# ---- dmem_arbiter ----
Figure 1. Placed standard cells (dmem_arbiter).
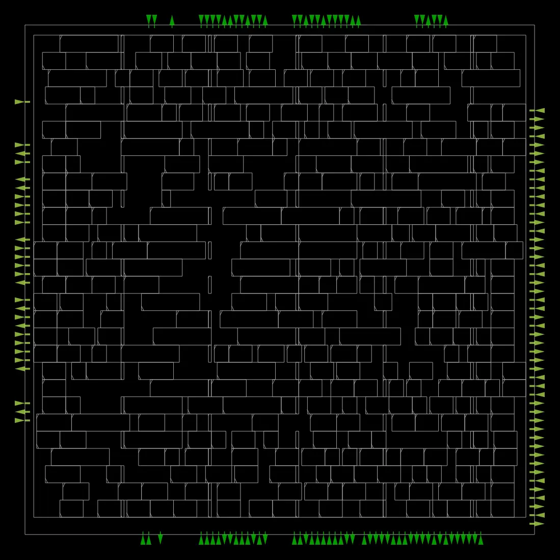

## config.mk

```make
export PLATFORM = sky130hd
export DESIGN_NAME = dmem_arbiter
export DESIGN_NICKNAME = d
export VERILOG_FILES = /design/src/rtl/dmem_arb_pkg.sv /design/src/rtl/rr_arb2.sv /design/src/rtl/dmem_arbiter.sv
export SDC_FILE = /design/constraint.sdc
export NUM_CORES = 1
export LEC_CHECK = 0
export CAP_MARGIN = 25
export CORE_UTILIZATION = 39
export CTS_CLUSTER_DIAMETER = 150
export DETAILED_ROUTE_END_ITERATION = 8
export HOLD_SLACK_MARGIN = 0.1
export MAX_ROUTING_LAYER = met4
export PLACE_DENSITY_LB_ADDON = 0.08
export REMOVE_ABC_BUFFERS = 1
export SYNTH_ARGS = -nofsm -noshare
export SYNTH_HDL_FRONTEND = slang
export SYNTH_HIERARCHICAL = 1
export SYNTH_SLANG_ARGS = --single-unit
```

## constraint.sdc

```tcl
create_clock -name clk -period 2.8 [get_ports clk]
set_input_delay 0.7 -clock clk [delete_from_list [all_inputs] [get_ports clk]]
set_output_delay 0.7 -clock clk [all_outputs]
set_load 0.005 [all_outputs]
```

## src/rtl/dmem_arb_pkg.sv

```systemverilog
// Shared types and constants for the data-memory arbiter: FSM state encoding and port IDs.
package dmem_arb_pkg;

    typedef enum logic [1:0] {
        StIdle  = 2'd0,
        StIssue = 2'd1,
        StResp  = 2'd2
    } state_e;

    localparam logic PortMem = 1'b0;
    localparam logic PortDbg = 1'b1;

endpackage

```

## src/rtl/rr_arb2.sv

```systemverilog
// Two-way round-robin pick: a lone requester wins, on a tie the port other than last wins.
module rr_arb2
    import dmem_arb_pkg::*;
(
    input  logic [1:0] req_i,
    input  logic       last_i,
    output logic [1:0] gnt_o,
    output logic       id_o
);

    always_comb begin
        if (req_i == 2'b11) begin
            id_o = ~last_i;
        end else begin
            id_o = req_i[1] ? PortDbg : PortMem;
        end
        gnt_o = 2'b00;
        if (|req_i) begin
            gnt_o = (id_o == PortDbg) ? 2'b10 : 2'b01;
        end
    end

endmodule

```

## src/rtl/dmem_arbiter.sv

```systemverilog
// Shares the single-port data_mem between the MEM stage (port 0) and the debug port (port 1),
// issuing one access at a time and routing registered read data back to the winner.
module dmem_arbiter
    import dmem_arb_pkg::*;
#(
    parameter int unsigned ADDR_W = 16,
    parameter int unsigned DATA_W = 16
) (
    input  logic              clk,
    input  logic              rst,
    input  logic              p0_req,
    input  logic              p0_we,
    input  logic [ADDR_W-1:0] p0_addr,
    input  logic [DATA_W-1:0] p0_wdata,
    input  logic              p1_req,
    input  logic              p1_we,
    input  logic [ADDR_W-1:0] p1_addr,
    input  logic [DATA_W-1:0] p1_wdata,
    output logic              p0_gnt,
    output logic              p1_gnt,
    output logic              p0_rvalid,
    output logic              p1_rvalid,
    output logic [DATA_W-1:0] p0_rdata,
    output logic [DATA_W-1:0] p1_rdata,
    output logic [ADDR_W-1:0] mem_access_addr,
    output logic [DATA_W-1:0] mem_write_data,
    output logic              mem_write_en,
    output logic              mem_read_en,
    input  logic [DATA_W-1:0] mem_read_data,
    output logic              busy
);

    state_e              state_q;
    logic                last_q;
    logic                we_q;
    logic [ADDR_W-1:0]   addr_q;
    logic [DATA_W-1:0]   wdata_q;
    logic                id_q;

    logic [1:0]          arb_gnt;
    logic                arb_id;
    logic                idle;
    logic                issue;
    logic                resp;
    logic                sel_we;
    logic [ADDR_W-1:0]   sel_addr;
    logic [DATA_W-1:0]   sel_wdata;

    rr_arb2 u_rr_arb2 (
        .req_i  ({p1_req, p0_req}),
        .last_i (last_q),
        .gnt_o  (arb_gnt),
        .id_o   (arb_id)
    );

    assign idle  = (state_q == StIdle);
    assign issue = (state_q == StIssue);
    assign resp  = (state_q == StResp);

    assign sel_we    = (arb_id == PortDbg) ? p1_we    : p0_we;
    assign sel_addr  = (arb_id == PortDbg) ? p1_addr  : p0_addr;
    assign sel_wdata = (arb_id == PortDbg) ? p1_wdata : p0_wdata;

    always_ff @(posedge clk or negedge rst) begin
        if (!rst) begin
            state_q <= StIdle;
            last_q  <= 1'b1;
            we_q    <= 1'b0;
            addr_q  <= '0;
            wdata_q <= '0;
            id_q    <= 1'b0;
        end else begin
            unique case (state_q)
                StIdle: begin
                    if (|arb_gnt) begin
                        we_q    <= sel_we;
                        addr_q  <= sel_addr;
                        wdata_q <= sel_wdata;
                        id_q    <= arb_id;
                        last_q  <= arb_id;
                        state_q <= StIssue;
                    end
                end
                StIssue: state_q <= we_q ? StIdle : StResp;
                StResp:  state_q <= StIdle;
                default: state_q <= StIdle;
            endcase
        end
    end

    // Grants only in IDLE; everything else waits with its request held.
    assign p0_gnt = idle & arb_gnt[0];
    assign p1_gnt = idle & arb_gnt[1];

    // Pins are gated by the state register so an async reset drops the enables at once.
    assign mem_write_en    = issue & we_q;
    assign mem_read_en     = issue & ~we_q;
    assign mem_access_addr = issue ? addr_q  : '0;
    assign mem_write_data  = issue ? wdata_q : '0;

    assign p0_rvalid = resp & (id_q == PortMem);
    assign p1_rvalid = resp & (id_q == PortDbg);
    assign p0_rdata  = p0_rvalid ? mem_read_data : '0;
    assign p1_rdata  = p1_rvalid ? mem_read_data : '0;

    assign busy = ~idle;

endmodule
```

# ---- codec_config_sequencer ----
===== config.mk =====
export PLATFORM = sky130hd
export DESIGN_NAME = codec_config_sequencer
export DESIGN_NICKNAME = d
export VERILOG_FILES = /design/src/rtl/codec_config_sequencer.sv
export SDC_FILE = /design/constraint.sdc
export NUM_CORES = 1
export LEC_CHECK = 0
export CORE_ASPECT_RATIO = 1.5
export CORE_MARGIN = 2
export CORE_UTILIZATION = 35
export DETAILED_ROUTE_END_ITERATION = 7
export PLACE_DENSITY = 0.58
export REMOVE_ABC_BUFFERS = 1
export SETUP_SLACK_MARGIN = 0.3
export SLEW_MARGIN = 0
export SYNTH_ARGS = -nofsm -noshare
export SYNTH_HDL_FRONTEND = slang
export SYNTH_SLANG_ARGS = --single-unit

===== constraint.sdc =====
create_clock -name i_clock -period 5.5 [get_ports i_clock]
set_input_delay 0.55 -clock i_clock [delete_from_list [all_inputs] [get_ports i_clock]]
set_output_delay 0.55 -clock i_clock [all_outputs]
set_load 0.03 [all_outputs]

===== src/rtl/codec_config_sequencer.sv =====
`timescale 1ns/1ps
// codec_config_sequencer
// Brings the audio codec's SPI control port up after reset and then shares it
// with a runtime register-write requester.
//   1. Waits STARTUP_DELAY_CYCLES for codec power-up.
//   2. Sends PRIME_WRITES all-zero frames to latch the codec into SPI mode.
//   3. Writes NUM_WRITES {address, data} pairs from an external init table.
//   4. Raises o_codec_ready and accepts single runtime writes.
//
// Ports
//   i_clock, i_reset        single clock, synchronous active-high reset
//   o_spi_data/o_spi_valid  frame request {8'h00, addr[15:0], data[7:0]}
//   i_spi_ready             SPI master accepts the frame on valid && ready
//   i_spi_done              one-cycle pulse when the frame has finished
//   o_table_index           init table address
//   i_table_entry           {addr[15:0], data[7:0]}, read latency <= 1 cycle
//   i_user_address/_data    runtime write payload
//   i_user_valid            runtime write request
//   o_user_ready            runtime write accepted on valid && ready
//   i_reconfigure           rewrite the init table (from RUN) or recover (from ERROR)
//   o_codec_ready           init complete, audio path may run
//   o_busy                  sequencer is neither in RUN nor in ERROR
//   o_error                 sticky SPI done timeout
module codec_config_sequencer #(
  parameter int unsigned STARTUP_DELAY_CYCLES = 1_000_000,
  parameter int unsigned PRIME_WRITES         = 3,
  parameter int unsigned NUM_WRITES           = 16,
  parameter int unsigned INDEX_WIDTH          = 4,
  parameter int unsigned INTER_WRITE_CYCLES   = 64,
  parameter int unsigned DONE_TIMEOUT_CYCLES  = 4096
) (
  input  logic                   i_clock,
  input  logic                   i_reset,
  output logic [31:0]            o_spi_data,
  output logic                   o_spi_valid,
  input  logic                   i_spi_ready,
  input  logic                   i_spi_done,
  output logic [INDEX_WIDTH-1:0] o_table_index,
  input  logic [23:0]            i_table_entry,
  input  logic [15:0]            i_user_address,
  input  logic [7:0]             i_user_data,
  input  logic                   i_user_valid,
  output logic                   o_user_ready,
  input  logic                   i_reconfigure,
  output logic                   o_codec_ready,
  output logic                   o_busy,
  output logic                   o_error
);

  // One counter serves the startup delay, the done timeout and the gap;
  // those waits never overlap.
  localparam int unsigned MAX_AB   = (STARTUP_DELAY_CYCLES > INTER_WRITE_CYCLES) ?
                                     STARTUP_DELAY_CYCLES : INTER_WRITE_CYCLES;
  localparam int unsigned MAX_WAIT = (MAX_AB > DONE_TIMEOUT_CYCLES) ? MAX_AB : DONE_TIMEOUT_CYCLES;
  localparam int unsigned CNT_W    = $clog2(MAX_WAIT + 1);
  localparam int unsigned PRIME_W  = (PRIME_WRITES > 1) ? $clog2(PRIME_WRITES) : 1;

  localparam logic [CNT_W-1:0]       STARTUP_LAST = CNT_W'(STARTUP_DELAY_CYCLES - 1);
  localparam logic [CNT_W-1:0]       GAP_LAST     = CNT_W'(INTER_WRITE_CYCLES - 1);
  localparam logic [CNT_W-1:0]       TIMEOUT_LAST = CNT_W'(DONE_TIMEOUT_CYCLES - 1);
  localparam logic [PRIME_W-1:0]     PRIME_LAST   = PRIME_W'(PRIME_WRITES - 1);
  localparam logic [INDEX_WIDTH-1:0] INDEX_LAST   = INDEX_WIDTH'(NUM_WRITES - 1);

  typedef enum logic [2:0] {
    ST_STARTUP,
    ST_ISSUE,
    ST_WAIT_DONE,
    ST_GAP,
    ST_RUN,
    ST_ERROR
  } state_t;

  typedef enum logic [1:0] {
    PH_PRIME,
    PH_TABLE,
    PH_USER
  } phase_t;

  state_t             state;
  phase_t             phase;
  logic [CNT_W-1:0]   wait_count;
  logic [PRIME_W-1:0] prime_count;
  logic               gap_to_run;
  // After a reconfigure the index returns to 0 on the same edge that enters
  // ISSUE; the table read is deferred two cycles so the entry has settled.
  logic [1:0]         reload_count;

  // Sequencer FSM with registered outputs.
  always_ff @(posedge i_clock) begin
    if (i_reset) begin
      state         <= ST_STARTUP;
      phase         <= PH_PRIME;
      wait_count    <= '0;
      prime_count   <= '0;
      gap_to_run    <= 1'b0;
      reload_count  <= 2'd0;
      o_spi_valid   <= 1'b0;
      o_spi_data    <= 32'h0;
      o_table_index <= '0;
      o_user_ready  <= 1'b0;
      o_codec_ready <= 1'b0;
      o_error       <= 1'b0;
      o_busy        <= 1'b1;
    end else begin
      case (state)
        // Codec power-up wait, then the first frame.
        ST_STARTUP: begin
          if (wait_count == STARTUP_LAST) begin
            wait_count  <= '0;
            prime_count <= '0;
            state       <= ST_ISSUE;
            o_spi_valid <= 1'b1;
            if (PRIME_WRITES == 0) begin
              phase      <= PH_TABLE;
              o_spi_data <= {8'h00, i_table_entry};
            end else begin
              phase      <= PH_PRIME;
              o_spi_data <= 32'h0;
            end
          end else begin
            wait_count <= wait_count + CNT_W'(1);
          end
        end

        // Hold the frame until the SPI master takes it.
        ST_ISSUE: begin
          if (reload_count != 2'd0) begin
            reload_count <= reload_count - 2'd1;
            if (reload_count == 2'd1) begin
              o_spi_data  <= {8'h00, i_table_entry};
              o_spi_valid <= 1'b1;
            end
          end else if (o_spi_valid && i_spi_ready) begin
            o_spi_valid <= 1'b0;
            wait_count  <= '0;
            state       <= ST_WAIT_DONE;
          end
        end

        // Wait for the frame to finish; the GAP-entry bookkeeping happens here.
        ST_WAIT_DONE: begin
          if (i_spi_done) begin
            state      <= ST_GAP;
            wait_count <= '0;
            gap_to_run <= 1'b0;
            case (phase)
              PH_PRIME: begin
                if (prime_count == PRIME_LAST) begin
                  phase         <= PH_TABLE;
                  o_table_index <= '0;
                end else begin
                  prime_count <= prime_count + PRIME_W'(1);
                end
              end
              PH_TABLE: begin
                // The index parks on the last entry rather than wrapping.
                if (o_table_index == INDEX_LAST) begin
                  gap_to_run <= 1'b1;
                end else begin
                  o_table_index <= o_table_index + INDEX_WIDTH'(1);
                end
              end
              default: gap_to_run <= 1'b1;
            endcase
          end else if (wait_count == TIMEOUT_LAST) begin
            state         <= ST_ERROR;
            o_error       <= 1'b1;
            o_codec_ready <= 1'b0;
            o_user_ready  <= 1'b0;
            o_busy        <= 1'b0;
          end else begin
            wait_count <= wait_count + CNT_W'(1);
          end
        end

        // Idle gap between frames, then the next frame or RUN.
        ST_GAP: begin
          if (wait_count == GAP_LAST) begin
            wait_count <= '0;
            if (gap_to_run) begin
              state         <= ST_RUN;
              o_codec_ready <= 1'b1;
              o_user_ready  <= 1'b1;
              o_busy        <= 1'b0;
            end else begin
              state       <= ST_ISSUE;
              o_spi_valid <= 1'b1;
              o_spi_data  <= (phase == PH_TABLE) ? {8'h00, i_table_entry} : 32'h0;
            end
          end else begin
            wait_count <= wait_count + CNT_W'(1);
          end
        end

        // Initialized; reconfigure outranks a runtime write.
        ST_RUN: begin
          if (i_reconfigure) begin
            state         <= ST_ISSUE;
            phase         <= PH_TABLE;
            o_table_index <= '0;
            reload_count  <= 2'd2;
            o_codec_ready <= 1'b0;
            o_user_ready  <= 1'b0;
            o_busy        <= 1'b1;
          end else if (i_user_valid) begin
            state        <= ST_ISSUE;
            phase        <= PH_USER;
            o_spi_data   <= {8'h00, i_user_address, i_user_data};
            o_spi_valid  <= 1'b1;
            o_user_ready <= 1'b0;
            o_busy       <= 1'b1;
          end
        end

        // Sticky timeout; reconfigure restarts the full power-up sequence.
        ST_ERROR: begin
          if (i_reconfigure) begin
            state         <= ST_STARTUP;
            phase         <= PH_PRIME;
            wait_count    <= '0;
            o_table_index <= '0;
            o_error       <= 1'b0;
            o_busy        <= 1'b1;
          end
        end

        default: begin
          state  <= ST_STARTUP;
          o_busy <= 1'b1;
        end
      endcase
    end
  end

endmodule

# ---- mem_arbiter_flat ----
===== src/rtl/mem_arbiter_if.sv =====
// Bus bundle for mem_arbiter: CPU fetch port, host (UART loader) port,
// lock handshake and the single-port memory port.
//   slave  : arbiter view (requests in, grants/read data/memory controls out)
//   master : requester/memory view (the opposite directions)
interface mem_arbiter_if #(
  parameter int unsigned ADDR_W = 12
);
  logic              f_req;
  logic [31:0]       f_addr;
  logic              f_gnt;
  logic              f_rvalid;
  logic [31:0]       f_rdata;
  logic              f_err;
  logic              h_req;
  logic              h_we;
  logic [ADDR_W-1:0] h_addr;
  logic [31:0]       h_wdata;
  logic              h_gnt;
  logic              h_rvalid;
  logic [31:0]       h_rdata;
  logic              h_lock;
  logic              h_locked;
  logic              cpu_stall;
  logic              mem_en;
  logic              mem_we;
  logic [ADDR_W-1:0] mem_addr;
  logic [31:0]       mem_wdata;
  logic [31:0]       mem_rdata;

  modport slave (
    input  f_req, f_addr, h_req, h_we, h_addr, h_wdata, h_lock, mem_rdata,
    output f_gnt, f_rvalid, f_rdata, f_err, h_gnt, h_rvalid, h_rdata,
           h_locked, cpu_stall, mem_en, mem_we, mem_addr, mem_wdata
  );

  modport master (
    output f_req, f_addr, h_req, h_we, h_addr, h_wdata, h_lock, mem_rdata,
    input  f_gnt, f_rvalid, f_rdata, f_err, h_gnt, h_rvalid, h_rdata,
           h_locked, cpu_stall, mem_en, mem_we, mem_addr, mem_wdata
  );
endinterface


===== src/rtl/mem_arbiter.sv =====
// mem_arbiter: shares one single-port 32-bit memory between the CPU fetch
// port and a host loader port. Grants are combinational; read data returns
// one cycle after the grant. Round-robin on contention; the host can take
// exclusive ownership (lock) which stalls the CPU.
// Ports:
//   clk   - system clock, rising edge
//   reset - asynchronous, active-low
//   bus   - mem_arbiter_if.slave: fetch port (f_*), host port (h_*),
//           lock (h_lock/h_locked/cpu_stall), memory port (mem_*)
module mem_arbiter #(
  parameter int unsigned ADDR_W   = 12,
  parameter logic [31:0] NOP_WORD = 32'h00000013
) (
  input  logic          clk,
  input  logic          reset,
  mem_arbiter_if.slave  bus
);

  typedef enum logic [1:0] {RUN, DRAIN, HELD} lock_state_t;

  lock_state_t state, state_nxt;

  logic        last_host;   // 1: host won the most recent grant
  logic        f_pend;      // fetch read data due this cycle
  logic        f_mis;       // pending fetch was misaligned
  logic        h_pend;      // host read data due this cycle
  logic [31:0] f_hold;
  logic [31:0] h_hold;
  logic        f_gnt_c;
  logic        h_gnt_c;
  logic        f_aligned;
  logic [31:0] f_rdata_c;
  logic [31:0] h_rdata_c;

  // Upper fetch address bits fold away: the address wraps modulo memory size.
  logic unused_addr_hi;
  assign unused_addr_hi = ^bus.f_addr[31:ADDR_W+2];

  assign f_aligned = (bus.f_addr[1:0] == 2'b00);

  // Lock FSM state register
  always_ff @(posedge clk or negedge reset) begin
    if (!reset) state <= RUN;
    else        state <= state_nxt;
  end

  // Grants and next state
  always_comb begin
    f_gnt_c   = 1'b0;
    h_gnt_c   = 1'b0;
    state_nxt = state;
    if (reset) begin
      if (state == RUN) begin
        if (bus.f_req && bus.h_req) begin
          f_gnt_c = last_host;
          h_gnt_c = !last_host;
        end else begin
          f_gnt_c = bus.f_req;
          h_gnt_c = bus.h_req;
        end
      end else begin
        h_gnt_c = bus.h_req;
      end
    end
    case (state)
      RUN:   if (bus.h_lock) state_nxt = DRAIN;
      // Fetches are never granted while draining, so the only in-flight
      // read is the one returning during DRAIN itself.
      DRAIN: if (!bus.h_lock)  state_nxt = RUN;
             else if (!f_gnt_c) state_nxt = HELD;
      HELD:  if (!bus.h_lock) state_nxt = RUN;
      default: state_nxt = RUN;
    endcase
  end

  // Memory port and handshake outputs
  always_comb begin
    bus.mem_en    = 1'b0;
    bus.mem_we    = 1'b0;
    bus.mem_addr  = '0;
    bus.mem_wdata = '0;
    if (f_gnt_c) begin
      bus.mem_en   = f_aligned;
      bus.mem_addr = bus.f_addr[ADDR_W+1:2];
    end else if (h_gnt_c) begin
      bus.mem_en    = 1'b1;
      bus.mem_we    = bus.h_we;
      bus.mem_addr  = bus.h_addr;
      bus.mem_wdata = bus.h_wdata;
    end
  end

  always_comb begin
    f_rdata_c = f_hold;
    h_rdata_c = h_hold;
    if (f_pend) f_rdata_c = f_mis ? NOP_WORD : bus.mem_rdata;
    if (h_pend) h_rdata_c = bus.mem_rdata;
  end

  assign bus.f_gnt     = f_gnt_c;
  assign bus.h_gnt     = h_gnt_c;
  assign bus.f_rvalid  = f_pend;
  assign bus.f_err     = f_pend & f_mis;
  assign bus.f_rdata   = f_rdata_c;
  assign bus.h_rvalid  = h_pend;
  assign bus.h_rdata   = h_rdata_c;
  assign bus.cpu_stall = (state != RUN);
  assign bus.h_locked  = (state == HELD);

  // Response pipeline, round-robin pointer and read-data hold registers
  always_ff @(posedge clk or negedge reset) begin
    if (!reset) begin
      last_host <= 1'b1;
      f_pend    <= 1'b0;
      f_mis     <= 1'b0;
      h_pend    <= 1'b0;
      f_hold    <= '0;
      h_hold    <= '0;
    end else begin
      f_pend <= f_gnt_c;
      f_mis  <= f_gnt_c & !f_aligned;
      h_pend <= h_gnt_c & !bus.h_we;
      if (f_gnt_c)      last_host <= 1'b0;
      else if (h_gnt_c) last_host <= 1'b1;
      if (f_pend) f_hold <= f_rdata_c;
      if (h_pend) h_hold <= h_rdata_c;
    end
  end

endmodule

===== src/flat_wrapper.sv =====
// flat-port wrapper written by rule: the top's interface ports become plain ports
module mem_arbiter_flat 
#(
  parameter int unsigned ADDR_W   = 12,
  parameter logic [31:0] NOP_WORD = 32'h00000013
)
  (clk, reset, bus_f_req, bus_f_addr, bus_h_req, bus_h_we, bus_h_addr, bus_h_wdata, bus_h_lock, bus_mem_rdata, bus_f_gnt, bus_f_rvalid, bus_f_rdata, bus_f_err, bus_h_gnt, bus_h_rvalid, bus_h_rdata, bus_h_locked, bus_cpu_stall, bus_mem_en, bus_mem_we, bus_mem_addr, bus_mem_wdata);
  mem_arbiter_if #(.ADDR_W(ADDR_W)) bus_i ();
  input  logic clk;
  input  logic reset;
  input wire logic [$bits(bus_i.f_req)-1:0] bus_f_req;
  input wire logic [$bits(bus_i.f_addr)-1:0] bus_f_addr;
  input wire logic [$bits(bus_i.h_req)-1:0] bus_h_req;
  input wire logic [$bits(bus_i.h_we)-1:0] bus_h_we;
  input wire logic [$bits(bus_i.h_addr)-1:0] bus_h_addr;
  input wire logic [$bits(bus_i.h_wdata)-1:0] bus_h_wdata;
  input wire logic [$bits(bus_i.h_lock)-1:0] bus_h_lock;
  input wire logic [$bits(bus_i.mem_rdata)-1:0] bus_mem_rdata;
  output wire logic [$bits(bus_i.f_gnt)-1:0] bus_f_gnt;
  output wire logic [$bits(bus_i.f_rvalid)-1:0] bus_f_rvalid;
  output wire logic [$bits(bus_i.f_rdata)-1:0] bus_f_rdata;
  output wire logic [$bits(bus_i.f_err)-1:0] bus_f_err;
  output wire logic [$bits(bus_i.h_gnt)-1:0] bus_h_gnt;
  output wire logic [$bits(bus_i.h_rvalid)-1:0] bus_h_rvalid;
  output wire logic [$bits(bus_i.h_rdata)-1:0] bus_h_rdata;
  output wire logic [$bits(bus_i.h_locked)-1:0] bus_h_locked;
  output wire logic [$bits(bus_i.cpu_stall)-1:0] bus_cpu_stall;
  output wire logic [$bits(bus_i.mem_en)-1:0] bus_mem_en;
  output wire logic [$bits(bus_i.mem_we)-1:0] bus_mem_we;
  output wire logic [$bits(bus_i.mem_addr)-1:0] bus_mem_addr;
  output wire logic [$bits(bus_i.mem_wdata)-1:0] bus_mem_wdata;
  assign bus_i.f_req = bus_f_req;
  assign bus_i.f_addr = bus_f_addr;
  assign bus_i.h_req = bus_h_req;
  assign bus_i.h_we = bus_h_we;
  assign bus_i.h_addr = bus_h_addr;
  assign bus_i.h_wdata = bus_h_wdata;
  assign bus_i.h_lock = bus_h_lock;
  assign bus_i.mem_rdata = bus_mem_rdata;
  assign bus_f_gnt = bus_i.f_gnt;
  assign bus_f_rvalid = bus_i.f_rvalid;
  assign bus_f_rdata = bus_i.f_rdata;
  assign bus_f_err = bus_i.f_err;
  assign bus_h_gnt = bus_i.h_gnt;
  assign bus_h_rvalid = bus_i.h_rvalid;
  assign bus_h_rdata = bus_i.h_rdata;
  assign bus_h_locked = bus_i.h_locked;
  assign bus_cpu_stall = bus_i.cpu_stall;
  assign bus_mem_en = bus_i.mem_en;
  assign bus_mem_we = bus_i.mem_we;
  assign bus_mem_addr = bus_i.mem_addr;
  assign bus_mem_wdata = bus_i.mem_wdata;
  mem_arbiter #(.ADDR_W(ADDR_W), .NOP_WORD(NOP_WORD)) u_core (.clk(clk), .reset(reset), .bus(bus_i));
endmodule

===== config.mk =====
export PLATFORM = sky130hd
export DESIGN_NAME = mem_arbiter_flat
export DESIGN_NICKNAME = d
export VERILOG_FILES = /design/src/rtl/mem_arbiter_if.sv /design/src/rtl/mem_arbiter.sv /design/src/flat_wrapper.sv
export SDC_FILE = /design/constraint.sdc
export NUM_CORES = 1
export LEC_CHECK = 0
export CORE_MARGIN = 2
export CORE_UTILIZATION = 37
export DETAILED_ROUTE_END_ITERATION = 7
export GPL_TIMING_DRIVEN = 0
export PLACE_DENSITY = 0.8
export SLEW_MARGIN = 10
export SYNTH_ARGS = -nofsm -noshare
export SYNTH_HDL_FRONTEND = slang
export SYNTH_SLANG_ARGS = --single-unit

===== constraint.sdc =====
create_clock -name clk -period 1.7 [get_ports clk]
set_clock_uncertainty 0.05 [all_clocks]
set_input_delay 0.425 -clock clk [delete_from_list [all_inputs] [get_ports clk]]
set_output_delay 0.425 -clock clk [all_outputs]
set_load 0.01 [all_outputs]


==> screenshots <==
Nets reached from selected ports.
image #1
Scale: 3 px per um.
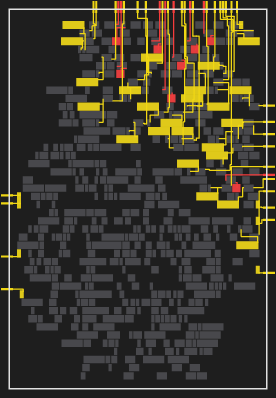
image #2
Scale: 4 px per um.
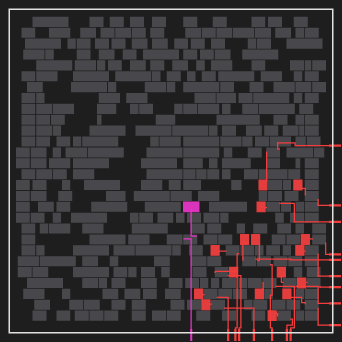
image #3
Scale: 4 px per um.
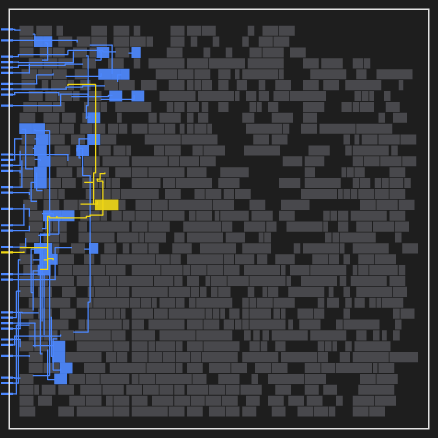
Image #1 is codec_config_sequencer.
Image #3 is mem_arbiter_flat.
Image #2 is dmem_arbiter.
The one with the smallest die is image #2.
The one with the fewest cells is image #2.

Figure 2. The metal 1 layer (mem_arbiter_flat).
Scale: 6 px per um. Supply wires on this layer in gray. Cells faint in the background.
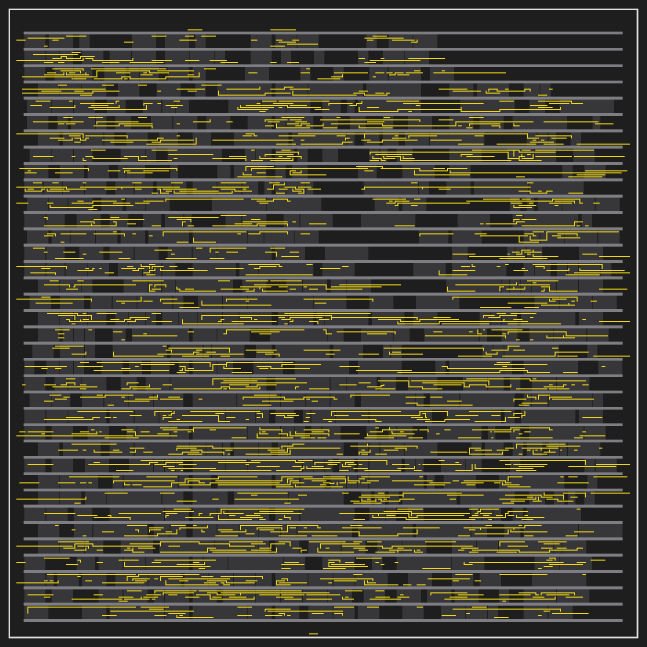
The wires run mostly horizontal. The layer holds 35% of the routed length. The longest straight run is 38.2 um. The layer carries 5,300 um of wire.
met1 GRT Util: 0.273
DR vias: 3,860
drt total wl: 15.0 mm

==> job_summary.md, mem_arbiter_flat <==
## PnR job results

| Metric | Value |
|---|---|
| NonClk Buf Share | 0.406 |
| Clock power frac | 0.173 |
| Worst-Margin Slew | between 400 and 500 ps |
| Final Power | 0.00750 W |
| Wire per inst | 19.6 um |
| Core area | between 9000 and 10,000 sq um |
| Seq pwr | around 0.0025 W |
| Pint | 0.00497 W |
| Die ar. | about 11,000 sq um |
| Largest area contributor in the netlist | dfrtp_1 |
| Port bufs | about 210 |
| Layout Utilization | 0.733 |
| Outcome | finished, violations left |
| Final Cell Area | roughly 7200 sq um |
| Dpl cell area | 6040 sq um |
| First-pass GRT wire length | between 20 and 25 mm |
| Sequential standard cell area | around 1800 sq um |
| Rows | 36 |
| CLK BUF | 9 |
| Gate Count Post-Synth | between 300 and 400 |
| Power of the combinational group | 0.00373 W |
| Final setup fails | approximately 120 |
| DRT met1 WL | ~5.3 mm |
| Final setup margin | -556 ps |
| Setup TNS Final | -38,700 ps |
| Top pwr grp | combinational logic |
| Failing checks | negative setup slack |
mem_arbiter_flat: kinds of logic (layout without fill, tap and decap cells):
kind of cell / Yosys count / after routing / synth area share
flip-flops: 70 / 70 / 0.469
AND/OR/NAND/NOR: 82 / 82 / 0.140
multiplexers: 64 / 64 / 0.193
XOR/XNOR: 1 / 1 / 0.00235
AND-OR/OR-AND: 79 / 79 / 0.122
buffers and inverters: 57 / 338 / 0.0734
mem_arbiter_flat: per-layer routing:
metal | global-route usage | vias up
met5 | 0 | -
met4 | 0.0898 | 0
met3 | 0.0645 | 35
met2 | 0.528 | 173
met1 | 0.273 | 1894
li1 | - | 1758
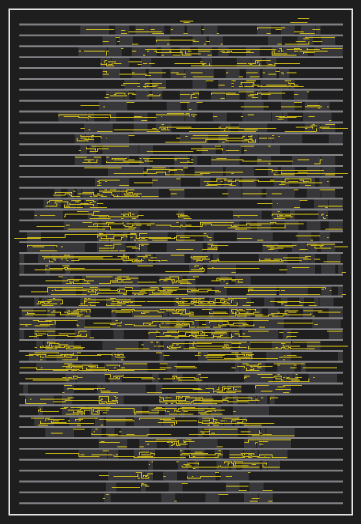
Figure 3: codec_config_sequencer, the metal 1 layer.
Scale: 4 px per um. Supply wires on this layer in gray. Cells faint in the background.
The layer carries 3,990 um of wire. 499 nets have wire on it.
DR vias: 3,422
met1 GRT Util: 0.213
drt total wl: 10.1 mm

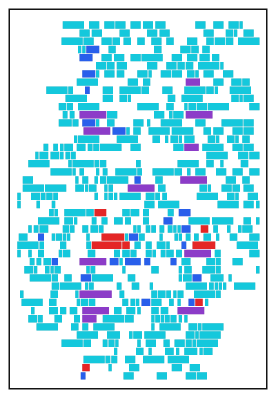
Figure 4: codec_config_sequencer, sizing map.
Scale: 3 px per um.
Key: blue = x2 [cells 23]; cyan = x1 and smaller [cells 455]; purple = x6 and larger [cells 13]; red = x3 and x4 [cells 8]
Final Cell Area: 4660 sq um
area added between synthesis and finish: 34.1%
final setup margin: 2380 ps
Non-Clock Buffer Count: 90

==> job_summary.md, codec_config_sequencer <==
## PnR job results

| Metric | Value |
|---|---|
| Synth warn | 0 |
| Outcome | finished, final reports clean |
| Crit path to | wait_count[3]$_SDFFE_PP0P_ |
| Leak | 1.45 nW |
| Crit-path leading delay family | AND-OR/OR-AND gates |
| Max FFs per register | 24 |
| CLK BUF | 13 |
| Met2 routed WL | approximately 5.4 mm |
| Met3 wire length | 350 um |
| Biggest Area Class | multi-input combinational cells |
| Worst Path Arrival | approximately 3300 ps |
| GRT Total Usage | 0.190 |
| Tmin final | about 3100 ps |
| Mux frac, synth | 0.00576 |
| Dpl cell area | approximately 4400 sq um |
codec_config_sequencer: layout by cell type, fill, tap and decap left out, types with 6 or more instances in the layout:
cell type        Yosys  routed
clkdlybuf4s50_1      0      85
nor3_1               6       6
a22oi_1             25      25
nor2_1              45      44
o311ai_0            10      10
a31oi_1              6       6
clkbuf_16            0       9
a21oi_1             18      17
nand2b_1             9       9
nand2_1             42      42
nand3_1             23      23
a211oi_1            23      23
inv_1               11      11
conb_1               1       8
dfxtp_1             63      63
nand4_1              7       7
o21ai_0              6       6
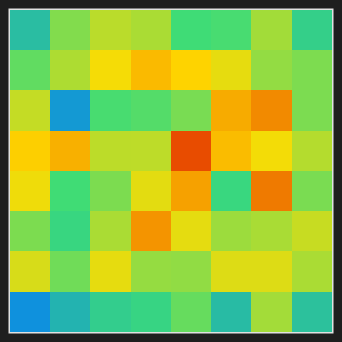
Figure 5: dmem_arbiter, placement density heat map.
Scale: 4 px per um. 8 x 8 tiles, from dark blue (low) to red (high), 0 to 100% covered.
17% of the tiles are over 75% full. The fullest tile reaches 91%. The mean over all tiles is 63%.
Layout Utilization: 0.701
core area: 5920 sq um
FP Util: 0.406

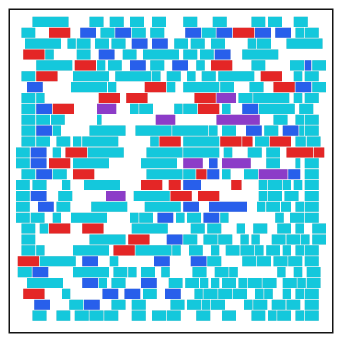
Figure 6: dmem_arbiter, sizing map.
Scale: 4 px per um.
Key: cyan = x1 and smaller [cells 266]; red = x3 and x4 [cells 35]; purple = x6 and larger [cells 8]; blue = x2 [cells 45]
Non-Clock Buffer Count: 162
Final Cell Area: 4150 sq um
final setup margin: 14.8 ps

About Figure 1:
Final Non-Filler Cells: 429
# Taps: 75

==> job_summary.md, dmem_arbiter <==
## PnR job results

| Metric | Value |
|---|---|
| Seq pwr | slightly below 0.001 W |
| Met1 GRT Util | 0.247 |
| IO Pins | roughly 160 |
| Reg clk slew, reported paths | 80 ps |
| CTS hold repair buffers | 0 |
| Synth cell types | 16 |
| P per Cell Area | 823 nW/um^2 |
| RSZ-0062 raised after global routing | yes |
| Power of the combinational group | 0.00198 W |
| Critical path type | in2out |
| Commonest flop | dfrtp_1 |
| Outcome | finished, final reports clean |
| Crit path to | p0_gnt |
| Clock-cell share | 0.0268 |
| Final GP Congestion | between 0.6 and 0.7 |
| Worst-Margin Slew | approximately 800 ps |
| Synth warn | 6 |
| Late-Pin Clk Latency | around 280 ps |
| Fin. Hold Viols | 0 |
| Sequential standard cell area | a little over 900 sq um |
| Max Used Layer | met4 |
[dmem_arbiter: cells by family after synthesis]
| family | Yosys count | synth area share |
|---|---|---|
| and+or+nand+nor | 73 | 0.194 |
| muxes | 68 | 0.364 |
| DFF | 37 | 0.386 |
| buffers and inverters | 16 | 0.0437 |
| AOI/OAI and AO/OA | 4 | 0.0125 |
[dmem_arbiter: registers in the layout (all words and copies together), names as in the netlist]
register / count
we_q: 1
last_q: 1
state_q: 2
addr_q: 16
id_q: 1
wdata_q: 16

# ---- inst_fetch_unit ----
Figure 7. Nets reached from selected ports (inst_fetch_unit).
Scale: 2 px per um.
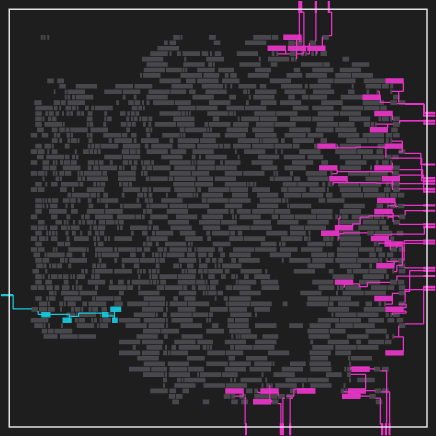

### config.mk
export PLATFORM = sky130hd
export DESIGN_NAME = inst_fetch_unit
export DESIGN_NICKNAME = d
export VERILOG_FILES = /design/src/rtl/inst_fetch_unit.sv
export SDC_FILE = /design/constraint.sdc
export NUM_CORES = 1
export LEC_CHECK = 0
export CAP_MARGIN = 10
export CORE_MARGIN = 10
export CORE_UTILIZATION = 45
export DETAILED_ROUTE_END_ITERATION = 10
export PLACE_DENSITY = 0.66
export SYNTH_ARGS = -nofsm -noshare
export SYNTH_HDL_FRONTEND = slang
export SYNTH_SLANG_ARGS = --single-unit
### constraint.sdc
create_clock -name clk -period 4.6 [get_ports clk]
set_input_delay 0.92 -clock clk [delete_from_list [all_inputs] [get_ports clk]]
set_output_delay 0.92 -clock clk [all_outputs]
set_load 0.02 [all_outputs]
### src/rtl/inst_fetch_unit.sv
// inst_fetch_unit: instruction fetch stage feeding the R-type decode/execute datapath.
//   clk, rst (async, active-low)
//   fetch_en                                    : permit new memory requests
//   imem_req_valid/ready/addr                   : in-order word requests to instruction memory
//   imem_resp_valid/data                        : responses, returned in request order
//   redirect_valid/redirect_pc                  : restart fetch at a new PC, flushing everything in flight
//   inst_valid/inst_ready/inst/inst_pc          : registered queue head towards decode
module inst_fetch_unit #(
    parameter int              XLEN     = 32,
    parameter logic [XLEN-1:0] RESET_PC = '0,
    parameter int              QDEPTH   = 4
) (
    input  logic            clk,
    input  logic            rst,
    input  logic            fetch_en,
    output logic            imem_req_valid,
    input  logic            imem_req_ready,
    output logic [XLEN-1:0] imem_req_addr,
    input  logic            imem_resp_valid,
    input  logic [31:0]     imem_resp_data,
    input  logic            redirect_valid,
    input  logic [XLEN-1:0] redirect_pc,
    output logic            inst_valid,
    input  logic            inst_ready,
    output logic [31:0]     inst,
    output logic [XLEN-1:0] inst_pc
);
    localparam int AW = $clog2(QDEPTH);
    localparam int CW = AW + 1;
    localparam logic [CW:0]   CREDITS = (CW + 1)'(QDEPTH);
    localparam logic [CW-1:0] FULL    = CW'(QDEPTH);

    typedef enum logic {RUN, DRAIN} state_t;

    state_t            state;
    logic [XLEN-1:0]   fetch_pc, resp_pc;
    logic [CW-1:0]     count, outstanding, drop_cnt;
    logic [AW-1:0]     rd_ptr, wr_ptr;
    logic [31:0]       q_data [QDEPTH];
    logic [XLEN-1:0]   q_pc   [QDEPTH];

    logic              accept, push, pop, dropping;
    logic [CW-1:0]     remain;
    logic [AW-1:0]     rd_next;
    logic [XLEN-1:0]   redirect_base;
    logic              unused_bits;

    assign unused_bits    = ^redirect_pc[1:0];
    assign redirect_base  = {redirect_pc[XLEN-1:2], 2'b00};
    // Every outstanding request already owns a queue slot, so pushes can never overflow.
    assign imem_req_valid = rst & fetch_en & ~redirect_valid &
                            (({1'b0, count} + {1'b0, outstanding}) < CREDITS);
    assign imem_req_addr  = {fetch_pc[XLEN-1:2], 2'b00};
    assign accept         = imem_req_valid & imem_req_ready;
    assign dropping       = drop_cnt != '0;
    assign push           = imem_resp_valid & ~dropping & ~redirect_valid;
    assign pop            = inst_valid & inst_ready;
    assign remain         = count - CW'(pop);
    assign rd_next        = rd_ptr + AW'(pop);

    always_ff @(posedge clk) begin
        if (push) begin
            q_data[wr_ptr] <= imem_resp_data;
            q_pc[wr_ptr]   <= resp_pc;
        end
    end

    always_ff @(posedge clk or negedge rst) begin
        if (!rst) begin
            state       <= RUN;
            fetch_pc    <= RESET_PC;
            resp_pc     <= RESET_PC;
            count       <= '0;
            outstanding <= '0;
            drop_cnt    <= '0;
            rd_ptr      <= '0;
            wr_ptr      <= '0;
            inst_valid  <= 1'b0;
            inst        <= '0;
            inst_pc     <= '0;
        end else begin
            case (state)
                RUN:   if (!fetch_en) state <= DRAIN;
                DRAIN: if (fetch_en) state <= RUN;
            endcase
            outstanding <= outstanding + CW'(accept) - CW'(imem_resp_valid);
            if (redirect_valid) begin
                // Everything still in flight after this cycle's response belongs to the old path.
                fetch_pc   <= redirect_base;
                resp_pc    <= redirect_base;
                drop_cnt   <= outstanding - CW'(imem_resp_valid);
                count      <= '0;
                rd_ptr     <= '0;
                wr_ptr     <= '0;
                inst_valid <= 1'b0;
            end else begin
                if (accept) fetch_pc <= fetch_pc + XLEN'(4);
                if (imem_resp_valid && dropping) drop_cnt <= drop_cnt - CW'(1);
                if (push) begin
                    wr_ptr  <= wr_ptr + AW'(1);
                    resp_pc <= resp_pc + XLEN'(4);
                end
                count      <= remain + CW'(push);
                rd_ptr     <= rd_next;
                inst_valid <= (remain != '0) | push;
                // Head register reloads from storage, or from the incoming word when nothing older remains.
                if (remain != '0) begin
                    inst    <= q_data[rd_next];
                    inst_pc <= q_pc[rd_next];
                end else if (push) begin
                    inst    <= imem_resp_data;
                    inst_pc <= resp_pc;
                end
            end
        end
    end

    assert property (@(posedge clk) disable iff (!rst) !(push && !pop && count == FULL));
endmodule
# ---- fc_tile_scheduler_flat ----
`src/rtl/fc_tile_scheduler_if.sv`:
```
// Mover control/result bus and the outgoing result stream of fc_tile_scheduler.
// master = scheduler side, slave = mover + result consumer side.
interface fc_tile_scheduler_if #(
   parameter int unsigned CNT_BIT = 31,
   parameter int unsigned RWIDTH  = 36
);
   logic                  mv_run;
   logic [CNT_BIT-1:0]    mv_num_cnt;
   logic                  mv_idle;
   logic                  mv_done;
   logic [RWIDTH-1:0]     mv_result_0;
   logic [RWIDTH-1:0]     mv_result_1;
   logic [RWIDTH-1:0]     mv_result_2;
   logic [RWIDTH-1:0]     mv_result_3;
   logic                  res_valid;
   logic                  res_ready;
   logic [4*RWIDTH-1:0]   res_data;
   logic                  res_last;

   modport master (
      output mv_run, mv_num_cnt, res_valid, res_data, res_last,
      input  mv_idle, mv_done, mv_result_0, mv_result_1, mv_result_2, mv_result_3,
             res_ready
   );

   modport slave (
      input  mv_run, mv_num_cnt, res_valid, res_data, res_last,
      output mv_idle, mv_done, mv_result_0, mv_result_1, mv_result_2, mv_result_3,
             res_ready
   );
endinterface

```
`src/rtl/fc_tile_scheduler.sv`:
```
// Job-level sequencer for the 4-core FC data mover: one mover run per tile,
// results drained over a valid/ready stream, with a per-tile watchdog and abort.
module fc_tile_scheduler #(
   parameter int unsigned CNT_BIT  = 31,
   parameter int unsigned TILE_BIT = 8,
   parameter int unsigned RWIDTH   = 36,
   parameter int unsigned WD_BIT   = 21,
   parameter int unsigned TIMEOUT  = 1048576
) (
   input  logic                clk,
   input  logic                reset_n,
   input  logic                i_start,
   input  logic                i_abort,
   input  logic [TILE_BIT-1:0] i_num_tile,
   input  logic [CNT_BIT-1:0]  i_num_cnt,
   output logic                o_busy,
   output logic                o_done,
   output logic                o_err_timeout,
   output logic [TILE_BIT-1:0] o_tile_idx,
   fc_tile_scheduler_if.master mv
);

   localparam logic [WD_BIT-1:0] WD_LAST = WD_BIT'(TIMEOUT - 1);

   typedef enum logic [2:0] {
      S_IDLE   = 3'd0,
      S_LAUNCH = 3'd1,
      S_WAIT   = 3'd2,
      S_PUSH   = 3'd3,
      S_DONE   = 3'd4,
      S_ERR    = 3'd5
   } state_e;

   state_e                        state_q, state_d;
   logic [TILE_BIT-1:0]           num_tile_q, num_tile_d;
   logic [TILE_BIT-1:0]           tile_idx_q, tile_idx_d;
   logic [CNT_BIT-1:0]            num_cnt_q, num_cnt_d;
   logic [WD_BIT-1:0]             wd_q, wd_d;
   logic [3:0][RWIDTH-1:0]        res_q, res_d;
   logic                          busy_q, done_q, err_q, valid_q, last_q;
   logic                          mv_run_c;
   logic                          last_tile_c;

   // Next-state, datapath updates and the combinational mover run strobe.
   always_comb begin
      state_d     = state_q;
      num_tile_d  = num_tile_q;
      tile_idx_d  = tile_idx_q;
      num_cnt_d   = num_cnt_q;
      wd_d        = wd_q;
      res_d       = res_q;
      mv_run_c    = 1'b0;
      last_tile_c = (tile_idx_q == (num_tile_q - TILE_BIT'(1)));

      if (i_abort) begin
         // Abort beats everything; results and indices are left untouched.
         state_d = S_IDLE;
      end else begin
         case (state_q)
            S_IDLE: begin
               if (i_start && mv.mv_idle) begin
                  num_tile_d = i_num_tile;
                  num_cnt_d  = i_num_cnt;
                  tile_idx_d = '0;
                  if ((i_num_tile == '0) || (i_num_cnt == '0)) begin
                     state_d = S_DONE;
                  end else begin
                     state_d = S_LAUNCH;
                  end
               end
            end
            S_LAUNCH: begin
               if (mv.mv_idle) begin
                  mv_run_c = 1'b1;
                  wd_d     = '0;
                  state_d  = S_WAIT;
               end
            end
            S_WAIT: begin
               wd_d = wd_q + WD_BIT'(1);
               if (mv.mv_done) begin
                  res_d[0] = mv.mv_result_0;
                  res_d[1] = mv.mv_result_1;
                  res_d[2] = mv.mv_result_2;
                  res_d[3] = mv.mv_result_3;
                  state_d  = S_PUSH;
               end else if (wd_q == WD_LAST) begin
                  state_d = S_ERR;
               end
            end
            S_PUSH: begin
               if (mv.res_ready) begin
                  if (last_tile_c) begin
                     state_d = S_DONE;
                  end else begin
                     tile_idx_d = tile_idx_q + TILE_BIT'(1);
                     state_d    = S_LAUNCH;
                  end
               end
            end
            S_DONE: begin
               state_d = S_IDLE;
            end
            S_ERR: begin
               state_d = S_ERR;
            end
            default: begin
               state_d = S_IDLE;
            end
         endcase
      end
   end

   // State, datapath and registered status flags (decoded from next state).
   always_ff @(posedge clk or negedge reset_n) begin
      if (!reset_n) begin
         state_q    <= S_IDLE;
         num_tile_q <= '0;
         tile_idx_q <= '0;
         num_cnt_q  <= '0;
         wd_q       <= '0;
         res_q      <= '0;
         busy_q     <= 1'b0;
         done_q     <= 1'b0;
         err_q      <= 1'b0;
         valid_q    <= 1'b0;
         last_q     <= 1'b0;
      end else begin
         state_q    <= state_d;
         num_tile_q <= num_tile_d;
         tile_idx_q <= tile_idx_d;
         num_cnt_q  <= num_cnt_d;
         wd_q       <= wd_d;
         res_q      <= res_d;
         busy_q     <= (state_d != S_IDLE);
         done_q     <= (state_d == S_DONE);
         err_q      <= (state_d == S_ERR);
         valid_q    <= (state_d == S_PUSH);
         last_q     <= (state_d == S_PUSH) &&
                       (tile_idx_d == (num_tile_d - TILE_BIT'(1)));
      end
   end

   assign o_busy        = busy_q;
   assign o_done        = done_q;
   assign o_err_timeout = err_q;
   assign o_tile_idx    = tile_idx_q;

   assign mv.mv_run     = mv_run_c;
   assign mv.mv_num_cnt = num_cnt_q;
   assign mv.res_valid  = valid_q;
   assign mv.res_last   = last_q;
   assign mv.res_data   = {res_q[0], res_q[1], res_q[2], res_q[3]};

endmodule

```
`src/flat_wrapper.sv`:
```
// flat-port wrapper written by rule: the top's interface ports become plain ports
module fc_tile_scheduler_flat 
#(
   parameter int unsigned CNT_BIT  = 31,
   parameter int unsigned TILE_BIT = 8,
   parameter int unsigned RWIDTH   = 36,
   parameter int unsigned WD_BIT   = 21,
   parameter int unsigned TIMEOUT  = 1048576
)
  (clk, reset_n, i_start, i_abort, i_num_tile, i_num_cnt, o_busy, o_done, o_err_timeout, o_tile_idx, mv_mv_run, mv_mv_num_cnt, mv_res_valid, mv_res_data, mv_res_last, mv_mv_idle, mv_mv_done, mv_mv_result_0, mv_mv_result_1, mv_mv_result_2, mv_mv_result_3, mv_res_ready);
  fc_tile_scheduler_if #(.CNT_BIT(CNT_BIT), .RWIDTH(RWIDTH)) mv_i ();
  input  logic clk;
  input  logic reset_n;
  input  logic i_start;
  input  logic i_abort;
  input  logic [TILE_BIT-1:0] i_num_tile;
  input  logic [CNT_BIT-1:0] i_num_cnt;
  output logic o_busy;
  output logic o_done;
  output logic o_err_timeout;
  output logic [TILE_BIT-1:0] o_tile_idx;
  output wire logic [$bits(mv_i.mv_run)-1:0] mv_mv_run;
  output wire logic [$bits(mv_i.mv_num_cnt)-1:0] mv_mv_num_cnt;
  output wire logic [$bits(mv_i.res_valid)-1:0] mv_res_valid;
  output wire logic [$bits(mv_i.res_data)-1:0] mv_res_data;
  output wire logic [$bits(mv_i.res_last)-1:0] mv_res_last;
  input wire logic [$bits(mv_i.mv_idle)-1:0] mv_mv_idle;
  input wire logic [$bits(mv_i.mv_done)-1:0] mv_mv_done;
  input wire logic [$bits(mv_i.mv_result_0)-1:0] mv_mv_result_0;
  input wire logic [$bits(mv_i.mv_result_1)-1:0] mv_mv_result_1;
  input wire logic [$bits(mv_i.mv_result_2)-1:0] mv_mv_result_2;
  input wire logic [$bits(mv_i.mv_result_3)-1:0] mv_mv_result_3;
  input wire logic [$bits(mv_i.res_ready)-1:0] mv_res_ready;
  assign mv_mv_run = mv_i.mv_run;
  assign mv_mv_num_cnt = mv_i.mv_num_cnt;
  assign mv_res_valid = mv_i.res_valid;
  assign mv_res_data = mv_i.res_data;
  assign mv_res_last = mv_i.res_last;
  assign mv_i.mv_idle = mv_mv_idle;
  assign mv_i.mv_done = mv_mv_done;
  assign mv_i.mv_result_0 = mv_mv_result_0;
  assign mv_i.mv_result_1 = mv_mv_result_1;
  assign mv_i.mv_result_2 = mv_mv_result_2;
  assign mv_i.mv_result_3 = mv_mv_result_3;
  assign mv_i.res_ready = mv_res_ready;
  fc_tile_scheduler #(.CNT_BIT(CNT_BIT), .TILE_BIT(TILE_BIT), .RWIDTH(RWIDTH), .WD_BIT(WD_BIT), .TIMEOUT(TIMEOUT)) u_core (.clk(clk), .reset_n(reset_n), .i_start(i_start), .i_abort(i_abort), .i_num_tile(i_num_tile), .i_num_cnt(i_num_cnt), .o_busy(o_busy), .o_done(o_done), .o_err_timeout(o_err_timeout), .o_tile_idx(o_tile_idx), .mv(mv_i));
endmodule
```
`config.mk`:
```
export PLATFORM = sky130hd
export DESIGN_NAME = fc_tile_scheduler_flat
export DESIGN_NICKNAME = d
export VERILOG_FILES = /design/src/rtl/fc_tile_scheduler_if.sv /design/src/rtl/fc_tile_scheduler.sv /design/src/flat_wrapper.sv
export SDC_FILE = /design/constraint.sdc
export NUM_CORES = 1
export LEC_CHECK = 0
export CORE_MARGIN = 2
export CORE_UTILIZATION = 26
export CTS_CLUSTER_DIAMETER = 50
export DETAILED_ROUTE_END_ITERATION = 7
export GPL_TIMING_DRIVEN = 0
export SETUP_SLACK_MARGIN = 0.05
export SLEW_MARGIN = 5
export SYNTH_ARGS = -nofsm -noshare
export SYNTH_HDL_FRONTEND = slang
export SYNTH_SLANG_ARGS = --single-unit
```
`constraint.sdc`:
```
create_clock -name clk -period 4.4 [get_ports clk]
set_input_delay 0.88 -clock clk [delete_from_list [all_inputs] [get_ports clk]]
set_output_delay 0.88 -clock clk [all_outputs]
set_load 0.02 [all_outputs]
```
# ---- spi_master ----
===== config.mk =====
export PLATFORM = sky130hd
export DESIGN_NAME = spi_master
export DESIGN_NICKNAME = d
export VERILOG_FILES = /design/src/rtl/spi_master_pkg.sv /design/src/rtl/spi_sck_gen.sv /design/src/rtl/spi_master.sv
export SDC_FILE = /design/constraint.sdc
export NUM_CORES = 1
export LEC_CHECK = 0
export ABC_AREA = 0
export ABC_CLOCK_PERIOD_IN_PS = 7300
export CORE_AREA = 2 2 77 79
export CTS_CLUSTER_DIAMETER = 150
export CTS_CLUSTER_SIZE = 24
export DETAILED_ROUTE_END_ITERATION = 7
export DIE_AREA = 0 0 79 81
export SLEW_MARGIN = 30
export SYNTH_ARGS = -nofsm -noshare
export SYNTH_HDL_FRONTEND = slang
export SYNTH_HIERARCHICAL = 1
export SYNTH_SLANG_ARGS = --single-unit

===== constraint.sdc =====
create_clock -name clock50_i -period 7.3 [get_ports clock50_i]
set_input_delay 1.095 -clock clock50_i [delete_from_list [all_inputs] [get_ports clock50_i]]
set_output_delay 1.095 -clock clock50_i [all_outputs]
set_load 0.01 [all_outputs]

===== src/rtl/spi_master_pkg.sv =====
// Shared definitions for the SPI master: FSM states, default timing and bus mode.
package spi_master_pkg;

    typedef enum logic [2:0] {
        IDLE,
        SHIFT,
        GAP,
        CS_HOLD,
        CS_OFF
    } state_t;

    localparam int unsigned DEFAULT_CLK_DIV       = 2;
    localparam int unsigned DEFAULT_CS_OFF_CYCLES = 4;

    // CPOL=0, CPHA=0
    localparam logic [1:0] SPI_MODE = 2'd0;

endpackage


===== src/rtl/spi_sck_gen.sv =====
// SCK generator: toggles SCK every CLK_DIV enabled cycles and flags the cycle
// in which the SCK flop is about to rise or fall.
module spi_sck_gen
    import spi_master_pkg::*;
#(
    parameter int unsigned CLK_DIV = DEFAULT_CLK_DIV
) (
    input  logic clk,
    input  logic rst_n,
    input  logic enable,
    output logic sck,
    output logic rise,
    output logic fall
);

    localparam logic [7:0] PHASE_LAST = 8'(CLK_DIV - 1);

    logic [7:0] cnt;
    logic       phase_end;

    assign phase_end = enable && (cnt == PHASE_LAST);
    assign rise      = phase_end && !sck;
    assign fall      = phase_end && sck;

    // Disabling forces SCK low and restarts the phase count for the next byte
    always_ff @(posedge clk or negedge rst_n) begin
        if (!rst_n) begin
            cnt <= 8'd0;
            sck <= 1'b0;
        end else if (!enable) begin
            cnt <= 8'd0;
            sck <= 1'b0;
        end else if (phase_end) begin
            cnt <= 8'd0;
            sck <= ~sck;
        end else begin
            cnt <= cnt + 8'd1;
        end
    end

endmodule


===== src/rtl/spi_master.sv =====
// SPI mode-0 master: byte-wide TX/RX handshake, frames delimited by a last flag,
// with CS hold and minimum CS-off spacing between frames.
module spi_master
    import spi_master_pkg::*;
#(
    parameter int unsigned CLK_DIV       = DEFAULT_CLK_DIV,
    parameter int unsigned CS_OFF_CYCLES = DEFAULT_CS_OFF_CYCLES
) (
    input  logic       clock50_i,
    input  logic       reset_n_i,
    input  logic       TX_valid_i,
    input  logic [7:0] TX_data_i,
    input  logic       TX_last_i,
    output logic       TX_ready_o,
    output logic       RX_valid_o,
    output logic [7:0] RX_data_o,
    output logic       busy_o,
    output logic       SPI_clock_o,
    output logic       SPI_mosi_o,
    output logic       SPI_cs_n_o,
    input  logic       SPI_miso_i
);

    localparam logic [7:0] HOLD_LAST = 8'(CLK_DIV - 1);
    localparam logic [7:0] OFF_LAST  = 8'(CS_OFF_CYCLES - 1);

    state_t     state, next_state;
    logic [7:0] tx_shift, rx_shift, rx_data, wait_cnt;
    logic [2:0] bit_cnt;
    logic       last_flag, ready, cs_n, mosi, rx_valid;
    logic       sck_rise, sck_fall, accept, byte_done;

    assign accept    = TX_valid_i && ready;
    assign byte_done = sck_fall && (bit_cnt == 3'd7);

    spi_sck_gen #(.CLK_DIV(CLK_DIV)) u_sck_gen (
        .clk    (clock50_i),
        .rst_n  (reset_n_i),
        .enable (state == SHIFT),
        .sck    (SPI_clock_o),
        .rise   (sck_rise),
        .fall   (sck_fall)
    );

    always_ff @(posedge clock50_i or negedge reset_n_i) begin
        if (!reset_n_i) state <= IDLE;
        else            state <= next_state;
    end

    always_comb begin
        next_state = state;
        case (state)
            IDLE:    if (accept) next_state = SHIFT;
            SHIFT:   if (byte_done) next_state = last_flag ? CS_HOLD : GAP;
            GAP:     if (accept) next_state = SHIFT;
            CS_HOLD: if (wait_cnt == HOLD_LAST) next_state = CS_OFF;
            CS_OFF:  if (wait_cnt == OFF_LAST) next_state = IDLE;
            default: next_state = IDLE;
        endcase
    end

    // Handshake and CS are registered from next_state so every SPI pin comes from a flop
    always_ff @(posedge clock50_i or negedge reset_n_i) begin
        if (!reset_n_i) begin
            ready     <= 1'b0;
            cs_n      <= 1'b1;
            mosi      <= 1'b0;
            rx_valid  <= 1'b0;
            rx_data   <= 8'd0;
            rx_shift  <= 8'd0;
            tx_shift  <= 8'd0;
            last_flag <= 1'b0;
            bit_cnt   <= 3'd0;
            wait_cnt  <= 8'd0;
        end else begin
            ready    <= (next_state == IDLE) || (next_state == GAP);
            cs_n     <= (next_state == IDLE) || (next_state == CS_OFF);
            rx_valid <= byte_done;
            wait_cnt <= ((next_state == state) && (state == CS_HOLD || state == CS_OFF))
                        ? wait_cnt + 8'd1 : 8'd0;
            if (accept) begin
                tx_shift  <= TX_data_i;
                mosi      <= TX_data_i[7];
                last_flag <= TX_last_i;
                bit_cnt   <= 3'd0;
            end else if (sck_fall) begin
                bit_cnt <= bit_cnt + 3'd1;
                if (!byte_done) begin
                    mosi     <= tx_shift[6];
                    tx_shift <= {tx_shift[6:0], 1'b0};
                end
            end else if (next_state == IDLE) begin
                mosi <= 1'b0;
            end
            if (sck_rise) rx_shift <= {rx_shift[6:0], SPI_miso_i};
            if (byte_done) rx_data <= rx_shift;
        end
    end

    assign TX_ready_o = ready;
    assign RX_valid_o = rx_valid;
    assign RX_data_o  = rx_data;
    assign busy_o     = (state != IDLE);
    assign SPI_cs_n_o = cs_n;
    assign SPI_mosi_o = mosi;

endmodule



## Gallery

Sizing map.
shot_01.png
Scale: 2 px per um.
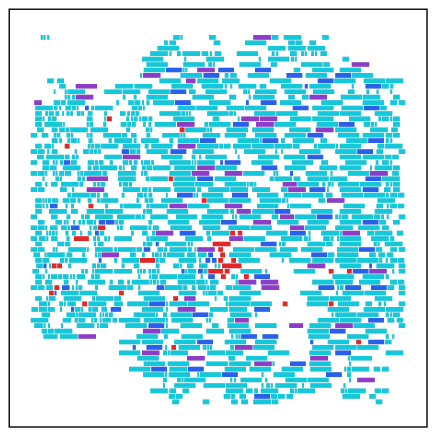
shot_02.png
Scale: 2 px per um.
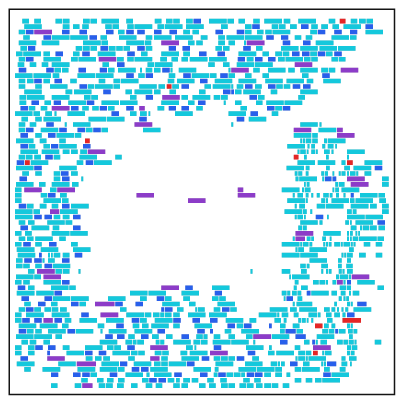
shot_03.png
Scale: 4 px per um.
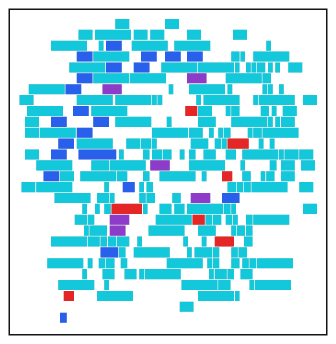
shot_01.png comes from inst_fetch_unit.
shot_02.png comes from fc_tile_scheduler_flat.
shot_03.png comes from spi_master.

Key to shot_03.png:
Key: red = x3 and x4 [cells 7]; cyan = x1 and smaller [cells 203]; blue = x2 [cells 21]; purple = x6 and larger [cells 6]

Figure 8. Placement density heat map (spi_master).
Scale: 4 px per um. 8 x 8 tiles, from dark blue (low) to red (high), 0 to 100% covered.
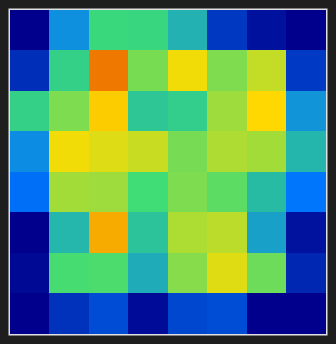
6.2% of the tiles are over 75% full. The densest ninth of the die: middle. The fullest tile reaches 86%. The mean over all tiles is 41%. 11% of the tiles are nearly empty.
core area: 5680 sq um
FP Util: 0.399

==> job_summary.md, spi_master <==
## PnR job results

| Metric | Value |
|---|---|
| Outcome | finished, final reports clean |
| H-tree levels | 2 |
| Filler instances | 556 |
| GRT met3 Usage | 0.0378 |
| Synth warn | 6 |
| Worst Path Arrival | ~3300 ps |
| Nets | 255 |
| Crit-path leading delay family | simple AND/OR/NAND/NOR gates |
| Most numerous cell in the Yosys netlist | dfrtp_1 |
| NonClk Buf Share | 0.0997 |
| IO Pins | 27 |
| Worst Path Buf+Inv | 2 |
| Fin crit share | 0.422 |
| Met2 routed WL | between 1.5 and 2 mm |
| Number of global-route vias before repair | between 1k and 1.5k |
| Fin. max-slew vios | 0 |
| Clock root cell | clkbuf_8 |
| Logic area | 937 sq um |
| Biggest Area Class | registers |
| CTS hold repair buffers | 0 |
| Worst path most repeated cell | inv_1 |
| Mapped Avg Cell Area | roughly 11 sq um |
| GR Util met2 | 0.213 |
| And-or/or-and share of the synthesized area | 0.0785 |
| Number of non-clock inverters | 9 |
| Max Cap Viol | 0 |
| Vias per std cell | ~5 |
| GRT Max-Usage Layer | met2 |
| Mux frac, synth | 0.0951 |
| Final GP Congestion | approximately 0.74 |
| GRT Total Usage | 0.138 |
| Global route overflow | 0 |
| Drt total wl | approximately 4 mm |
| Power share of the combinational group | 0.297 |
| Wire per inst | roughly 13 um |
| DRT iter0 DRCs | ~63 |
| Critical Path, Cell by Cell | inv_1 -> ha_1 -> or4b_4 -> nor4_2 -> inv_1 -> o21ai_1 -> o21bai_1 -> mux2_4 |
| Clk_skew | about 8.5 ps |
| Max Used Layer | met4 |
| Syn Std Cell Area | ~2300 sq um |
| Pre-antenna DRT Iters | 6 |
| Hold Crit Start | last_flag$_DFFE_PN0P_ |
| Total number of sequential cells | 51 |
| Clk pwr | ~0.00017 W |
| CLK BUF | 5 |
| Top pwr grp | registers |
| Post-synth top area share | 0.553 |
| DRT met1 WL | about 2.0 mm |
| Hold path cells | 2 |
| Clock-cell share | 0.0360 |
| Critical-path top delay cell | o21ai_1 |
| Crit path to | SPI_mosi_o$_DFFE_PN0P_ |
| Max-slew headroom | 0.455 |
| Max FO, Critical Path | 14 |
| Tool Warnings | 28 |
-- spi_master: through the flow --
stage	util	hold WS [ps]	power, W	setup WS, ps	instance area [sq um]
2_1_floorplan	-	446	0.000570	4910	2260
3_3_place_gp	0.459	479	0.000647	3980	2610
3_5_place_dp	0.460	486	0.000652	4200	2610
4_1_cts	0.478	508	0.000828	4180	2710
5_1_grt	0.478	526	0.000877	3860	2710
6_report	0.478	498	0.000813	4220	2710
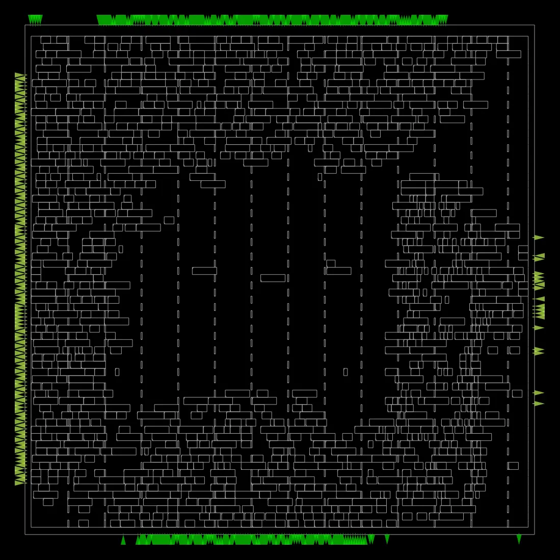
Figure 9: fc_tile_scheduler_flat, placed standard cells.
flop share of the area: 0.378
Layout Utilization: 0.421
Final Non-Filler Cells: 1,552

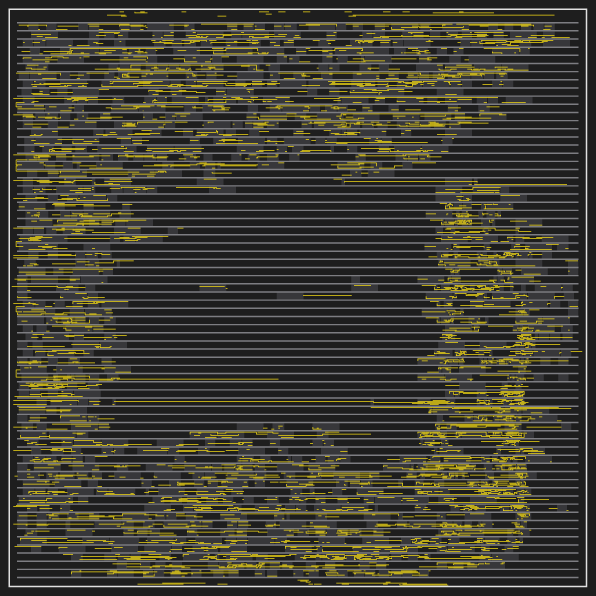
Figure 10: fc_tile_scheduler_flat, the metal 1 layer.
Scale: 3 px per um. Supply wires on this layer in gray. Cells faint in the background.
The longest straight run is 86.5 um. The wires run mostly horizontal. The layer holds 39% of the routed length. 1,135 nets have wire on it.
DR vias: 6,859
drt total wl: 27.7 mm

==> job_summary.md, fc_tile_scheduler_flat <==
## PnR job results

| Metric | Value |
|---|---|
| Clk pwr | 0.00232 W |
| FP Util | 0.265 |
| Port bufs | 378 |
| Crit path to | mv_mv_run |
| Non-Clock Buffer Count | ~410 |
| Power share of the combinational group | 0.414 |
| Logic area | 3540 sq um |
| Top cells by area, synth | dfrtp_1 60%, mux2_2 22%, xor2_1 1.8% |
| Comb area leader | multiplexers |
| Gate Count Post-Synth | around 660 |
| Outcome | finished, final reports clean |
| Cell count in the Yosys report | between 600 and 700 |
| Area added between synthesis and finish | 58.6% |
| Clk_skew | approximately 14 ps |
| Leak | between 6 and 7 nW |
| Worst Path Required | roughly 3500 ps |
| Number of non-clock inverters | 9 |
| Final setup fails | 0 |
| Post-Place Cells | about 1.5k |
| Core area | 34,600 sq um |
| Most used logic cell in the final layout | clkdlybuf4s50_1 |
| Max-slew headroom | 0.458 |
| DRT iter0 DRCs | 238 |
| Clock-cell share | 0.0663 |
| Nets | ~1.3k |
| Clock power frac | 0.245 |
| Final Cell Area | between 10,000 and 15,000 sq um |
| Post-synth ARST share | 1.00 |
| Pint | 0.00627 W |
| P per Cell Area | 652 nW/um^2 |
| Wire per inst | 17.9 um |
| Mux frac, synth | 0.238 |
| Top pwr grp | combinational logic |
| Psw | 0.00323 W |
| DIE HEIGHT | around 190 um |
| Synth Register Bits | 220 |
| RR Startpoint | u_core.state_q[0]$_DFF_PN0_ |
| First-pass GRT wire length | between 40 and 50 mm |
| Top cells by count | 220 x dfrtp_1, 179 x mux2_2, 29 x nand2_1 |
| RSZ-0062 raised after global routing | no |
| Drt drc | 0 |
| Reg2reg setup slack | 640 ps |
| # clock sinks | between 200 and 250 |
| Dpl hpwl | 21.2 mm |
| H-tree levels | 1 |
| Post-Syn Nets | between 800 and 900 |
| Fin. max-slew vios | 0 |
| Flop pwr share | 0.342 |
| CP endpoint kind | primary output |
| Mapped Avg Cell Area | around 14 sq um |
| Post-Synth XOR/XNOR Area | 0.0301 |
| GRT Total Usage | 0.146 |
| Logic share of the area | 0.243 |
| Share of cells above drive strength 1 | 0.227 |
| Syn Std Cell Area | between 9000 and 10,000 sq um |
[fc_tile_scheduler_flat: metal layers]
layer,global-route usage,wire [um]
met5,0,0
met3,0.0477,2050
met1,0.170,10800
met4,0.0456,853
met2,0.255,14100
[fc_tile_scheduler_flat: flip-flops by register name (all words and copies together), names as in the netlist]
register	count
u_core.o_done	1
u_core.wd_q	21
u_core.state_q	3
u_core.o_busy	1
u_core.mv.mv_num_cnt	31
u_core.mv.res_last	1
u_core.mv.res_valid	1
u_core.mv.res_data	144
u_core.o_tile_idx	8
u_core.o_err_timeout	1
u_core.num_tile_q	8
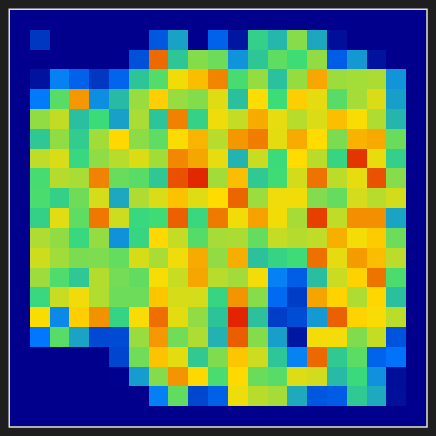
Figure 11: inst_fetch_unit, placement density heat map.
Scale: 2 px per um. 21 x 21 tiles, from dark blue (low) to red (high), 0 to 100% covered.
The fullest tile reaches 96%. The mean over all tiles is 44%. The densest ninth of the die: middle. 25% of the tiles are nearly empty. 15% of the tiles are over 75% full.
Layout Utilization: 0.561
core area: 34,700 sq um
FP Util: 0.459

Notes on Figure 7 above:
Key: cyan = imem_resp_valid [bits 1, direction input, end cells 6, buffers 1, wire 72.2 um]; magenta = inst [bits 32, direction output, end cells 32, buffers 32, wire 1,040 um]
IO Pins: 169
port bufs: 162

==> job_summary.md, inst_fetch_unit <==
## PnR job results

| Metric | Value |
|---|---|
| Outcome | finished, final reports clean |
| Clock power frac | 0.286 |
| Pint | ~0.0074 W |
| Post-synthesis simple-gate area fraction | 0.0925 |
| Post-CTS Repair Setup Buffers | 0 |
| Final GP Congestion | between 0.8 and 0.9 |
| Clk pwr | around 0.0031 W |
| Logic area | roughly 4800 sq um |
| Max FO, Critical Path | 38 |
| CP endpoint kind | flop |
| Met1 GRT Util | 0.233 |
| Power share of the combinational group | 0.299 |
| Worst IR Drop VDD | roughly 370 uV |
| NonClk Buf Share | 0.101 |
| Largest area contributor in the netlist | edfxtp_1 |
| # clock sinks | about 380 |
| GRT Total Usage | 0.167 |
| Top cells by count | 248 x edfxtp_1, 136 x dfrtp_1, 123 x nor2_1 |
| Sw Ratio | 0.311 |
| GRT Max-Usage Layer | met2 |
| Post-Place Cells | 1,666 |
| DRT iter0 DRCs | between 500 and 600 |
| Drt drc | 0 |
| Mux frac, synth | 0.109 |
| Non-Clock Buffer Count | 196 |
| Number of diodes | 0 |
| Fin. Hold Viols | 0 |
| Worst path most repeated cell | ha_1 |
| Late-Pin Clk Latency | approximately 530 ps |
| Met2 routed WL | between 15 and 20 mm |
| Tool Warnings | 32 |
| Critical Path, Cell by Cell | clkdlybuf4s50_1 -> and2_1 -> ha_1 -> ha_1 -> xnor2_1 -> nand3_2 -> o22ai_1 -> nor2_1 |
| Filler instances | 2,782 |
| DR vias | about 9.6k |
| # Taps | around 460 |
| GRT met3 Usage | 0.0415 |
| Nets | approximately 1.3k |
| Area added between synthesis and finish | 22.3% |
| Critical path type | in2reg |
| Flop pwr share | 0.416 |
| Clock root cell | clkbuf_16 |
| Number of nets with antenna violations after routing | 0 |
| Total number of sequential cells | about 380 |
| Reg2reg path depth | 7 |
| Register bank with the most flops | q_data |
| Startpoint types | input port |
| Worst Path Required | approximately 5000 ps |
| Number of non-clock inverters | 23 |
| Final Non-Filler Cells | ~1.7k |
| Final Power | around 0.011 W |
| Synth cell types | 54 |
| Sequential standard cell area | roughly 11,000 sq um |
| Final setup margin | roughly 1100 ps |
| Post-CTS Resized | 0 |
| Final hold slack | between 200 and 250 ps |
| Worst Path Buf+Inv | 1 |
## inst_fetch_unit: cells in the final DEF, fill, tap and decap left out, types with 12 or more instances in the layout
cell type and count:
a21oi_1 31, and3_1 12, buf_4 27, clkbuf_16 42, clkdlybuf4s50_1 160, dfrtp_1 136
edfxtp_1 248, ha_1 18, inv_1 21, mux2i_1 28, mux4_2 62, nand2_1 57
nand3_1 41, nand4_1 17, nor2_1 123, o21ai_0 27, o21ai_1 22, o22ai_1 38
xnor2_1 17, xor2_1 20

# ---- pow_bcd_conv_flat ----
Figure 12. Sizing map (pow_bcd_conv_flat).
Scale: 4 px per um.
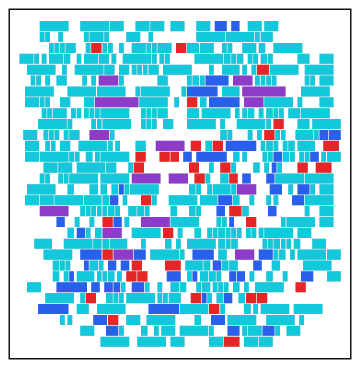

--- src/rtl/pow_pkg.sv ---
// Shared types and sizing for the power-unit result path.
package pow_pkg;
  localparam int POW_WIDTH  = 16;
  localparam int POW_DIGITS = 5;

  typedef logic [3:0] bcd_digit_t;

  typedef enum logic {
    IDLE  = 1'b0,
    SHIFT = 1'b1
  } conv_state_t;
endpackage

--- src/rtl/pow_bcd_conv_if.sv ---
// Handshake bundle between the power unit, the BCD converter and the display driver.
interface pow_bcd_conv_if
  import pow_pkg::*;
#(
  parameter int WIDTH  = POW_WIDTH,
  parameter int DIGITS = POW_DIGITS
);
  logic                  in_valid;
  logic [WIDTH-1:0]      in_data;
  logic                  in_ready;
  logic                  out_valid;
  logic [4*DIGITS-1:0]   bcd_digits;
  logic [DIGITS-1:0]     digit_en;
  logic                  busy;

  modport master (
    output in_valid, in_data,
    input  in_ready, out_valid, bcd_digits, digit_en, busy
  );

  modport slave (
    input  in_valid, in_data,
    output in_ready, out_valid, bcd_digits, digit_en, busy
  );
endinterface

--- src/rtl/bcd_digit_adj.sv ---
// Double-dabble digit correction: add 3 to a BCD digit of 5 or more before the shift.
module bcd_digit_adj
  import pow_pkg::*;
(
  input  bcd_digit_t dig_i,
  output bcd_digit_t dig_o
);
  assign dig_o = (dig_i >= 4'd5) ? dig_i + 4'd3 : dig_i;
endmodule

--- src/rtl/pow_bcd_conv.sv ---
// Sequential binary-to-BCD converter: one shift-add-3 iteration per cycle,
// result and leading-zero blanking mask held until the next operand is accepted.
module pow_bcd_conv
  import pow_pkg::*;
#(
  parameter int WIDTH  = POW_WIDTH,
  parameter int DIGITS = POW_DIGITS
)
(
  input  logic           clk,
  input  logic           rst_n,
  pow_bcd_conv_if.slave  bus
);
  localparam int CW = $clog2(WIDTH + 1);

  conv_state_t         state_q;
  logic [WIDTH-1:0]    bin_q, bin_d;
  logic [4*DIGITS-1:0] scr_q, scr_d, adj;
  logic [4*DIGITS-1:0] bcd_q;
  logic [DIGITS-1:0]   en_q, en_d;
  logic [CW-1:0]       cnt_q;
  logic                out_vld_q, rdy_q, busy_q;
  logic                nz;
  logic                adj_msb_unused;

  for (genvar g = 0; g < DIGITS; g++) begin : g_adj
    bcd_digit_adj u_adj (
      .dig_i (scr_q[4*g +: 4]),
      .dig_o (adj[4*g +: 4])
    );
  end

  // The top bit of the adjusted scratch is shifted out; it is always zero
  // because 10^DIGITS exceeds the largest input.
  assign scr_d          = {adj[4*DIGITS-2:0], bin_q[WIDTH-1]};
  assign bin_d          = {bin_q[WIDTH-2:0], 1'b0};
  assign adj_msb_unused = adj[4*DIGITS-1];

  always_comb begin
    en_d = '0;
    nz   = 1'b0;
    for (int i = DIGITS - 1; i >= 1; i--) begin
      nz      = nz | (scr_d[4*i +: 4] != 4'd0);
      en_d[i] = nz;
    end
    en_d[0] = 1'b1;
  end

  always_ff @(posedge clk) begin
    if (!rst_n) begin
      state_q   <= IDLE;
      bin_q     <= '0;
      scr_q     <= '0;
      bcd_q     <= '0;
      en_q      <= '0;
      cnt_q     <= '0;
      out_vld_q <= 1'b0;
      rdy_q     <= 1'b1;
      busy_q    <= 1'b0;
    end else begin
      case (state_q)
        IDLE: begin
          if (bus.in_valid) begin
            bin_q     <= bus.in_data;
            scr_q     <= '0;
            cnt_q     <= CW'(WIDTH);
            out_vld_q <= 1'b0;
            rdy_q     <= 1'b0;
            busy_q    <= 1'b1;
            state_q   <= SHIFT;
          end
        end
        SHIFT: begin
          bin_q <= bin_d;
          scr_q <= scr_d;
          cnt_q <= cnt_q - CW'(1);
          if (cnt_q == CW'(1)) begin
            bcd_q     <= scr_d;
            en_q      <= en_d;
            out_vld_q <= 1'b1;
            rdy_q     <= 1'b1;
            busy_q    <= 1'b0;
            state_q   <= IDLE;
          end
        end
      endcase
    end
  end

  assign bus.in_ready   = rdy_q;
  assign bus.busy       = busy_q;
  assign bus.out_valid  = out_vld_q;
  assign bus.bcd_digits = bcd_q;
  assign bus.digit_en   = en_q;
endmodule

--- src/flat_wrapper.sv ---
// flat-port wrapper written by rule: the top's interface ports become plain ports
module pow_bcd_conv_flat import pow_pkg::*;
#(
  parameter int WIDTH  = POW_WIDTH,
  parameter int DIGITS = POW_DIGITS
)
  (clk, rst_n, bus_in_valid, bus_in_data, bus_in_ready, bus_out_valid, bus_bcd_digits, bus_digit_en, bus_busy);
  pow_bcd_conv_if #(.WIDTH(WIDTH), .DIGITS(DIGITS)) bus_i ();
  input  logic clk;
  input  logic rst_n;
  input wire logic [$bits(bus_i.in_valid)-1:0] bus_in_valid;
  input wire logic [$bits(bus_i.in_data)-1:0] bus_in_data;
  output wire logic [$bits(bus_i.in_ready)-1:0] bus_in_ready;
  output wire logic [$bits(bus_i.out_valid)-1:0] bus_out_valid;
  output wire logic [$bits(bus_i.bcd_digits)-1:0] bus_bcd_digits;
  output wire logic [$bits(bus_i.digit_en)-1:0] bus_digit_en;
  output wire logic [$bits(bus_i.busy)-1:0] bus_busy;
  assign bus_i.in_valid = bus_in_valid;
  assign bus_i.in_data = bus_in_data;
  assign bus_in_ready = bus_i.in_ready;
  assign bus_out_valid = bus_i.out_valid;
  assign bus_bcd_digits = bus_i.bcd_digits;
  assign bus_digit_en = bus_i.digit_en;
  assign bus_busy = bus_i.busy;
  pow_bcd_conv #(.WIDTH(WIDTH), .DIGITS(DIGITS)) u_core (.clk(clk), .rst_n(rst_n), .bus(bus_i));
endmodule
--- config.mk ---
export PLATFORM = sky130hd
export DESIGN_NAME = pow_bcd_conv_flat
export DESIGN_NICKNAME = d
export VERILOG_FILES = /design/src/rtl/pow_pkg.sv /design/src/rtl/pow_bcd_conv_if.sv /design/src/rtl/bcd_digit_adj.sv /design/src/rtl/pow_bcd_conv.sv /design/src/flat_wrapper.sv
export SDC_FILE = /design/constraint.sdc
export NUM_CORES = 1
export LEC_CHECK = 0
export ABC_AREA = 1
export CORE_AREA = 2 2 83 85
export CTS_BUF_LIST = sky130_fd_sc_hd__clkbuf_2 sky130_fd_sc_hd__clkbuf_4 sky130_fd_sc_hd__clkbuf_8
export CTS_CLUSTER_DIAMETER = 100
export DETAILED_ROUTE_END_ITERATION = 8
export DIE_AREA = 0 0 85 87
export PLACE_DENSITY_LB_ADDON = 0.1
export SYNTH_ARGS = -nofsm -noshare
export SYNTH_HDL_FRONTEND = slang
export SYNTH_SLANG_ARGS = --single-unit
--- constraint.sdc ---
create_clock -name clk -period 1.6 [get_ports clk]
set_input_delay 0.24 -clock clk [delete_from_list [all_inputs] [get_ports clk]]
set_output_delay 0.24 -clock clk [all_outputs]
set_load 0.02 [all_outputs]
# ---- burst_rd_engine ----
===== config.mk =====
export PLATFORM = sky130hd
export DESIGN_NAME = burst_rd_engine
export DESIGN_NICKNAME = d
export VERILOG_FILES = /design/src/rtl/axi_rd_pkg.sv /design/src/rtl/rd_burst_calc.sv /design/src/rtl/burst_rd_engine.sv
export SDC_FILE = /design/constraint.sdc
export NUM_CORES = 1
export LEC_CHECK = 0
export CORE_AREA = 8 8 248 250
export CTS_CLUSTER_DIAMETER = 50
export CTS_CLUSTER_SIZE = 30
export DETAILED_ROUTE_END_ITERATION = 7
export DIE_AREA = 0 0 256 258
export PLACE_DENSITY_LB_ADDON = 0.25
export SLEW_MARGIN = 25
export SYNTH_ARGS = -nofsm -noshare
export SYNTH_HDL_FRONTEND = slang
export SYNTH_HIERARCHICAL = 1
export SYNTH_SLANG_ARGS = --single-unit

===== constraint.sdc =====
create_clock -name clk -period 11.15 [get_ports clk]
set_clock_uncertainty 0.1 [all_clocks]
set_input_delay 2.23 -clock clk [delete_from_list [all_inputs] [get_ports clk]]
set_output_delay 2.23 -clock clk [all_outputs]
set_load 0.005 [all_outputs]

===== src/rtl/axi_rd_pkg.sv =====
// Shared types and helpers for the AXI burst read engine: FSM states,
// RRESP codes and the beat-width to ARSIZE conversion.
package axi_rd_pkg;

    typedef enum logic [1:0] {
        ST_IDLE = 2'd0,
        ST_ADDR = 2'd1,
        ST_DATA = 2'd2,
        ST_DONE = 2'd3
    } state_t;

    localparam logic [1:0] RRESP_OKAY   = 2'b00;
    localparam logic [1:0] RRESP_EXOKAY = 2'b01;
    localparam logic [1:0] RRESP_SLVERR = 2'b10;
    localparam logic [1:0] RRESP_DECERR = 2'b11;

    function automatic logic [2:0] axsize_from_width(input int data_width);
        logic [2:0] size;
        size = 3'd0;
        for (int i = 0; i < 8; i++) begin
            if ((8 << i) == data_width) size = 3'(i);
        end
        return size;
    endfunction

    function automatic logic rresp_is_err(input logic [1:0] rresp);
        logic is_err;
        case (rresp)
            RRESP_SLVERR, RRESP_DECERR: is_err = 1'b1;
            RRESP_OKAY, RRESP_EXOKAY:   is_err = 1'b0;
        endcase
        return is_err;
    endfunction

endpackage


===== src/rtl/rd_burst_calc.sv =====
// Combinational burst sizing: beats in the next burst, its ARLEN, and the
// address / remaining count that follow once that burst is issued.
module rd_burst_calc
    import axi_rd_pkg::*;
#(
    parameter int ADDR_WIDTH  = 33,
    parameter int DATA_WIDTH  = 256,
    parameter int LEN_WIDTH   = 8,
    parameter int BURST_BEATS = 16,
    parameter int CNT_WIDTH   = 16
) (
    input  logic [ADDR_WIDTH-1:0] i_addr,
    input  logic [CNT_WIDTH-1:0]  i_remaining,
    output logic [LEN_WIDTH:0]    o_n,
    output logic [LEN_WIDTH-1:0]  o_arlen,
    output logic [ADDR_WIDTH-1:0] o_next_addr,
    output logic [CNT_WIDTH-1:0]  o_next_remaining
);

    localparam int N_W  = LEN_WIDTH + 1;
    localparam int SIZE = int'(axsize_from_width(DATA_WIDTH));
    localparam logic [CNT_WIDTH-1:0] MAX_N = CNT_WIDTH'(BURST_BEATS);

    always_comb begin
        o_n              = (i_remaining >= MAX_N) ? N_W'(BURST_BEATS) : N_W'(i_remaining);
        o_arlen          = LEN_WIDTH'(o_n - N_W'(1));
        o_next_addr      = i_addr + (ADDR_WIDTH'(o_n) << SIZE);
        o_next_remaining = i_remaining - CNT_WIDTH'(o_n);
    end

endmodule


===== src/rtl/burst_rd_engine.sv =====
// Splits a (start address, beat count) command into single-outstanding AXI
// INCR read bursts and forwards the read data as a zero-latency stream.
module burst_rd_engine
    import axi_rd_pkg::*;
#(
    parameter int ENGINE_ID   = 0,
    parameter int ADDR_WIDTH  = 33,
    parameter int DATA_WIDTH  = 256,
    parameter int ID_WIDTH    = 6,
    parameter int LEN_WIDTH   = 8,
    parameter int BURST_BEATS = 16,
    parameter int CNT_WIDTH   = 16
) (
    input  logic                  clk,
    input  logic                  resetn,
    input  logic                  cmd_valid,
    output logic                  cmd_ready,
    input  logic [ADDR_WIDTH-1:0] cmd_addr,
    input  logic [CNT_WIDTH-1:0]  cmd_beats,
    output logic                  out_valid,
    input  logic                  out_ready,
    output logic [DATA_WIDTH-1:0] out_data,
    output logic                  out_last,
    output logic                  busy,
    output logic                  done,
    output logic                  err,
    output logic                  m_axi_ARVALID,
    input  logic                  m_axi_ARREADY,
    output logic [ADDR_WIDTH-1:0] m_axi_ARADDR,
    output logic [ID_WIDTH-1:0]   m_axi_ARID,
    output logic [LEN_WIDTH-1:0]  m_axi_ARLEN,
    output logic [2:0]            m_axi_ARSIZE,
    output logic [1:0]            m_axi_ARBURST,
    output logic                  m_axi_ARLOCK,
    output logic [3:0]            m_axi_ARCACHE,
    output logic [2:0]            m_axi_ARPROT,
    output logic [3:0]            m_axi_ARQOS,
    output logic [3:0]            m_axi_ARREGION,
    input  logic                  m_axi_RVALID,
    output logic                  m_axi_RREADY,
    input  logic [DATA_WIDTH-1:0] m_axi_RDATA,
    input  logic                  m_axi_RLAST,
    input  logic [ID_WIDTH-1:0]   m_axi_RID,
    input  logic [1:0]            m_axi_RRESP
);

    localparam int N_W = LEN_WIDTH + 1;
    localparam logic [ID_WIDTH-1:0] AR_ID = ID_WIDTH'(ENGINE_ID);

    state_t                r_state;
    state_t                w_state_nxt;
    logic [ADDR_WIDTH-1:0] r_addr;
    logic [CNT_WIDTH-1:0]  r_remaining;
    logic [N_W-1:0]        r_burst_n;
    logic [N_W-1:0]        r_beat_cnt;
    logic                  r_sticky;

    logic [N_W-1:0]        w_n;
    logic [LEN_WIDTH-1:0]  w_arlen;
    logic [ADDR_WIDTH-1:0] w_next_addr;
    logic [CNT_WIDTH-1:0]  w_next_rem;
    logic                  w_in_data;
    logic                  w_beat;
    logic                  w_beat_is_n;
    logic                  w_burst_end;
    logic                  w_beat_err;

    rd_burst_calc #(
        .ADDR_WIDTH (ADDR_WIDTH),
        .DATA_WIDTH (DATA_WIDTH),
        .LEN_WIDTH  (LEN_WIDTH),
        .BURST_BEATS(BURST_BEATS),
        .CNT_WIDTH  (CNT_WIDTH)
    ) u_calc (
        .i_addr          (r_addr),
        .i_remaining     (r_remaining),
        .o_n             (w_n),
        .o_arlen         (w_arlen),
        .o_next_addr     (w_next_addr),
        .o_next_remaining(w_next_rem)
    );

    // Gating with resetn makes the R-side outputs look like IDLE while reset is held.
    assign w_in_data   = resetn && (r_state == ST_DATA);
    assign w_beat      = w_in_data && m_axi_RVALID && out_ready;
    assign w_beat_is_n = ((r_beat_cnt + N_W'(1)) == r_burst_n);
    assign w_burst_end = m_axi_RLAST || w_beat_is_n;
    assign w_beat_err  = rresp_is_err(m_axi_RRESP) || (m_axi_RID != AR_ID)
                         || (m_axi_RLAST != w_beat_is_n);

    // NOTE: state registers use non-blocking (<=) so every flop samples pre-edge values.
    always_ff @(posedge clk) begin
        if (!resetn) r_state <= ST_IDLE;
        else         r_state <= w_state_nxt;
    end

    always_ff @(posedge clk) begin
        if (!resetn) begin
            r_addr      <= '0;
            r_remaining <= '0;
            r_burst_n   <= '0;
            r_beat_cnt  <= '0;
            r_sticky    <= 1'b0;
        end else begin
            case (r_state)
                ST_IDLE: if (cmd_valid) begin
                    r_addr      <= cmd_addr;
                    r_remaining <= cmd_beats;
                    r_sticky    <= 1'b0;
                end
                ST_ADDR: if (m_axi_ARREADY) begin
                    r_addr      <= w_next_addr;
                    r_remaining <= w_next_rem;
                    r_burst_n   <= w_n;
                    r_beat_cnt  <= '0;
                end
                ST_DATA: if (w_beat) begin
                    r_beat_cnt <= r_beat_cnt + N_W'(1);
                    if (w_beat_err) r_sticky <= 1'b1;
                end
                default: ;
            endcase
        end
    end

    // NOTE: next state defaults to the current state first, so no path can infer a latch.
    always_comb begin
        w_state_nxt = r_state;
        case (r_state)
            ST_IDLE: if (cmd_valid) w_state_nxt = (cmd_beats == '0) ? ST_DONE : ST_ADDR;
            ST_ADDR: if (m_axi_ARREADY) w_state_nxt = ST_DATA;
            ST_DATA: if (w_beat && w_burst_end)
                         w_state_nxt = (r_remaining != '0) ? ST_ADDR : ST_DONE;
            ST_DONE: w_state_nxt = ST_IDLE;
        endcase
    end

    assign cmd_ready = !resetn || (r_state == ST_IDLE);
    assign busy      = (r_state != ST_IDLE);
    assign done      = (r_state == ST_DONE);
    assign err       = done && r_sticky;

    assign out_valid    = w_in_data && m_axi_RVALID;
    assign out_data     = m_axi_RDATA;
    assign out_last     = w_in_data && m_axi_RLAST && (r_remaining == '0);
    assign m_axi_RREADY = w_in_data && out_ready;

    assign m_axi_ARVALID  = (r_state == ST_ADDR);
    assign m_axi_ARADDR   = r_addr;
    assign m_axi_ARLEN    = (r_state == ST_ADDR) ? w_arlen : '0;
    assign m_axi_ARID     = AR_ID;
    assign m_axi_ARSIZE   = axsize_from_width(DATA_WIDTH);
    assign m_axi_ARBURST  = 2'b01;
    assign m_axi_ARLOCK   = 1'b0;
    assign m_axi_ARCACHE  = 4'd0;
    assign m_axi_ARPROT   = 3'b010;
    assign m_axi_ARQOS    = 4'd0;
    assign m_axi_ARREGION = 4'd0;

endmodule

# ---- phase_pulse_gen ----
### config.mk
export PLATFORM = sky130hd
export DESIGN_NAME = phase_pulse_gen
export DESIGN_NICKNAME = d
export VERILOG_FILES = /design/src/rtl/phase_pulse_gen.sv
export SDC_FILE = /design/constraint.sdc
export NUM_CORES = 1
export LEC_CHECK = 0
export ABC_AREA = 0
export CAP_MARGIN = 20
export CORE_MARGIN = 2
export CORE_UTILIZATION = 55
export DETAILED_ROUTE_END_ITERATION = 10
export GPL_TIMING_DRIVEN = 0
export PLACE_DENSITY = 0.76
export SETUP_SLACK_MARGIN = 0.02
export SLEW_MARGIN = 20
export SYNTH_ARGS = -nofsm -noshare
export SYNTH_HDL_FRONTEND = slang
export SYNTH_SLANG_ARGS = --single-unit
export TNS_END_PERCENT = 5
### constraint.sdc
create_clock -name i_clk -period 5.85 [get_ports i_clk]
set_input_delay 0.585 -clock i_clk [delete_from_list [all_inputs] [get_ports i_clk]]
set_output_delay 0.585 -clock i_clk [all_outputs]
set_load 0.005 [all_outputs]
### src/rtl/phase_pulse_gen.sv
// Multi-phase strobe generator. A period counter runs 0..max, either
// free-running or one period per start, and each channel raises its pulse
// over a programmable window [ofs, ofs+wid-1] clipped at max. Configuration
// is written to a shadow copy and made live only on a period boundary (or
// straight away while the counter is stopped), so a strobe never changes
// shape in the middle of a period.
//
//   state   | meaning
//   --------+--------------------------------------------------------------
//   ST_IDLE | one-shot mode waiting for start; also parked here in
//           | continuous mode, where the state is not used
//   ST_RUN  | one-shot period in progress, count steps 0..max
module phase_pulse_gen #(
   parameter int                       NUM_PH  = 3,
   parameter int                       CNT_W   = 8,
   parameter logic [CNT_W-1:0]         RST_MAX = 10,
   parameter logic [NUM_PH*CNT_W-1:0]  RST_OFS = {8'd6, 8'd4, 8'd2},
   parameter logic [CNT_W-1:0]         RST_WID = 1
) (
   input  logic                       i_clk,
   input  logic                       i_rst,
   input  logic                       i_en,
   input  logic                       i_start,
   input  logic                       i_cfg_wr,
   input  logic [CNT_W-1:0]           i_cfg_max,
   input  logic [NUM_PH*CNT_W-1:0]    i_cfg_ofs,
   input  logic [CNT_W-1:0]           i_cfg_wid,
   input  logic                       i_cfg_mode,
   output logic [NUM_PH-1:0]          o_pulse,
   output logic [CNT_W-1:0]           o_count,
   output logic                       o_wrap,
   output logic                       o_active,
   output logic                       o_done,
   output logic                       o_cfg_pending,
   output logic                       o_cfg_ack,
   output logic                       o_cfg_err
);

   typedef enum logic {ST_IDLE, ST_RUN} state_t;

   state_t                     r_state, w_state;
   logic [CNT_W-1:0]           r_count, w_count;
   logic                       r_active, w_active;
   // r_fresh: the held count has not yet been shown in an active cycle, so
   // the next enabled edge displays it instead of stepping past it.
   logic                       r_fresh, w_fresh;
   logic                       r_done, w_done;
   logic [NUM_PH-1:0]          r_pulse, w_pulse;
   logic                       r_wrap, w_wrap;
   logic                       r_pend, w_pend;
   logic                       r_ack, r_err;

   logic [CNT_W-1:0]           r_max, w_max;
   logic [NUM_PH*CNT_W-1:0]    r_ofs, w_ofs;
   logic [CNT_W-1:0]           r_wid, w_wid;
   logic                       r_mode, w_mode;

   logic [CNT_W-1:0]           r_sh_max;
   logic [NUM_PH*CNT_W-1:0]    r_sh_ofs;
   logic [CNT_W-1:0]           r_sh_wid;
   logic                       r_sh_mode;

   logic                       w_cfg_ok;
   logic                       w_wr_ok;
   logic                       w_wr_bad;
   logic                       w_boundary;
   logic                       w_apply;

   // Validate an incoming config word: nonzero max, every offset within it.
   always_comb begin
      w_cfg_ok = (i_cfg_max != '0);
      for (int i = 0; i < NUM_PH; i++) begin
         if (i_cfg_ofs[i*CNT_W +: CNT_W] > i_cfg_max) w_cfg_ok = 1'b0;
      end
   end

   assign w_wr_ok  = i_cfg_wr && w_cfg_ok;
   assign w_wr_bad = i_cfg_wr && !w_cfg_ok;

   // Apply point: end of a period while running, any edge while stopped.
   // A frozen one-shot run still counts as running so it is not cut short.
   always_comb begin
      if (r_mode) begin
         w_boundary = (r_state == ST_RUN) ? (i_en && (r_count == r_max)) : 1'b1;
      end else begin
         w_boundary = !r_active || (r_count == r_max);
      end
   end

   assign w_apply = r_pend && w_boundary;

   // Next state of the counter, run state and live configuration.
   always_comb begin
      w_state  = r_state;
      w_count  = r_count;
      w_active = r_active;
      w_fresh  = r_fresh;
      w_done   = 1'b0;
      w_max    = r_max;
      w_ofs    = r_ofs;
      w_wid    = r_wid;
      w_mode   = r_mode;

      if (!r_mode) begin
         w_state  = ST_IDLE;
         w_active = i_en;
         if (i_en) begin
            w_fresh = 1'b0;
            if (!r_fresh) w_count = (r_count == r_max) ? '0 : r_count + 1'b1;
         end
      end else begin
         case (r_state)
            ST_IDLE: begin
               w_count  = '0;
               w_active = 1'b0;
               w_fresh  = 1'b1;
               if (i_en && i_start) begin
                  w_state  = ST_RUN;
                  w_active = 1'b1;
                  w_fresh  = 1'b0;
               end
            end
            ST_RUN: begin
               w_active = i_en;
               if (i_en) begin
                  if (r_count == r_max) begin
                     w_count  = '0;
                     w_done   = 1'b1;
                     w_state  = ST_IDLE;
                     w_active = 1'b0;
                     w_fresh  = 1'b1;
                     // back-to-back start on the edge that ends the period
                     if (i_start) begin
                        w_state  = ST_RUN;
                        w_active = 1'b1;
                        w_fresh  = 1'b0;
                     end
                  end else begin
                     w_count = r_count + 1'b1;
                  end
               end
            end
         endcase
      end

      if (w_apply) begin
         w_max   = r_sh_max;
         w_ofs   = r_sh_ofs;
         w_wid   = r_sh_wid;
         w_mode  = r_sh_mode;
         w_count = '0;
         if (!r_sh_mode) begin
            w_state  = ST_IDLE;
            w_active = i_en;
            w_fresh  = !i_en;
         end else if (!r_mode) begin
            w_state  = ST_IDLE;
            w_active = 1'b0;
            w_fresh  = 1'b1;
         end
      end
   end

   // Pulse windows and wrap flag, evaluated on the next count and next live
   // config so strobes move on the same edge as the counter.
   always_comb begin
      w_pulse = '0;
      for (int i = 0; i < NUM_PH; i++) begin
         w_pulse[i] = w_active
            && ({1'b0, w_count} >= {1'b0, w_ofs[i*CNT_W +: CNT_W]})
            && ({1'b0, w_count} < ({1'b0, w_ofs[i*CNT_W +: CNT_W]} + {1'b0, w_wid}))
            && (w_count <= w_max);
      end
      w_wrap = w_active && (w_count == w_max);
   end

   // A new accepted write always ends up pending, even on an apply edge.
   assign w_pend = w_wr_ok ? 1'b1 : (w_apply ? 1'b0 : r_pend);

   // State, outputs, live and shadow config registers.
   always_ff @(posedge i_clk or posedge i_rst) begin
      if (i_rst) begin
         r_state   <= ST_IDLE;
         r_count   <= '0;
         r_active  <= 1'b0;
         r_fresh   <= 1'b1;
         r_done    <= 1'b0;
         r_pulse   <= '0;
         r_wrap    <= 1'b0;
         r_pend    <= 1'b0;
         r_ack     <= 1'b0;
         r_err     <= 1'b0;
         r_max     <= RST_MAX;
         r_ofs     <= RST_OFS;
         r_wid     <= RST_WID;
         r_mode    <= 1'b0;
         r_sh_max  <= RST_MAX;
         r_sh_ofs  <= RST_OFS;
         r_sh_wid  <= RST_WID;
         r_sh_mode <= 1'b0;
      end else begin
         r_state  <= w_state;
         r_count  <= w_count;
         r_active <= w_active;
         r_fresh  <= w_fresh;
         r_done   <= w_done;
         r_pulse  <= w_pulse;
         r_wrap   <= w_wrap;
         r_pend   <= w_pend;
         r_ack    <= w_apply;
         r_err    <= w_wr_bad;
         r_max    <= w_max;
         r_ofs    <= w_ofs;
         r_wid    <= w_wid;
         r_mode   <= w_mode;
         if (w_wr_ok) begin
            r_sh_max  <= i_cfg_max;
            r_sh_ofs  <= i_cfg_ofs;
            r_sh_wid  <= i_cfg_wid;
            r_sh_mode <= i_cfg_mode;
         end
      end
   end

   assign o_pulse       = r_pulse;
   assign o_count       = r_count;
   assign o_wrap        = r_wrap;
   assign o_active      = r_active;
   assign o_done        = r_done;
   assign o_cfg_pending = r_pend;
   assign o_cfg_ack     = r_ack;
   assign o_cfg_err     = r_err;

endmodule

# ---- change_dispenser ----
$ cat src/rtl/change_dispenser.sv
`default_nettype none
// ============================================================================
// Module      : change_dispenser
// Description : Payout side of the coin interface. Accepts a refund amount
//               and drives a coin hopper one coin per four-phase req/ack
//               handshake until the whole amount has been paid out.
//               Coin codes: 2'b01 = 1 unit, 2'b10 = 2 units, 2'b00 = none.
// Revision    : 1.0 - initial release
// ----------------------------------------------------------------------------
// Ports:
//   clk, rst        : clock (rising edge), synchronous active-high reset
//   refund_valid/   : refund request handshake; refund_amount is sampled
//   refund_ready/     on the accepting edge (ready only in IDLE)
//   refund_amount
//   two_empty       : 2-unit tube empty, forces 1-unit coins at next issue
//   hopper_req/     : four-phase dispense handshake with the hopper;
//   hopper_ack/       hopper_coin is valid only while hopper_req is high
//   hopper_coin
//   refund_left     : units still owed
//   busy            : high in every state except IDLE
//   done            : one-cycle pulse when the payout completes
//   fault/          : hopper handshake timed out; held until fault_clear
//   fault_clear
// ============================================================================
module change_dispenser #(
    parameter int AMT_W          = 4,
    parameter int TIMEOUT_CYCLES = 16
) (
    input  logic             clk,
    input  logic             rst,
    input  logic             refund_valid,
    input  logic [AMT_W-1:0] refund_amount,
    output logic             refund_ready,
    input  logic             two_empty,
    output logic             hopper_req,
    output logic [1:0]       hopper_coin,
    input  logic             hopper_ack,
    output logic [AMT_W-1:0] refund_left,
    output logic             busy,
    output logic             done,
    output logic             fault,
    input  logic             fault_clear
);

    localparam int TMR_W = (TIMEOUT_CYCLES > 2) ? $clog2(TIMEOUT_CYCLES) : 1;
    localparam logic [TMR_W-1:0] c_tmr_last = TMR_W'(TIMEOUT_CYCLES - 1);
    localparam logic [AMT_W-1:0] c_two      = AMT_W'(2);

    typedef enum logic [2:0] {
        ST_IDLE     = 3'd0,
        ST_ISSUE    = 3'd1,
        ST_WAIT_ACK = 3'd2,
        ST_RELEASE  = 3'd3,
        ST_DONE     = 3'd4,
        ST_FAULT    = 3'd5
    } state_t;

    state_t             state_q, state_d;
    logic [AMT_W-1:0]   refund_left_q, refund_left_d;
    logic [1:0]         coin_q, coin_d;
    logic [TMR_W-1:0]   timer_q, timer_d;

    always_comb begin
        state_d       = state_q;
        refund_left_d = refund_left_q;
        coin_d        = coin_q;
        timer_d       = timer_q;
        case (state_q)
            ST_IDLE: begin
                if (refund_valid) begin
                    refund_left_d = refund_amount;
                    state_d       = (refund_amount == '0) ? ST_DONE : ST_ISSUE;
                end
            end
            ST_ISSUE: begin
                // A 2-unit coin is chosen only when it cannot overpay.
                coin_d  = ((refund_left_q >= c_two) && !two_empty) ? 2'b10 : 2'b01;
                timer_d = '0;
                state_d = ST_WAIT_ACK;
            end
            ST_WAIT_ACK: begin
                // Ack takes priority over a coincident timeout.
                if (hopper_ack) begin
                    // The coin code equals its value in units.
                    refund_left_d = refund_left_q - AMT_W'(coin_q);
                    timer_d       = '0;
                    state_d       = ST_RELEASE;
                end else if (timer_q == c_tmr_last) begin
                    state_d = ST_FAULT;
                end else begin
                    timer_d = timer_q + TMR_W'(1);
                end
            end
            ST_RELEASE: begin
                if (!hopper_ack) begin
                    timer_d = '0;
                    state_d = (refund_left_q == '0) ? ST_DONE : ST_ISSUE;
                end else if (timer_q == c_tmr_last) begin
                    state_d = ST_FAULT;
                end else begin
                    timer_d = timer_q + TMR_W'(1);
                end
            end
            ST_DONE: begin
                state_d = ST_IDLE;
            end
            ST_FAULT: begin
                // refund_left stays frozen at the amount still owed.
                if (fault_clear) begin
                    refund_left_d = '0;
                    state_d       = ST_IDLE;
                end
            end
            default: begin
                state_d = ST_IDLE;
            end
        endcase
    end

    always_ff @(posedge clk) begin
        if (rst) begin
            state_q       <= ST_IDLE;
            refund_left_q <= '0;
            coin_q        <= 2'b00;
            timer_q       <= '0;
        end else begin
            state_q       <= state_d;
            refund_left_q <= refund_left_d;
            coin_q        <= coin_d;
            timer_q       <= timer_d;
        end
    end

    // Moore-decoded outputs straight from registered state.
    assign refund_ready = (state_q == ST_IDLE);
    assign busy         = (state_q != ST_IDLE);
    assign hopper_req   = (state_q == ST_WAIT_ACK);
    assign hopper_coin  = (state_q == ST_WAIT_ACK) ? coin_q : 2'b00;
    assign done         = (state_q == ST_DONE);
    assign fault        = (state_q == ST_FAULT);
    assign refund_left  = refund_left_q;

endmodule
`default_nettype wire

$ cat config.mk
export PLATFORM = sky130hd
export DESIGN_NAME = change_dispenser
export DESIGN_NICKNAME = d
export VERILOG_FILES = /design/src/rtl/change_dispenser.sv
export SDC_FILE = /design/constraint.sdc
export NUM_CORES = 1
export LEC_CHECK = 0
export ABC_AREA = 1
export CAP_MARGIN = 30
export CELL_PAD_IN_SITES_DETAIL_PLACEMENT = 0
export CELL_PAD_IN_SITES_GLOBAL_PLACEMENT = 1
export CORE_UTILIZATION = 33
export DETAILED_ROUTE_END_ITERATION = 10
export GPL_ROUTABILITY_DRIVEN = 0
export PLACE_DENSITY_LB_ADDON = 0.1
export SETUP_SLACK_MARGIN = 0.05
export SKIP_LAST_GASP = 1
export SLEW_MARGIN = 20
export SYNTH_ARGS = -nofsm -noshare
export SYNTH_HDL_FRONTEND = slang
export SYNTH_SLANG_ARGS = --single-unit
$ cat constraint.sdc
create_clock -name clk -period 1.9 [get_ports clk]
set_input_delay 0.285 -clock clk [delete_from_list [all_inputs] [get_ports clk]]
set_output_delay 0.285 -clock clk [all_outputs]
set_load 0.02 [all_outputs]
Figure 13. Placed standard cells (phase_pulse_gen).
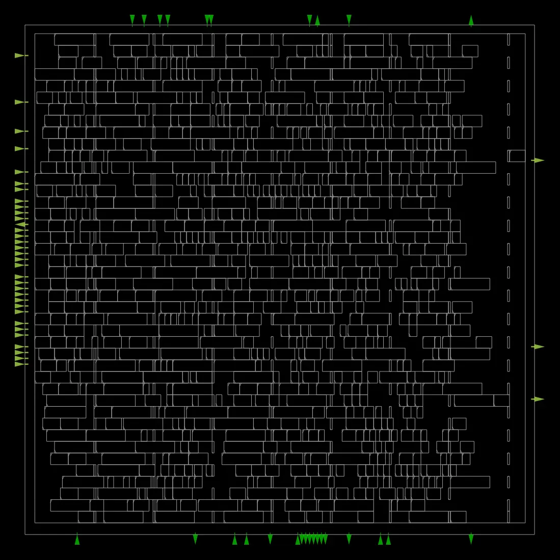
Final Non-Filler Cells: 1,022
Layout Utilization: 0.647

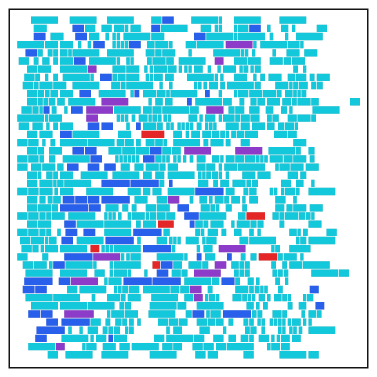
Figure 14: phase_pulse_gen, sizing map.
Scale: 3 px per um.
Key: cyan = x1 and smaller [cells 747]; purple = x6 and larger [cells 19]; blue = x2 [cells 74]; red = x3 and x4 [cells 6]
Non-Clock Buffer Count: 85
area added between synthesis and finish: 16.4%
Final Cell Area: 8460 sq um
final setup margin: 203 ps

==> job_summary.md, phase_pulse_gen <==
## PnR job results

| Metric | Value |
|---|---|
| Post-Place Cells | 1,007 |
| Outcome | finished, final reports clean |
| Post-synth EDFFs | 0 |
| # Taps | 176 |
| FP Util | 0.556 |
| Logic area | approximately 4400 sq um |
| Clock Path Buffers | 2 |
| Rows | ~42 |
| Drt drc | 0 |
| Port bufs | 62 |
| Most frequent cells in the layout | 122 x nand2_1, 94 x ha_1, 86 x dfrtp_1, 62 x clkdlybuf4s50_1, 53 x inv_1 |
| Fin crit share | 0.965 |
| Number of diodes | 0 |
| Final hold slack | between 500 and 600 ps |
| Antenna violations before repair | 0 |
| Cell count in the Yosys report | roughly 770 |
| Max Cap Viol | 0 |
| CLK BUF | 9 |
| Reg clk slew, reported paths | approximately 80 ps |
| FMAX | about 180 MHz |
| Post-Syn Nets | between 900 and 1k |
| Synth cell types | roughly 64 |
| Post-CTS Repair Setup Buffers | 0 |
| CTS hold repair buffers | 0 |
| Share of cells above drive strength 1 | 0.117 |
==> phase_pulse_gen: cell families after synthesis <==
family / Yosys count / synth area share
adders and majority gates: 104 / 0.177
xor gates and xnor gates: 52 / 0.0626
and+or+nand+nor: 217 / 0.137
AOI/OAI and AO/OA: 155 / 0.138
DFF: 101 / 0.350
muxes: 61 / 0.0920
buffers and inverters: 78 / 0.0430
==> phase_pulse_gen: power by group <==
part / internal, W / switching (W) / total (W)
Sequential: 0.00101 / 0.000256 / 0.00126
Clock: 0.000304 / 0.000304 / 0.000608
Combinational: 0.00133 / 0.00174 / 0.00307
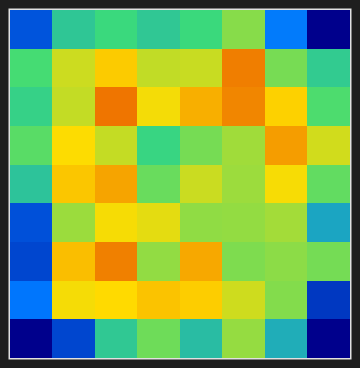
Figure 15: pow_bcd_conv_flat, placement density heat map.
Scale: 4 px per um. 8 x 9 tiles, from dark blue (low) to red (high), 0 to 100% covered.
The mean over all tiles is 57%. 4.2% of the tiles are nearly empty. 21% of the tiles are over 75% full. The fullest tile reaches 87%.
FP Util: 0.493
Layout Utilization: 0.653

Notes on Figure 12 above:
Key: cyan = x1 and smaller [cells 406]; blue = x2 [cells 56]; purple = x6 and larger [cells 15]; red = x3 and x4 [cells 37]
area added between synthesis and finish: 32.4%
Non-Clock Buffer Count: 75
Final Cell Area: 4290 sq um
final setup margin: 29.8 ps

==> job_summary.md, pow_bcd_conv_flat <==
## PnR job results

| Metric | Value |
|---|---|
| Register area share after synthesis | 0.432 |
| Adders+Majority by Area | 0.0463 |
| Setup TNS Final | 0 ps |
| Global route overflow | 0 |
| Worst Path Buf+Inv | 1 |
| Critical Path, Cell by Cell | clkdlybuf4s50_1 |
| H-tree levels | 3 |
| CTS tree | done |
| Share of cells above drive strength 1 | 0.210 |
| Number of cells on the critical path | 1 |
| Clock power frac | 0.422 |
| Max FO, Critical Path | 2 |
| Post-CTS Resized | 4 |
| Clk pwr | 0.00157 W |
| Worst-Margin Slew | 353 ps |
| Reg2reg setup slack | 50 ps |
| Psw | 0.000901 W |
| Clock-cell share | 0.0507 |
| Mapped Avg Cell Area | around 7.4 sq um |
| Outcome | finished, final reports clean |
| Number of non-clock inverters | approximately 51 |
| Core area | around 6600 sq um |
| Setup Slack @ Placement | -33.5 ps |
| Clk_skew | around 9.3 ps |
| Late-Pin Clk Latency | about 350 ps |
| Critical-path top delay cell | clkdlybuf4s50_1 |
| Worst IR Drop VDD | 882 uV |
| Startpoint types | flop |
| YS chip area | approximately 3200 sq um |
| Tmin final | 1570 ps |
| Post-synthesis simple-gate area fraction | 0.281 |
| Max Cap Viol | 0 |
| Reg clk slew, reported paths | roughly 80 ps |
| Antenna violations before repair | 0 |
| CTS hold repair buffers | 0 |
| Number of nets with antenna violations after routing | 0 |
| Post-Synth XOR/XNOR Area | 0.00270 |
| Logic area | about 1700 sq um |
| DRT iter0 DRCs | 121 |
| Cell count in the Yosys report | approximately 440 |
| Die Width | 85 um |
| Final Non-Filler Cells | around 600 |
| Most used logic cell in the final layout | nand2_1 |
| Worst Path Arrival | 1330 ps |
| Post-Syn Nets | 471 |
| Hold path cells | 2 |
| Final hold slack | between 400 and 500 ps |
| Critical path type | reg2out |
| Post-synth top area share | 0.432 |
| Sw Ratio | 0.242 |
| Pre-antenna DRT Iters | 5 |
| Commonest flop | dfxtp_1 |
| Rows | 30 |
| GRT Total Usage | 0.207 |
| # clock sinks | about 70 |
[pow_bcd_conv_flat: sequential cells by signal, indices dropped and copies added (netlist names)]
signal / count
u_core.bus.busy: 1
u_core.cnt_q: 5
u_core.state_q: 1
u_core.bus.in_ready: 1
u_core.scr_q: 20
u_core.bus.bcd_digits: 20
u_core.bin_q: 16
u_core.bus.out_valid: 1
u_core.bus.digit_en: 5
[pow_bcd_conv_flat: metal layers]
layer	vias up	GRT usage	part of all wire
met5	-	0	0
met3	6	0.0322	0.042
met1	1366	0.275	0.47
met4	0	0.0794	0.0082
li1	1553	-	-
met2	70	0.340	0.48
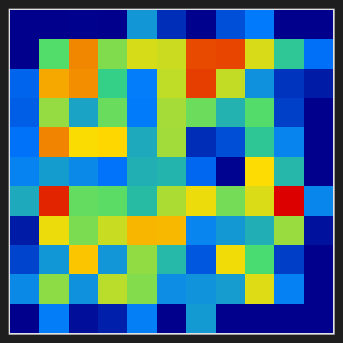
Figure 16: change_dispenser, placement density heat map.
Scale: 6 px per um. 11 x 11 tiles, from dark blue (low) to red (high), 0 to 100% covered.
The fullest tile reaches 100%. 11% of the tiles are over 75% full. The mean over all tiles is 38%. 17% of the tiles are nearly empty.
core area: 2500 sq um
Layout Utilization: 0.460
FP Util: 0.355

==> job_summary.md, change_dispenser <==
## PnR job results

| Metric | Value |
|---|---|
| Outcome | finished, final reports clean |
| Synth warn | 0 |
| Clock-cell share | 0.0229 |
| Reg2reg path depth | 7 |
| Critical path type | reg2out |
| Hold path cells | 2 |
| Pre-antenna DRT Iters | 4 |
| Power of the combinational group | ~0.00054 W |
| Area added between synthesis and finish | 29.6% |
| Drt total wl | ~2.2 mm |
| Logic area | around 520 sq um |
| Worst Path Arrival | 1430 ps |
| Met1 GRT Util | 0.243 |
| Worst IR Drop VDD | 626 uV |
| Commonest flop | dfxtp_1 |
| Sw Ratio | 0.437 |
| Setup TNS Final | 0 ps |
| Die Width | ~54 um |
| Logic share of the area | 0.454 |
| Final Power | between 0.001 and 0.0015 W |
| CP endpoint kind | primary output |
| Fin crit share | 0.903 |
| Post-synthesis simple-gate area fraction | 0.370 |
| CTS Buf Count | 3 |
| Rows | 18 |
| Most used logic cell in the final layout | nand2_1 |
| FMAX | ~580 MHz |
| Die ar. | slightly below 3000 sq um |
| Comb area leader | simple AND/OR/NAND/NOR gates |
| Critical-path top delay cell | dfxtp_1 |
| IO Pins | 21 |
change_dispenser: Yosys cell counts (all sizes together) (2+ instances only):
| cell type | n | area [sq um] |
|---|---|---|
| dfxtp | 13 | 260 |
| o21ai | 10 | 50.1 |
| nand2 | 27 | 111 |
| nor3 | 4 | 20.0 |
| inv | 26 | 97.6 |
| o22ai | 2 | 12.5 |
| nand3 | 14 | 75.1 |
| nand3b | 2 | 15.0 |
| nor2 | 24 | 100 |
| o211ai | 2 | 15.0 |
| a21oi | 7 | 35.0 |
| ha | 3 | 37.5 |
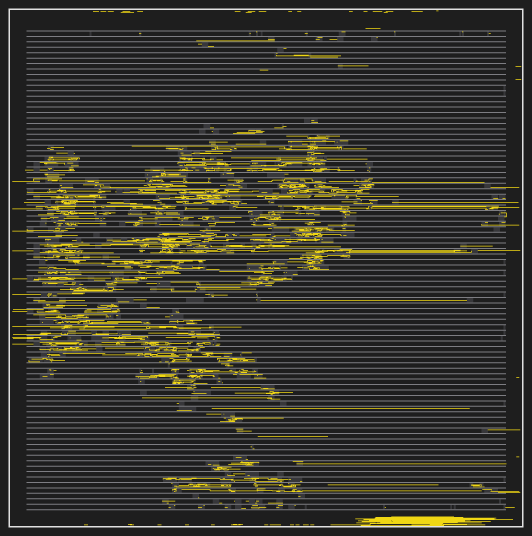
Figure 17: burst_rd_engine, the metal 1 layer.
Scale: 2 px per um. Supply wires on this layer in gray. Cells faint in the background.
The layer carries 9,970 um of wire. 737 nets have wire on it.
met1 GRT Util: 0.0792
drt total wl: 28.6 mm
DR vias: 5,033

==> job_summary.md, burst_rd_engine <==
## PnR job results

| Metric | Value |
|---|---|
| Outcome | finished, final reports clean |
| Final Non-Filler Cells | ~1.5k |
| Tmin final | between 6000 and 7000 ps |
| Die ar. | roughly 66,000 sq um |
| Number of diodes | 2 |
| Worst path most repeated cell | and2_1 |
| Clock-cell share | 0.0420 |
| Post-CTS Repair Setup Buffers | 0 |
| CP endpoint kind | primary output |
| Biggest Area Class | multi-input combinational cells |
| Fin crit share | 0.556 |
| P per Cell Area | ~120 nW/um^2 |
| First-pass GRT wire length | between 40 and 50 mm |
| # Taps | between 700 and 800 |
| Critical Path, Cell by Cell | or4_4 -> or3_1 -> nor4_2 -> buf_4 -> and2_1 -> xor2_1 -> and2_1 -> clkdlybuf4s50_1 |
| Combinational gates | just under 500 |
| Final Cell Area | 7270 sq um |
| Power share of the combinational group | 0.304 |
| Non-Clock Buffer Count | 117 |
| Most numerous cell in the Yosys netlist | buf_4 |
| Filler instances | around 6.6k |
| Critical-path top delay cell | or4_4 |
| Max FFs per register | 33 |
| Hold Crit Start | r_burst_n[4]$_SDFFE_PN0P_ |
| Worst-Margin Slew | 860 ps |
| Synth cell types | about 63 |
| Clock power frac | 0.347 |
| Met3 wire length | ~4.3 mm |
| Seq pwr | 0.000315 W |
| Final hold slack | around 390 ps |
| Logic share of the area | 0.468 |
| Max-slew headroom | 0.427 |
| Late-Pin Clk Latency | 350 ps |
| RR Startpoint | r_remaining[5]$_SDFFE_PN0P_ |
| Number of cells on the critical path | 8 |
| DIE HEIGHT | about 260 um |
| Mapped Avg Cell Area | between 8 and 9 sq um |
| CTS tree | done |
| FMAX | between 150 and 200 MHz |
| Startpoint types | flop |
| Top pwr grp | registers |
| Nets | a little over 1k |
| Worst Hold Path EP | r_burst_n[4]$_SDFFE_PN0P_ |
| Final GP Congestion | ~0.73 |
| Share of cells above drive strength 1 | 0.0535 |
| FP Util | 0.123 |
[burst_rd_engine: cell usage in the layout, fill, tap and decap left out, types with 4 or more instances in the layout]
cell type / n
mux2i_1: 52
nor3_1: 13
nor2_1: 24
and2_1: 13
a31oi_1: 4
nor4_1: 16
inv_1: 13
dfxtp_1: 70
xor2_1: 27
and3_1: 11
conb_1: 36
nor2b_1: 7
clkdlybuf4s50_1: 110
a21oi_1: 14
o31ai_1: 4
nand3_1: 22
ha_1: 12
xnor2_1: 20
buf_4: 6
nand2_1: 86
nand4_1: 4
o211a_1: 49
o21ai_0: 16
clkbuf_16: 9
a21boi_0: 11


## Gallery

Sizing map.
picture 1
Scale: 6 px per um.
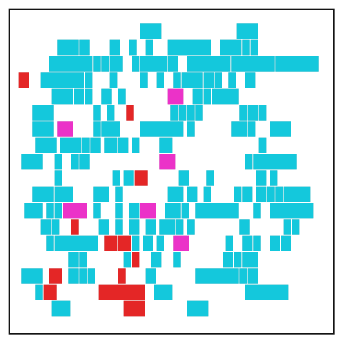
picture 2
Scale: 4 px per um.
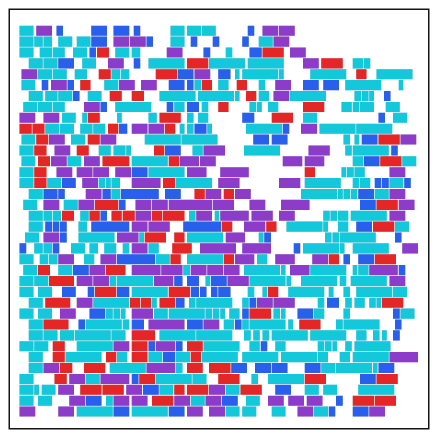
picture 3
Scale: 1.5 px per um.
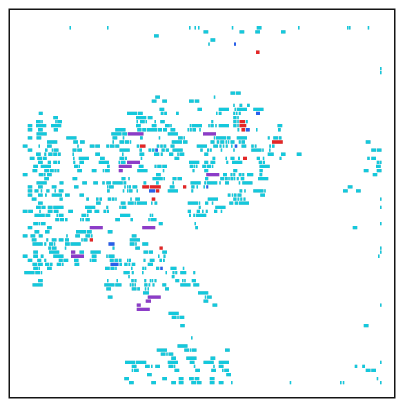
- fewest cells: picture 1
| from | picture |
|---|---|
| change_dispenser | picture 1 |
| mem_arbiter_flat | picture 2 |
| burst_rd_engine | picture 3 |


==> layout pictures side by side <==
The metal 1 layer.
Plate I
Scale: 8 px per um. Supply wires on this layer in gray. Cells faint in the background.
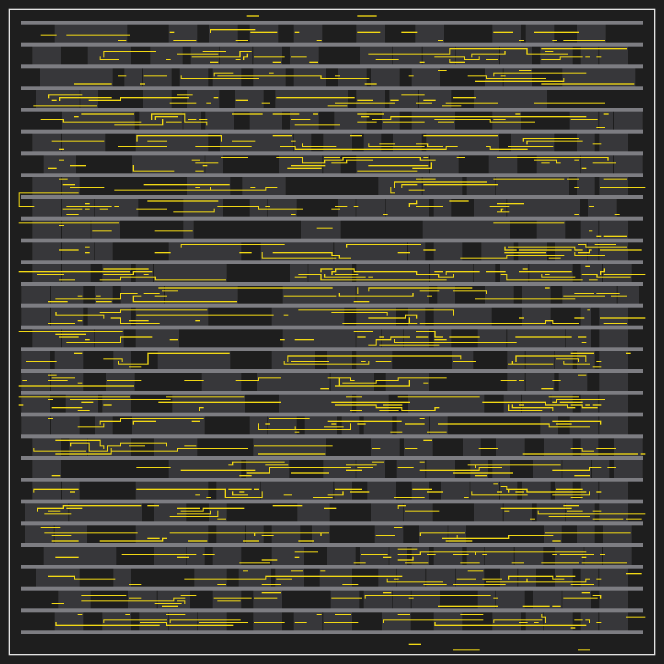
Plate II
Scale: 6 px per um. Supply wires on this layer in gray. Cells faint in the background.
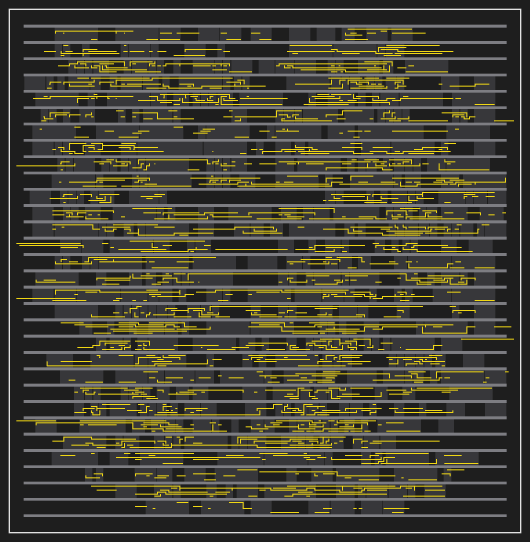
Plate III
Scale: 4 px per um. Supply wires on this layer in gray. Cells faint in the background.
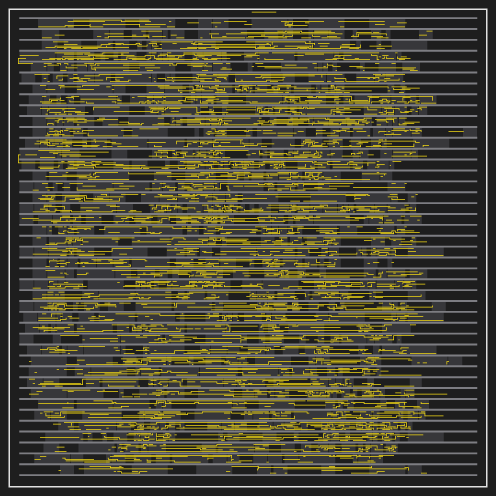
Plate IV
Scale: 8 px per um. Supply wires on this layer in gray. Cells faint in the background.
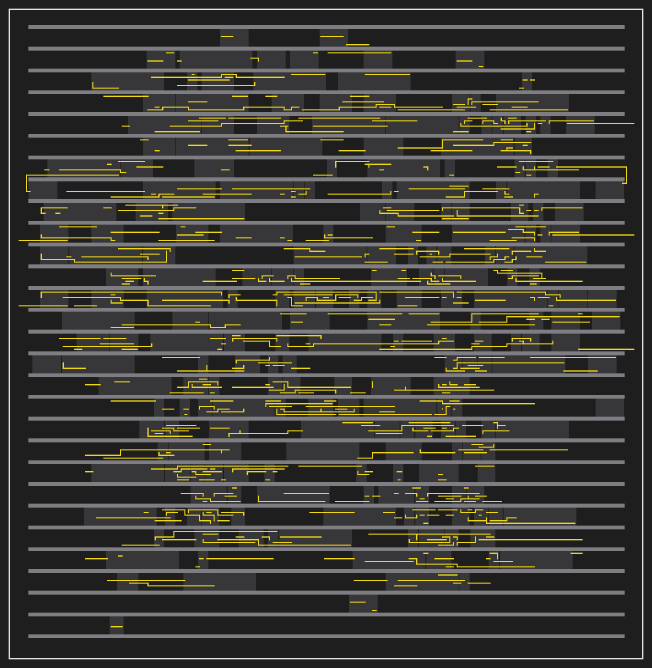
Plate V
Scale: 12 px per um. Supply wires on this layer in gray. Cells faint in the background.
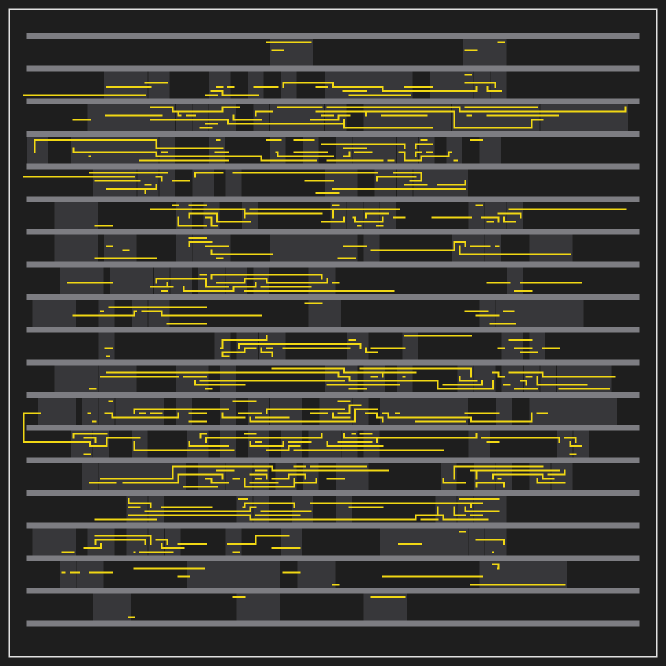
Plate VI
Scale: 3 px per um. Supply wires on this layer in gray. Cells faint in the background.
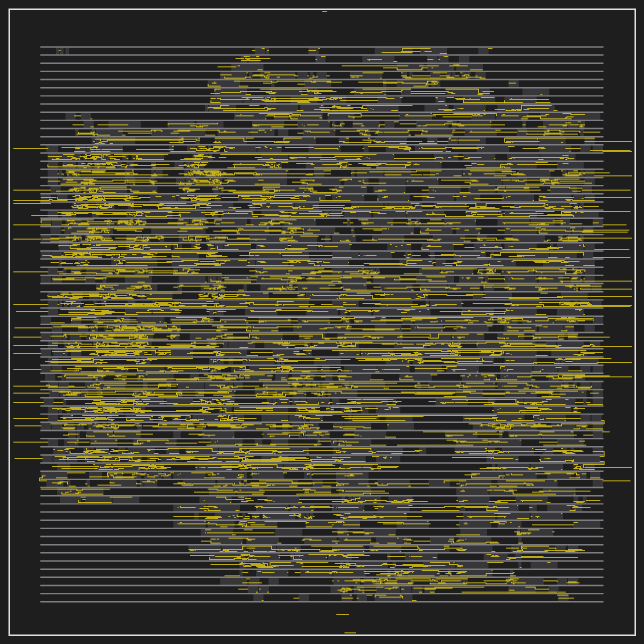
Of these, largest die: Plate VI
Of these, smallest die: Plate V
- phase_pulse_gen = Plate III
- inst_fetch_unit = Plate VI
- change_dispenser = Plate V
- spi_master = Plate IV
- dmem_arbiter = Plate I
- pow_bcd_conv_flat = Plate II

Key to Plate I:
380 nets have wire on it. The layer carries 2,670 um of wire. The longest straight run is 24.4 um. The layer holds 43% of the routed length. The wires run mostly horizontal.

Power and IR drop assume default switching activity.
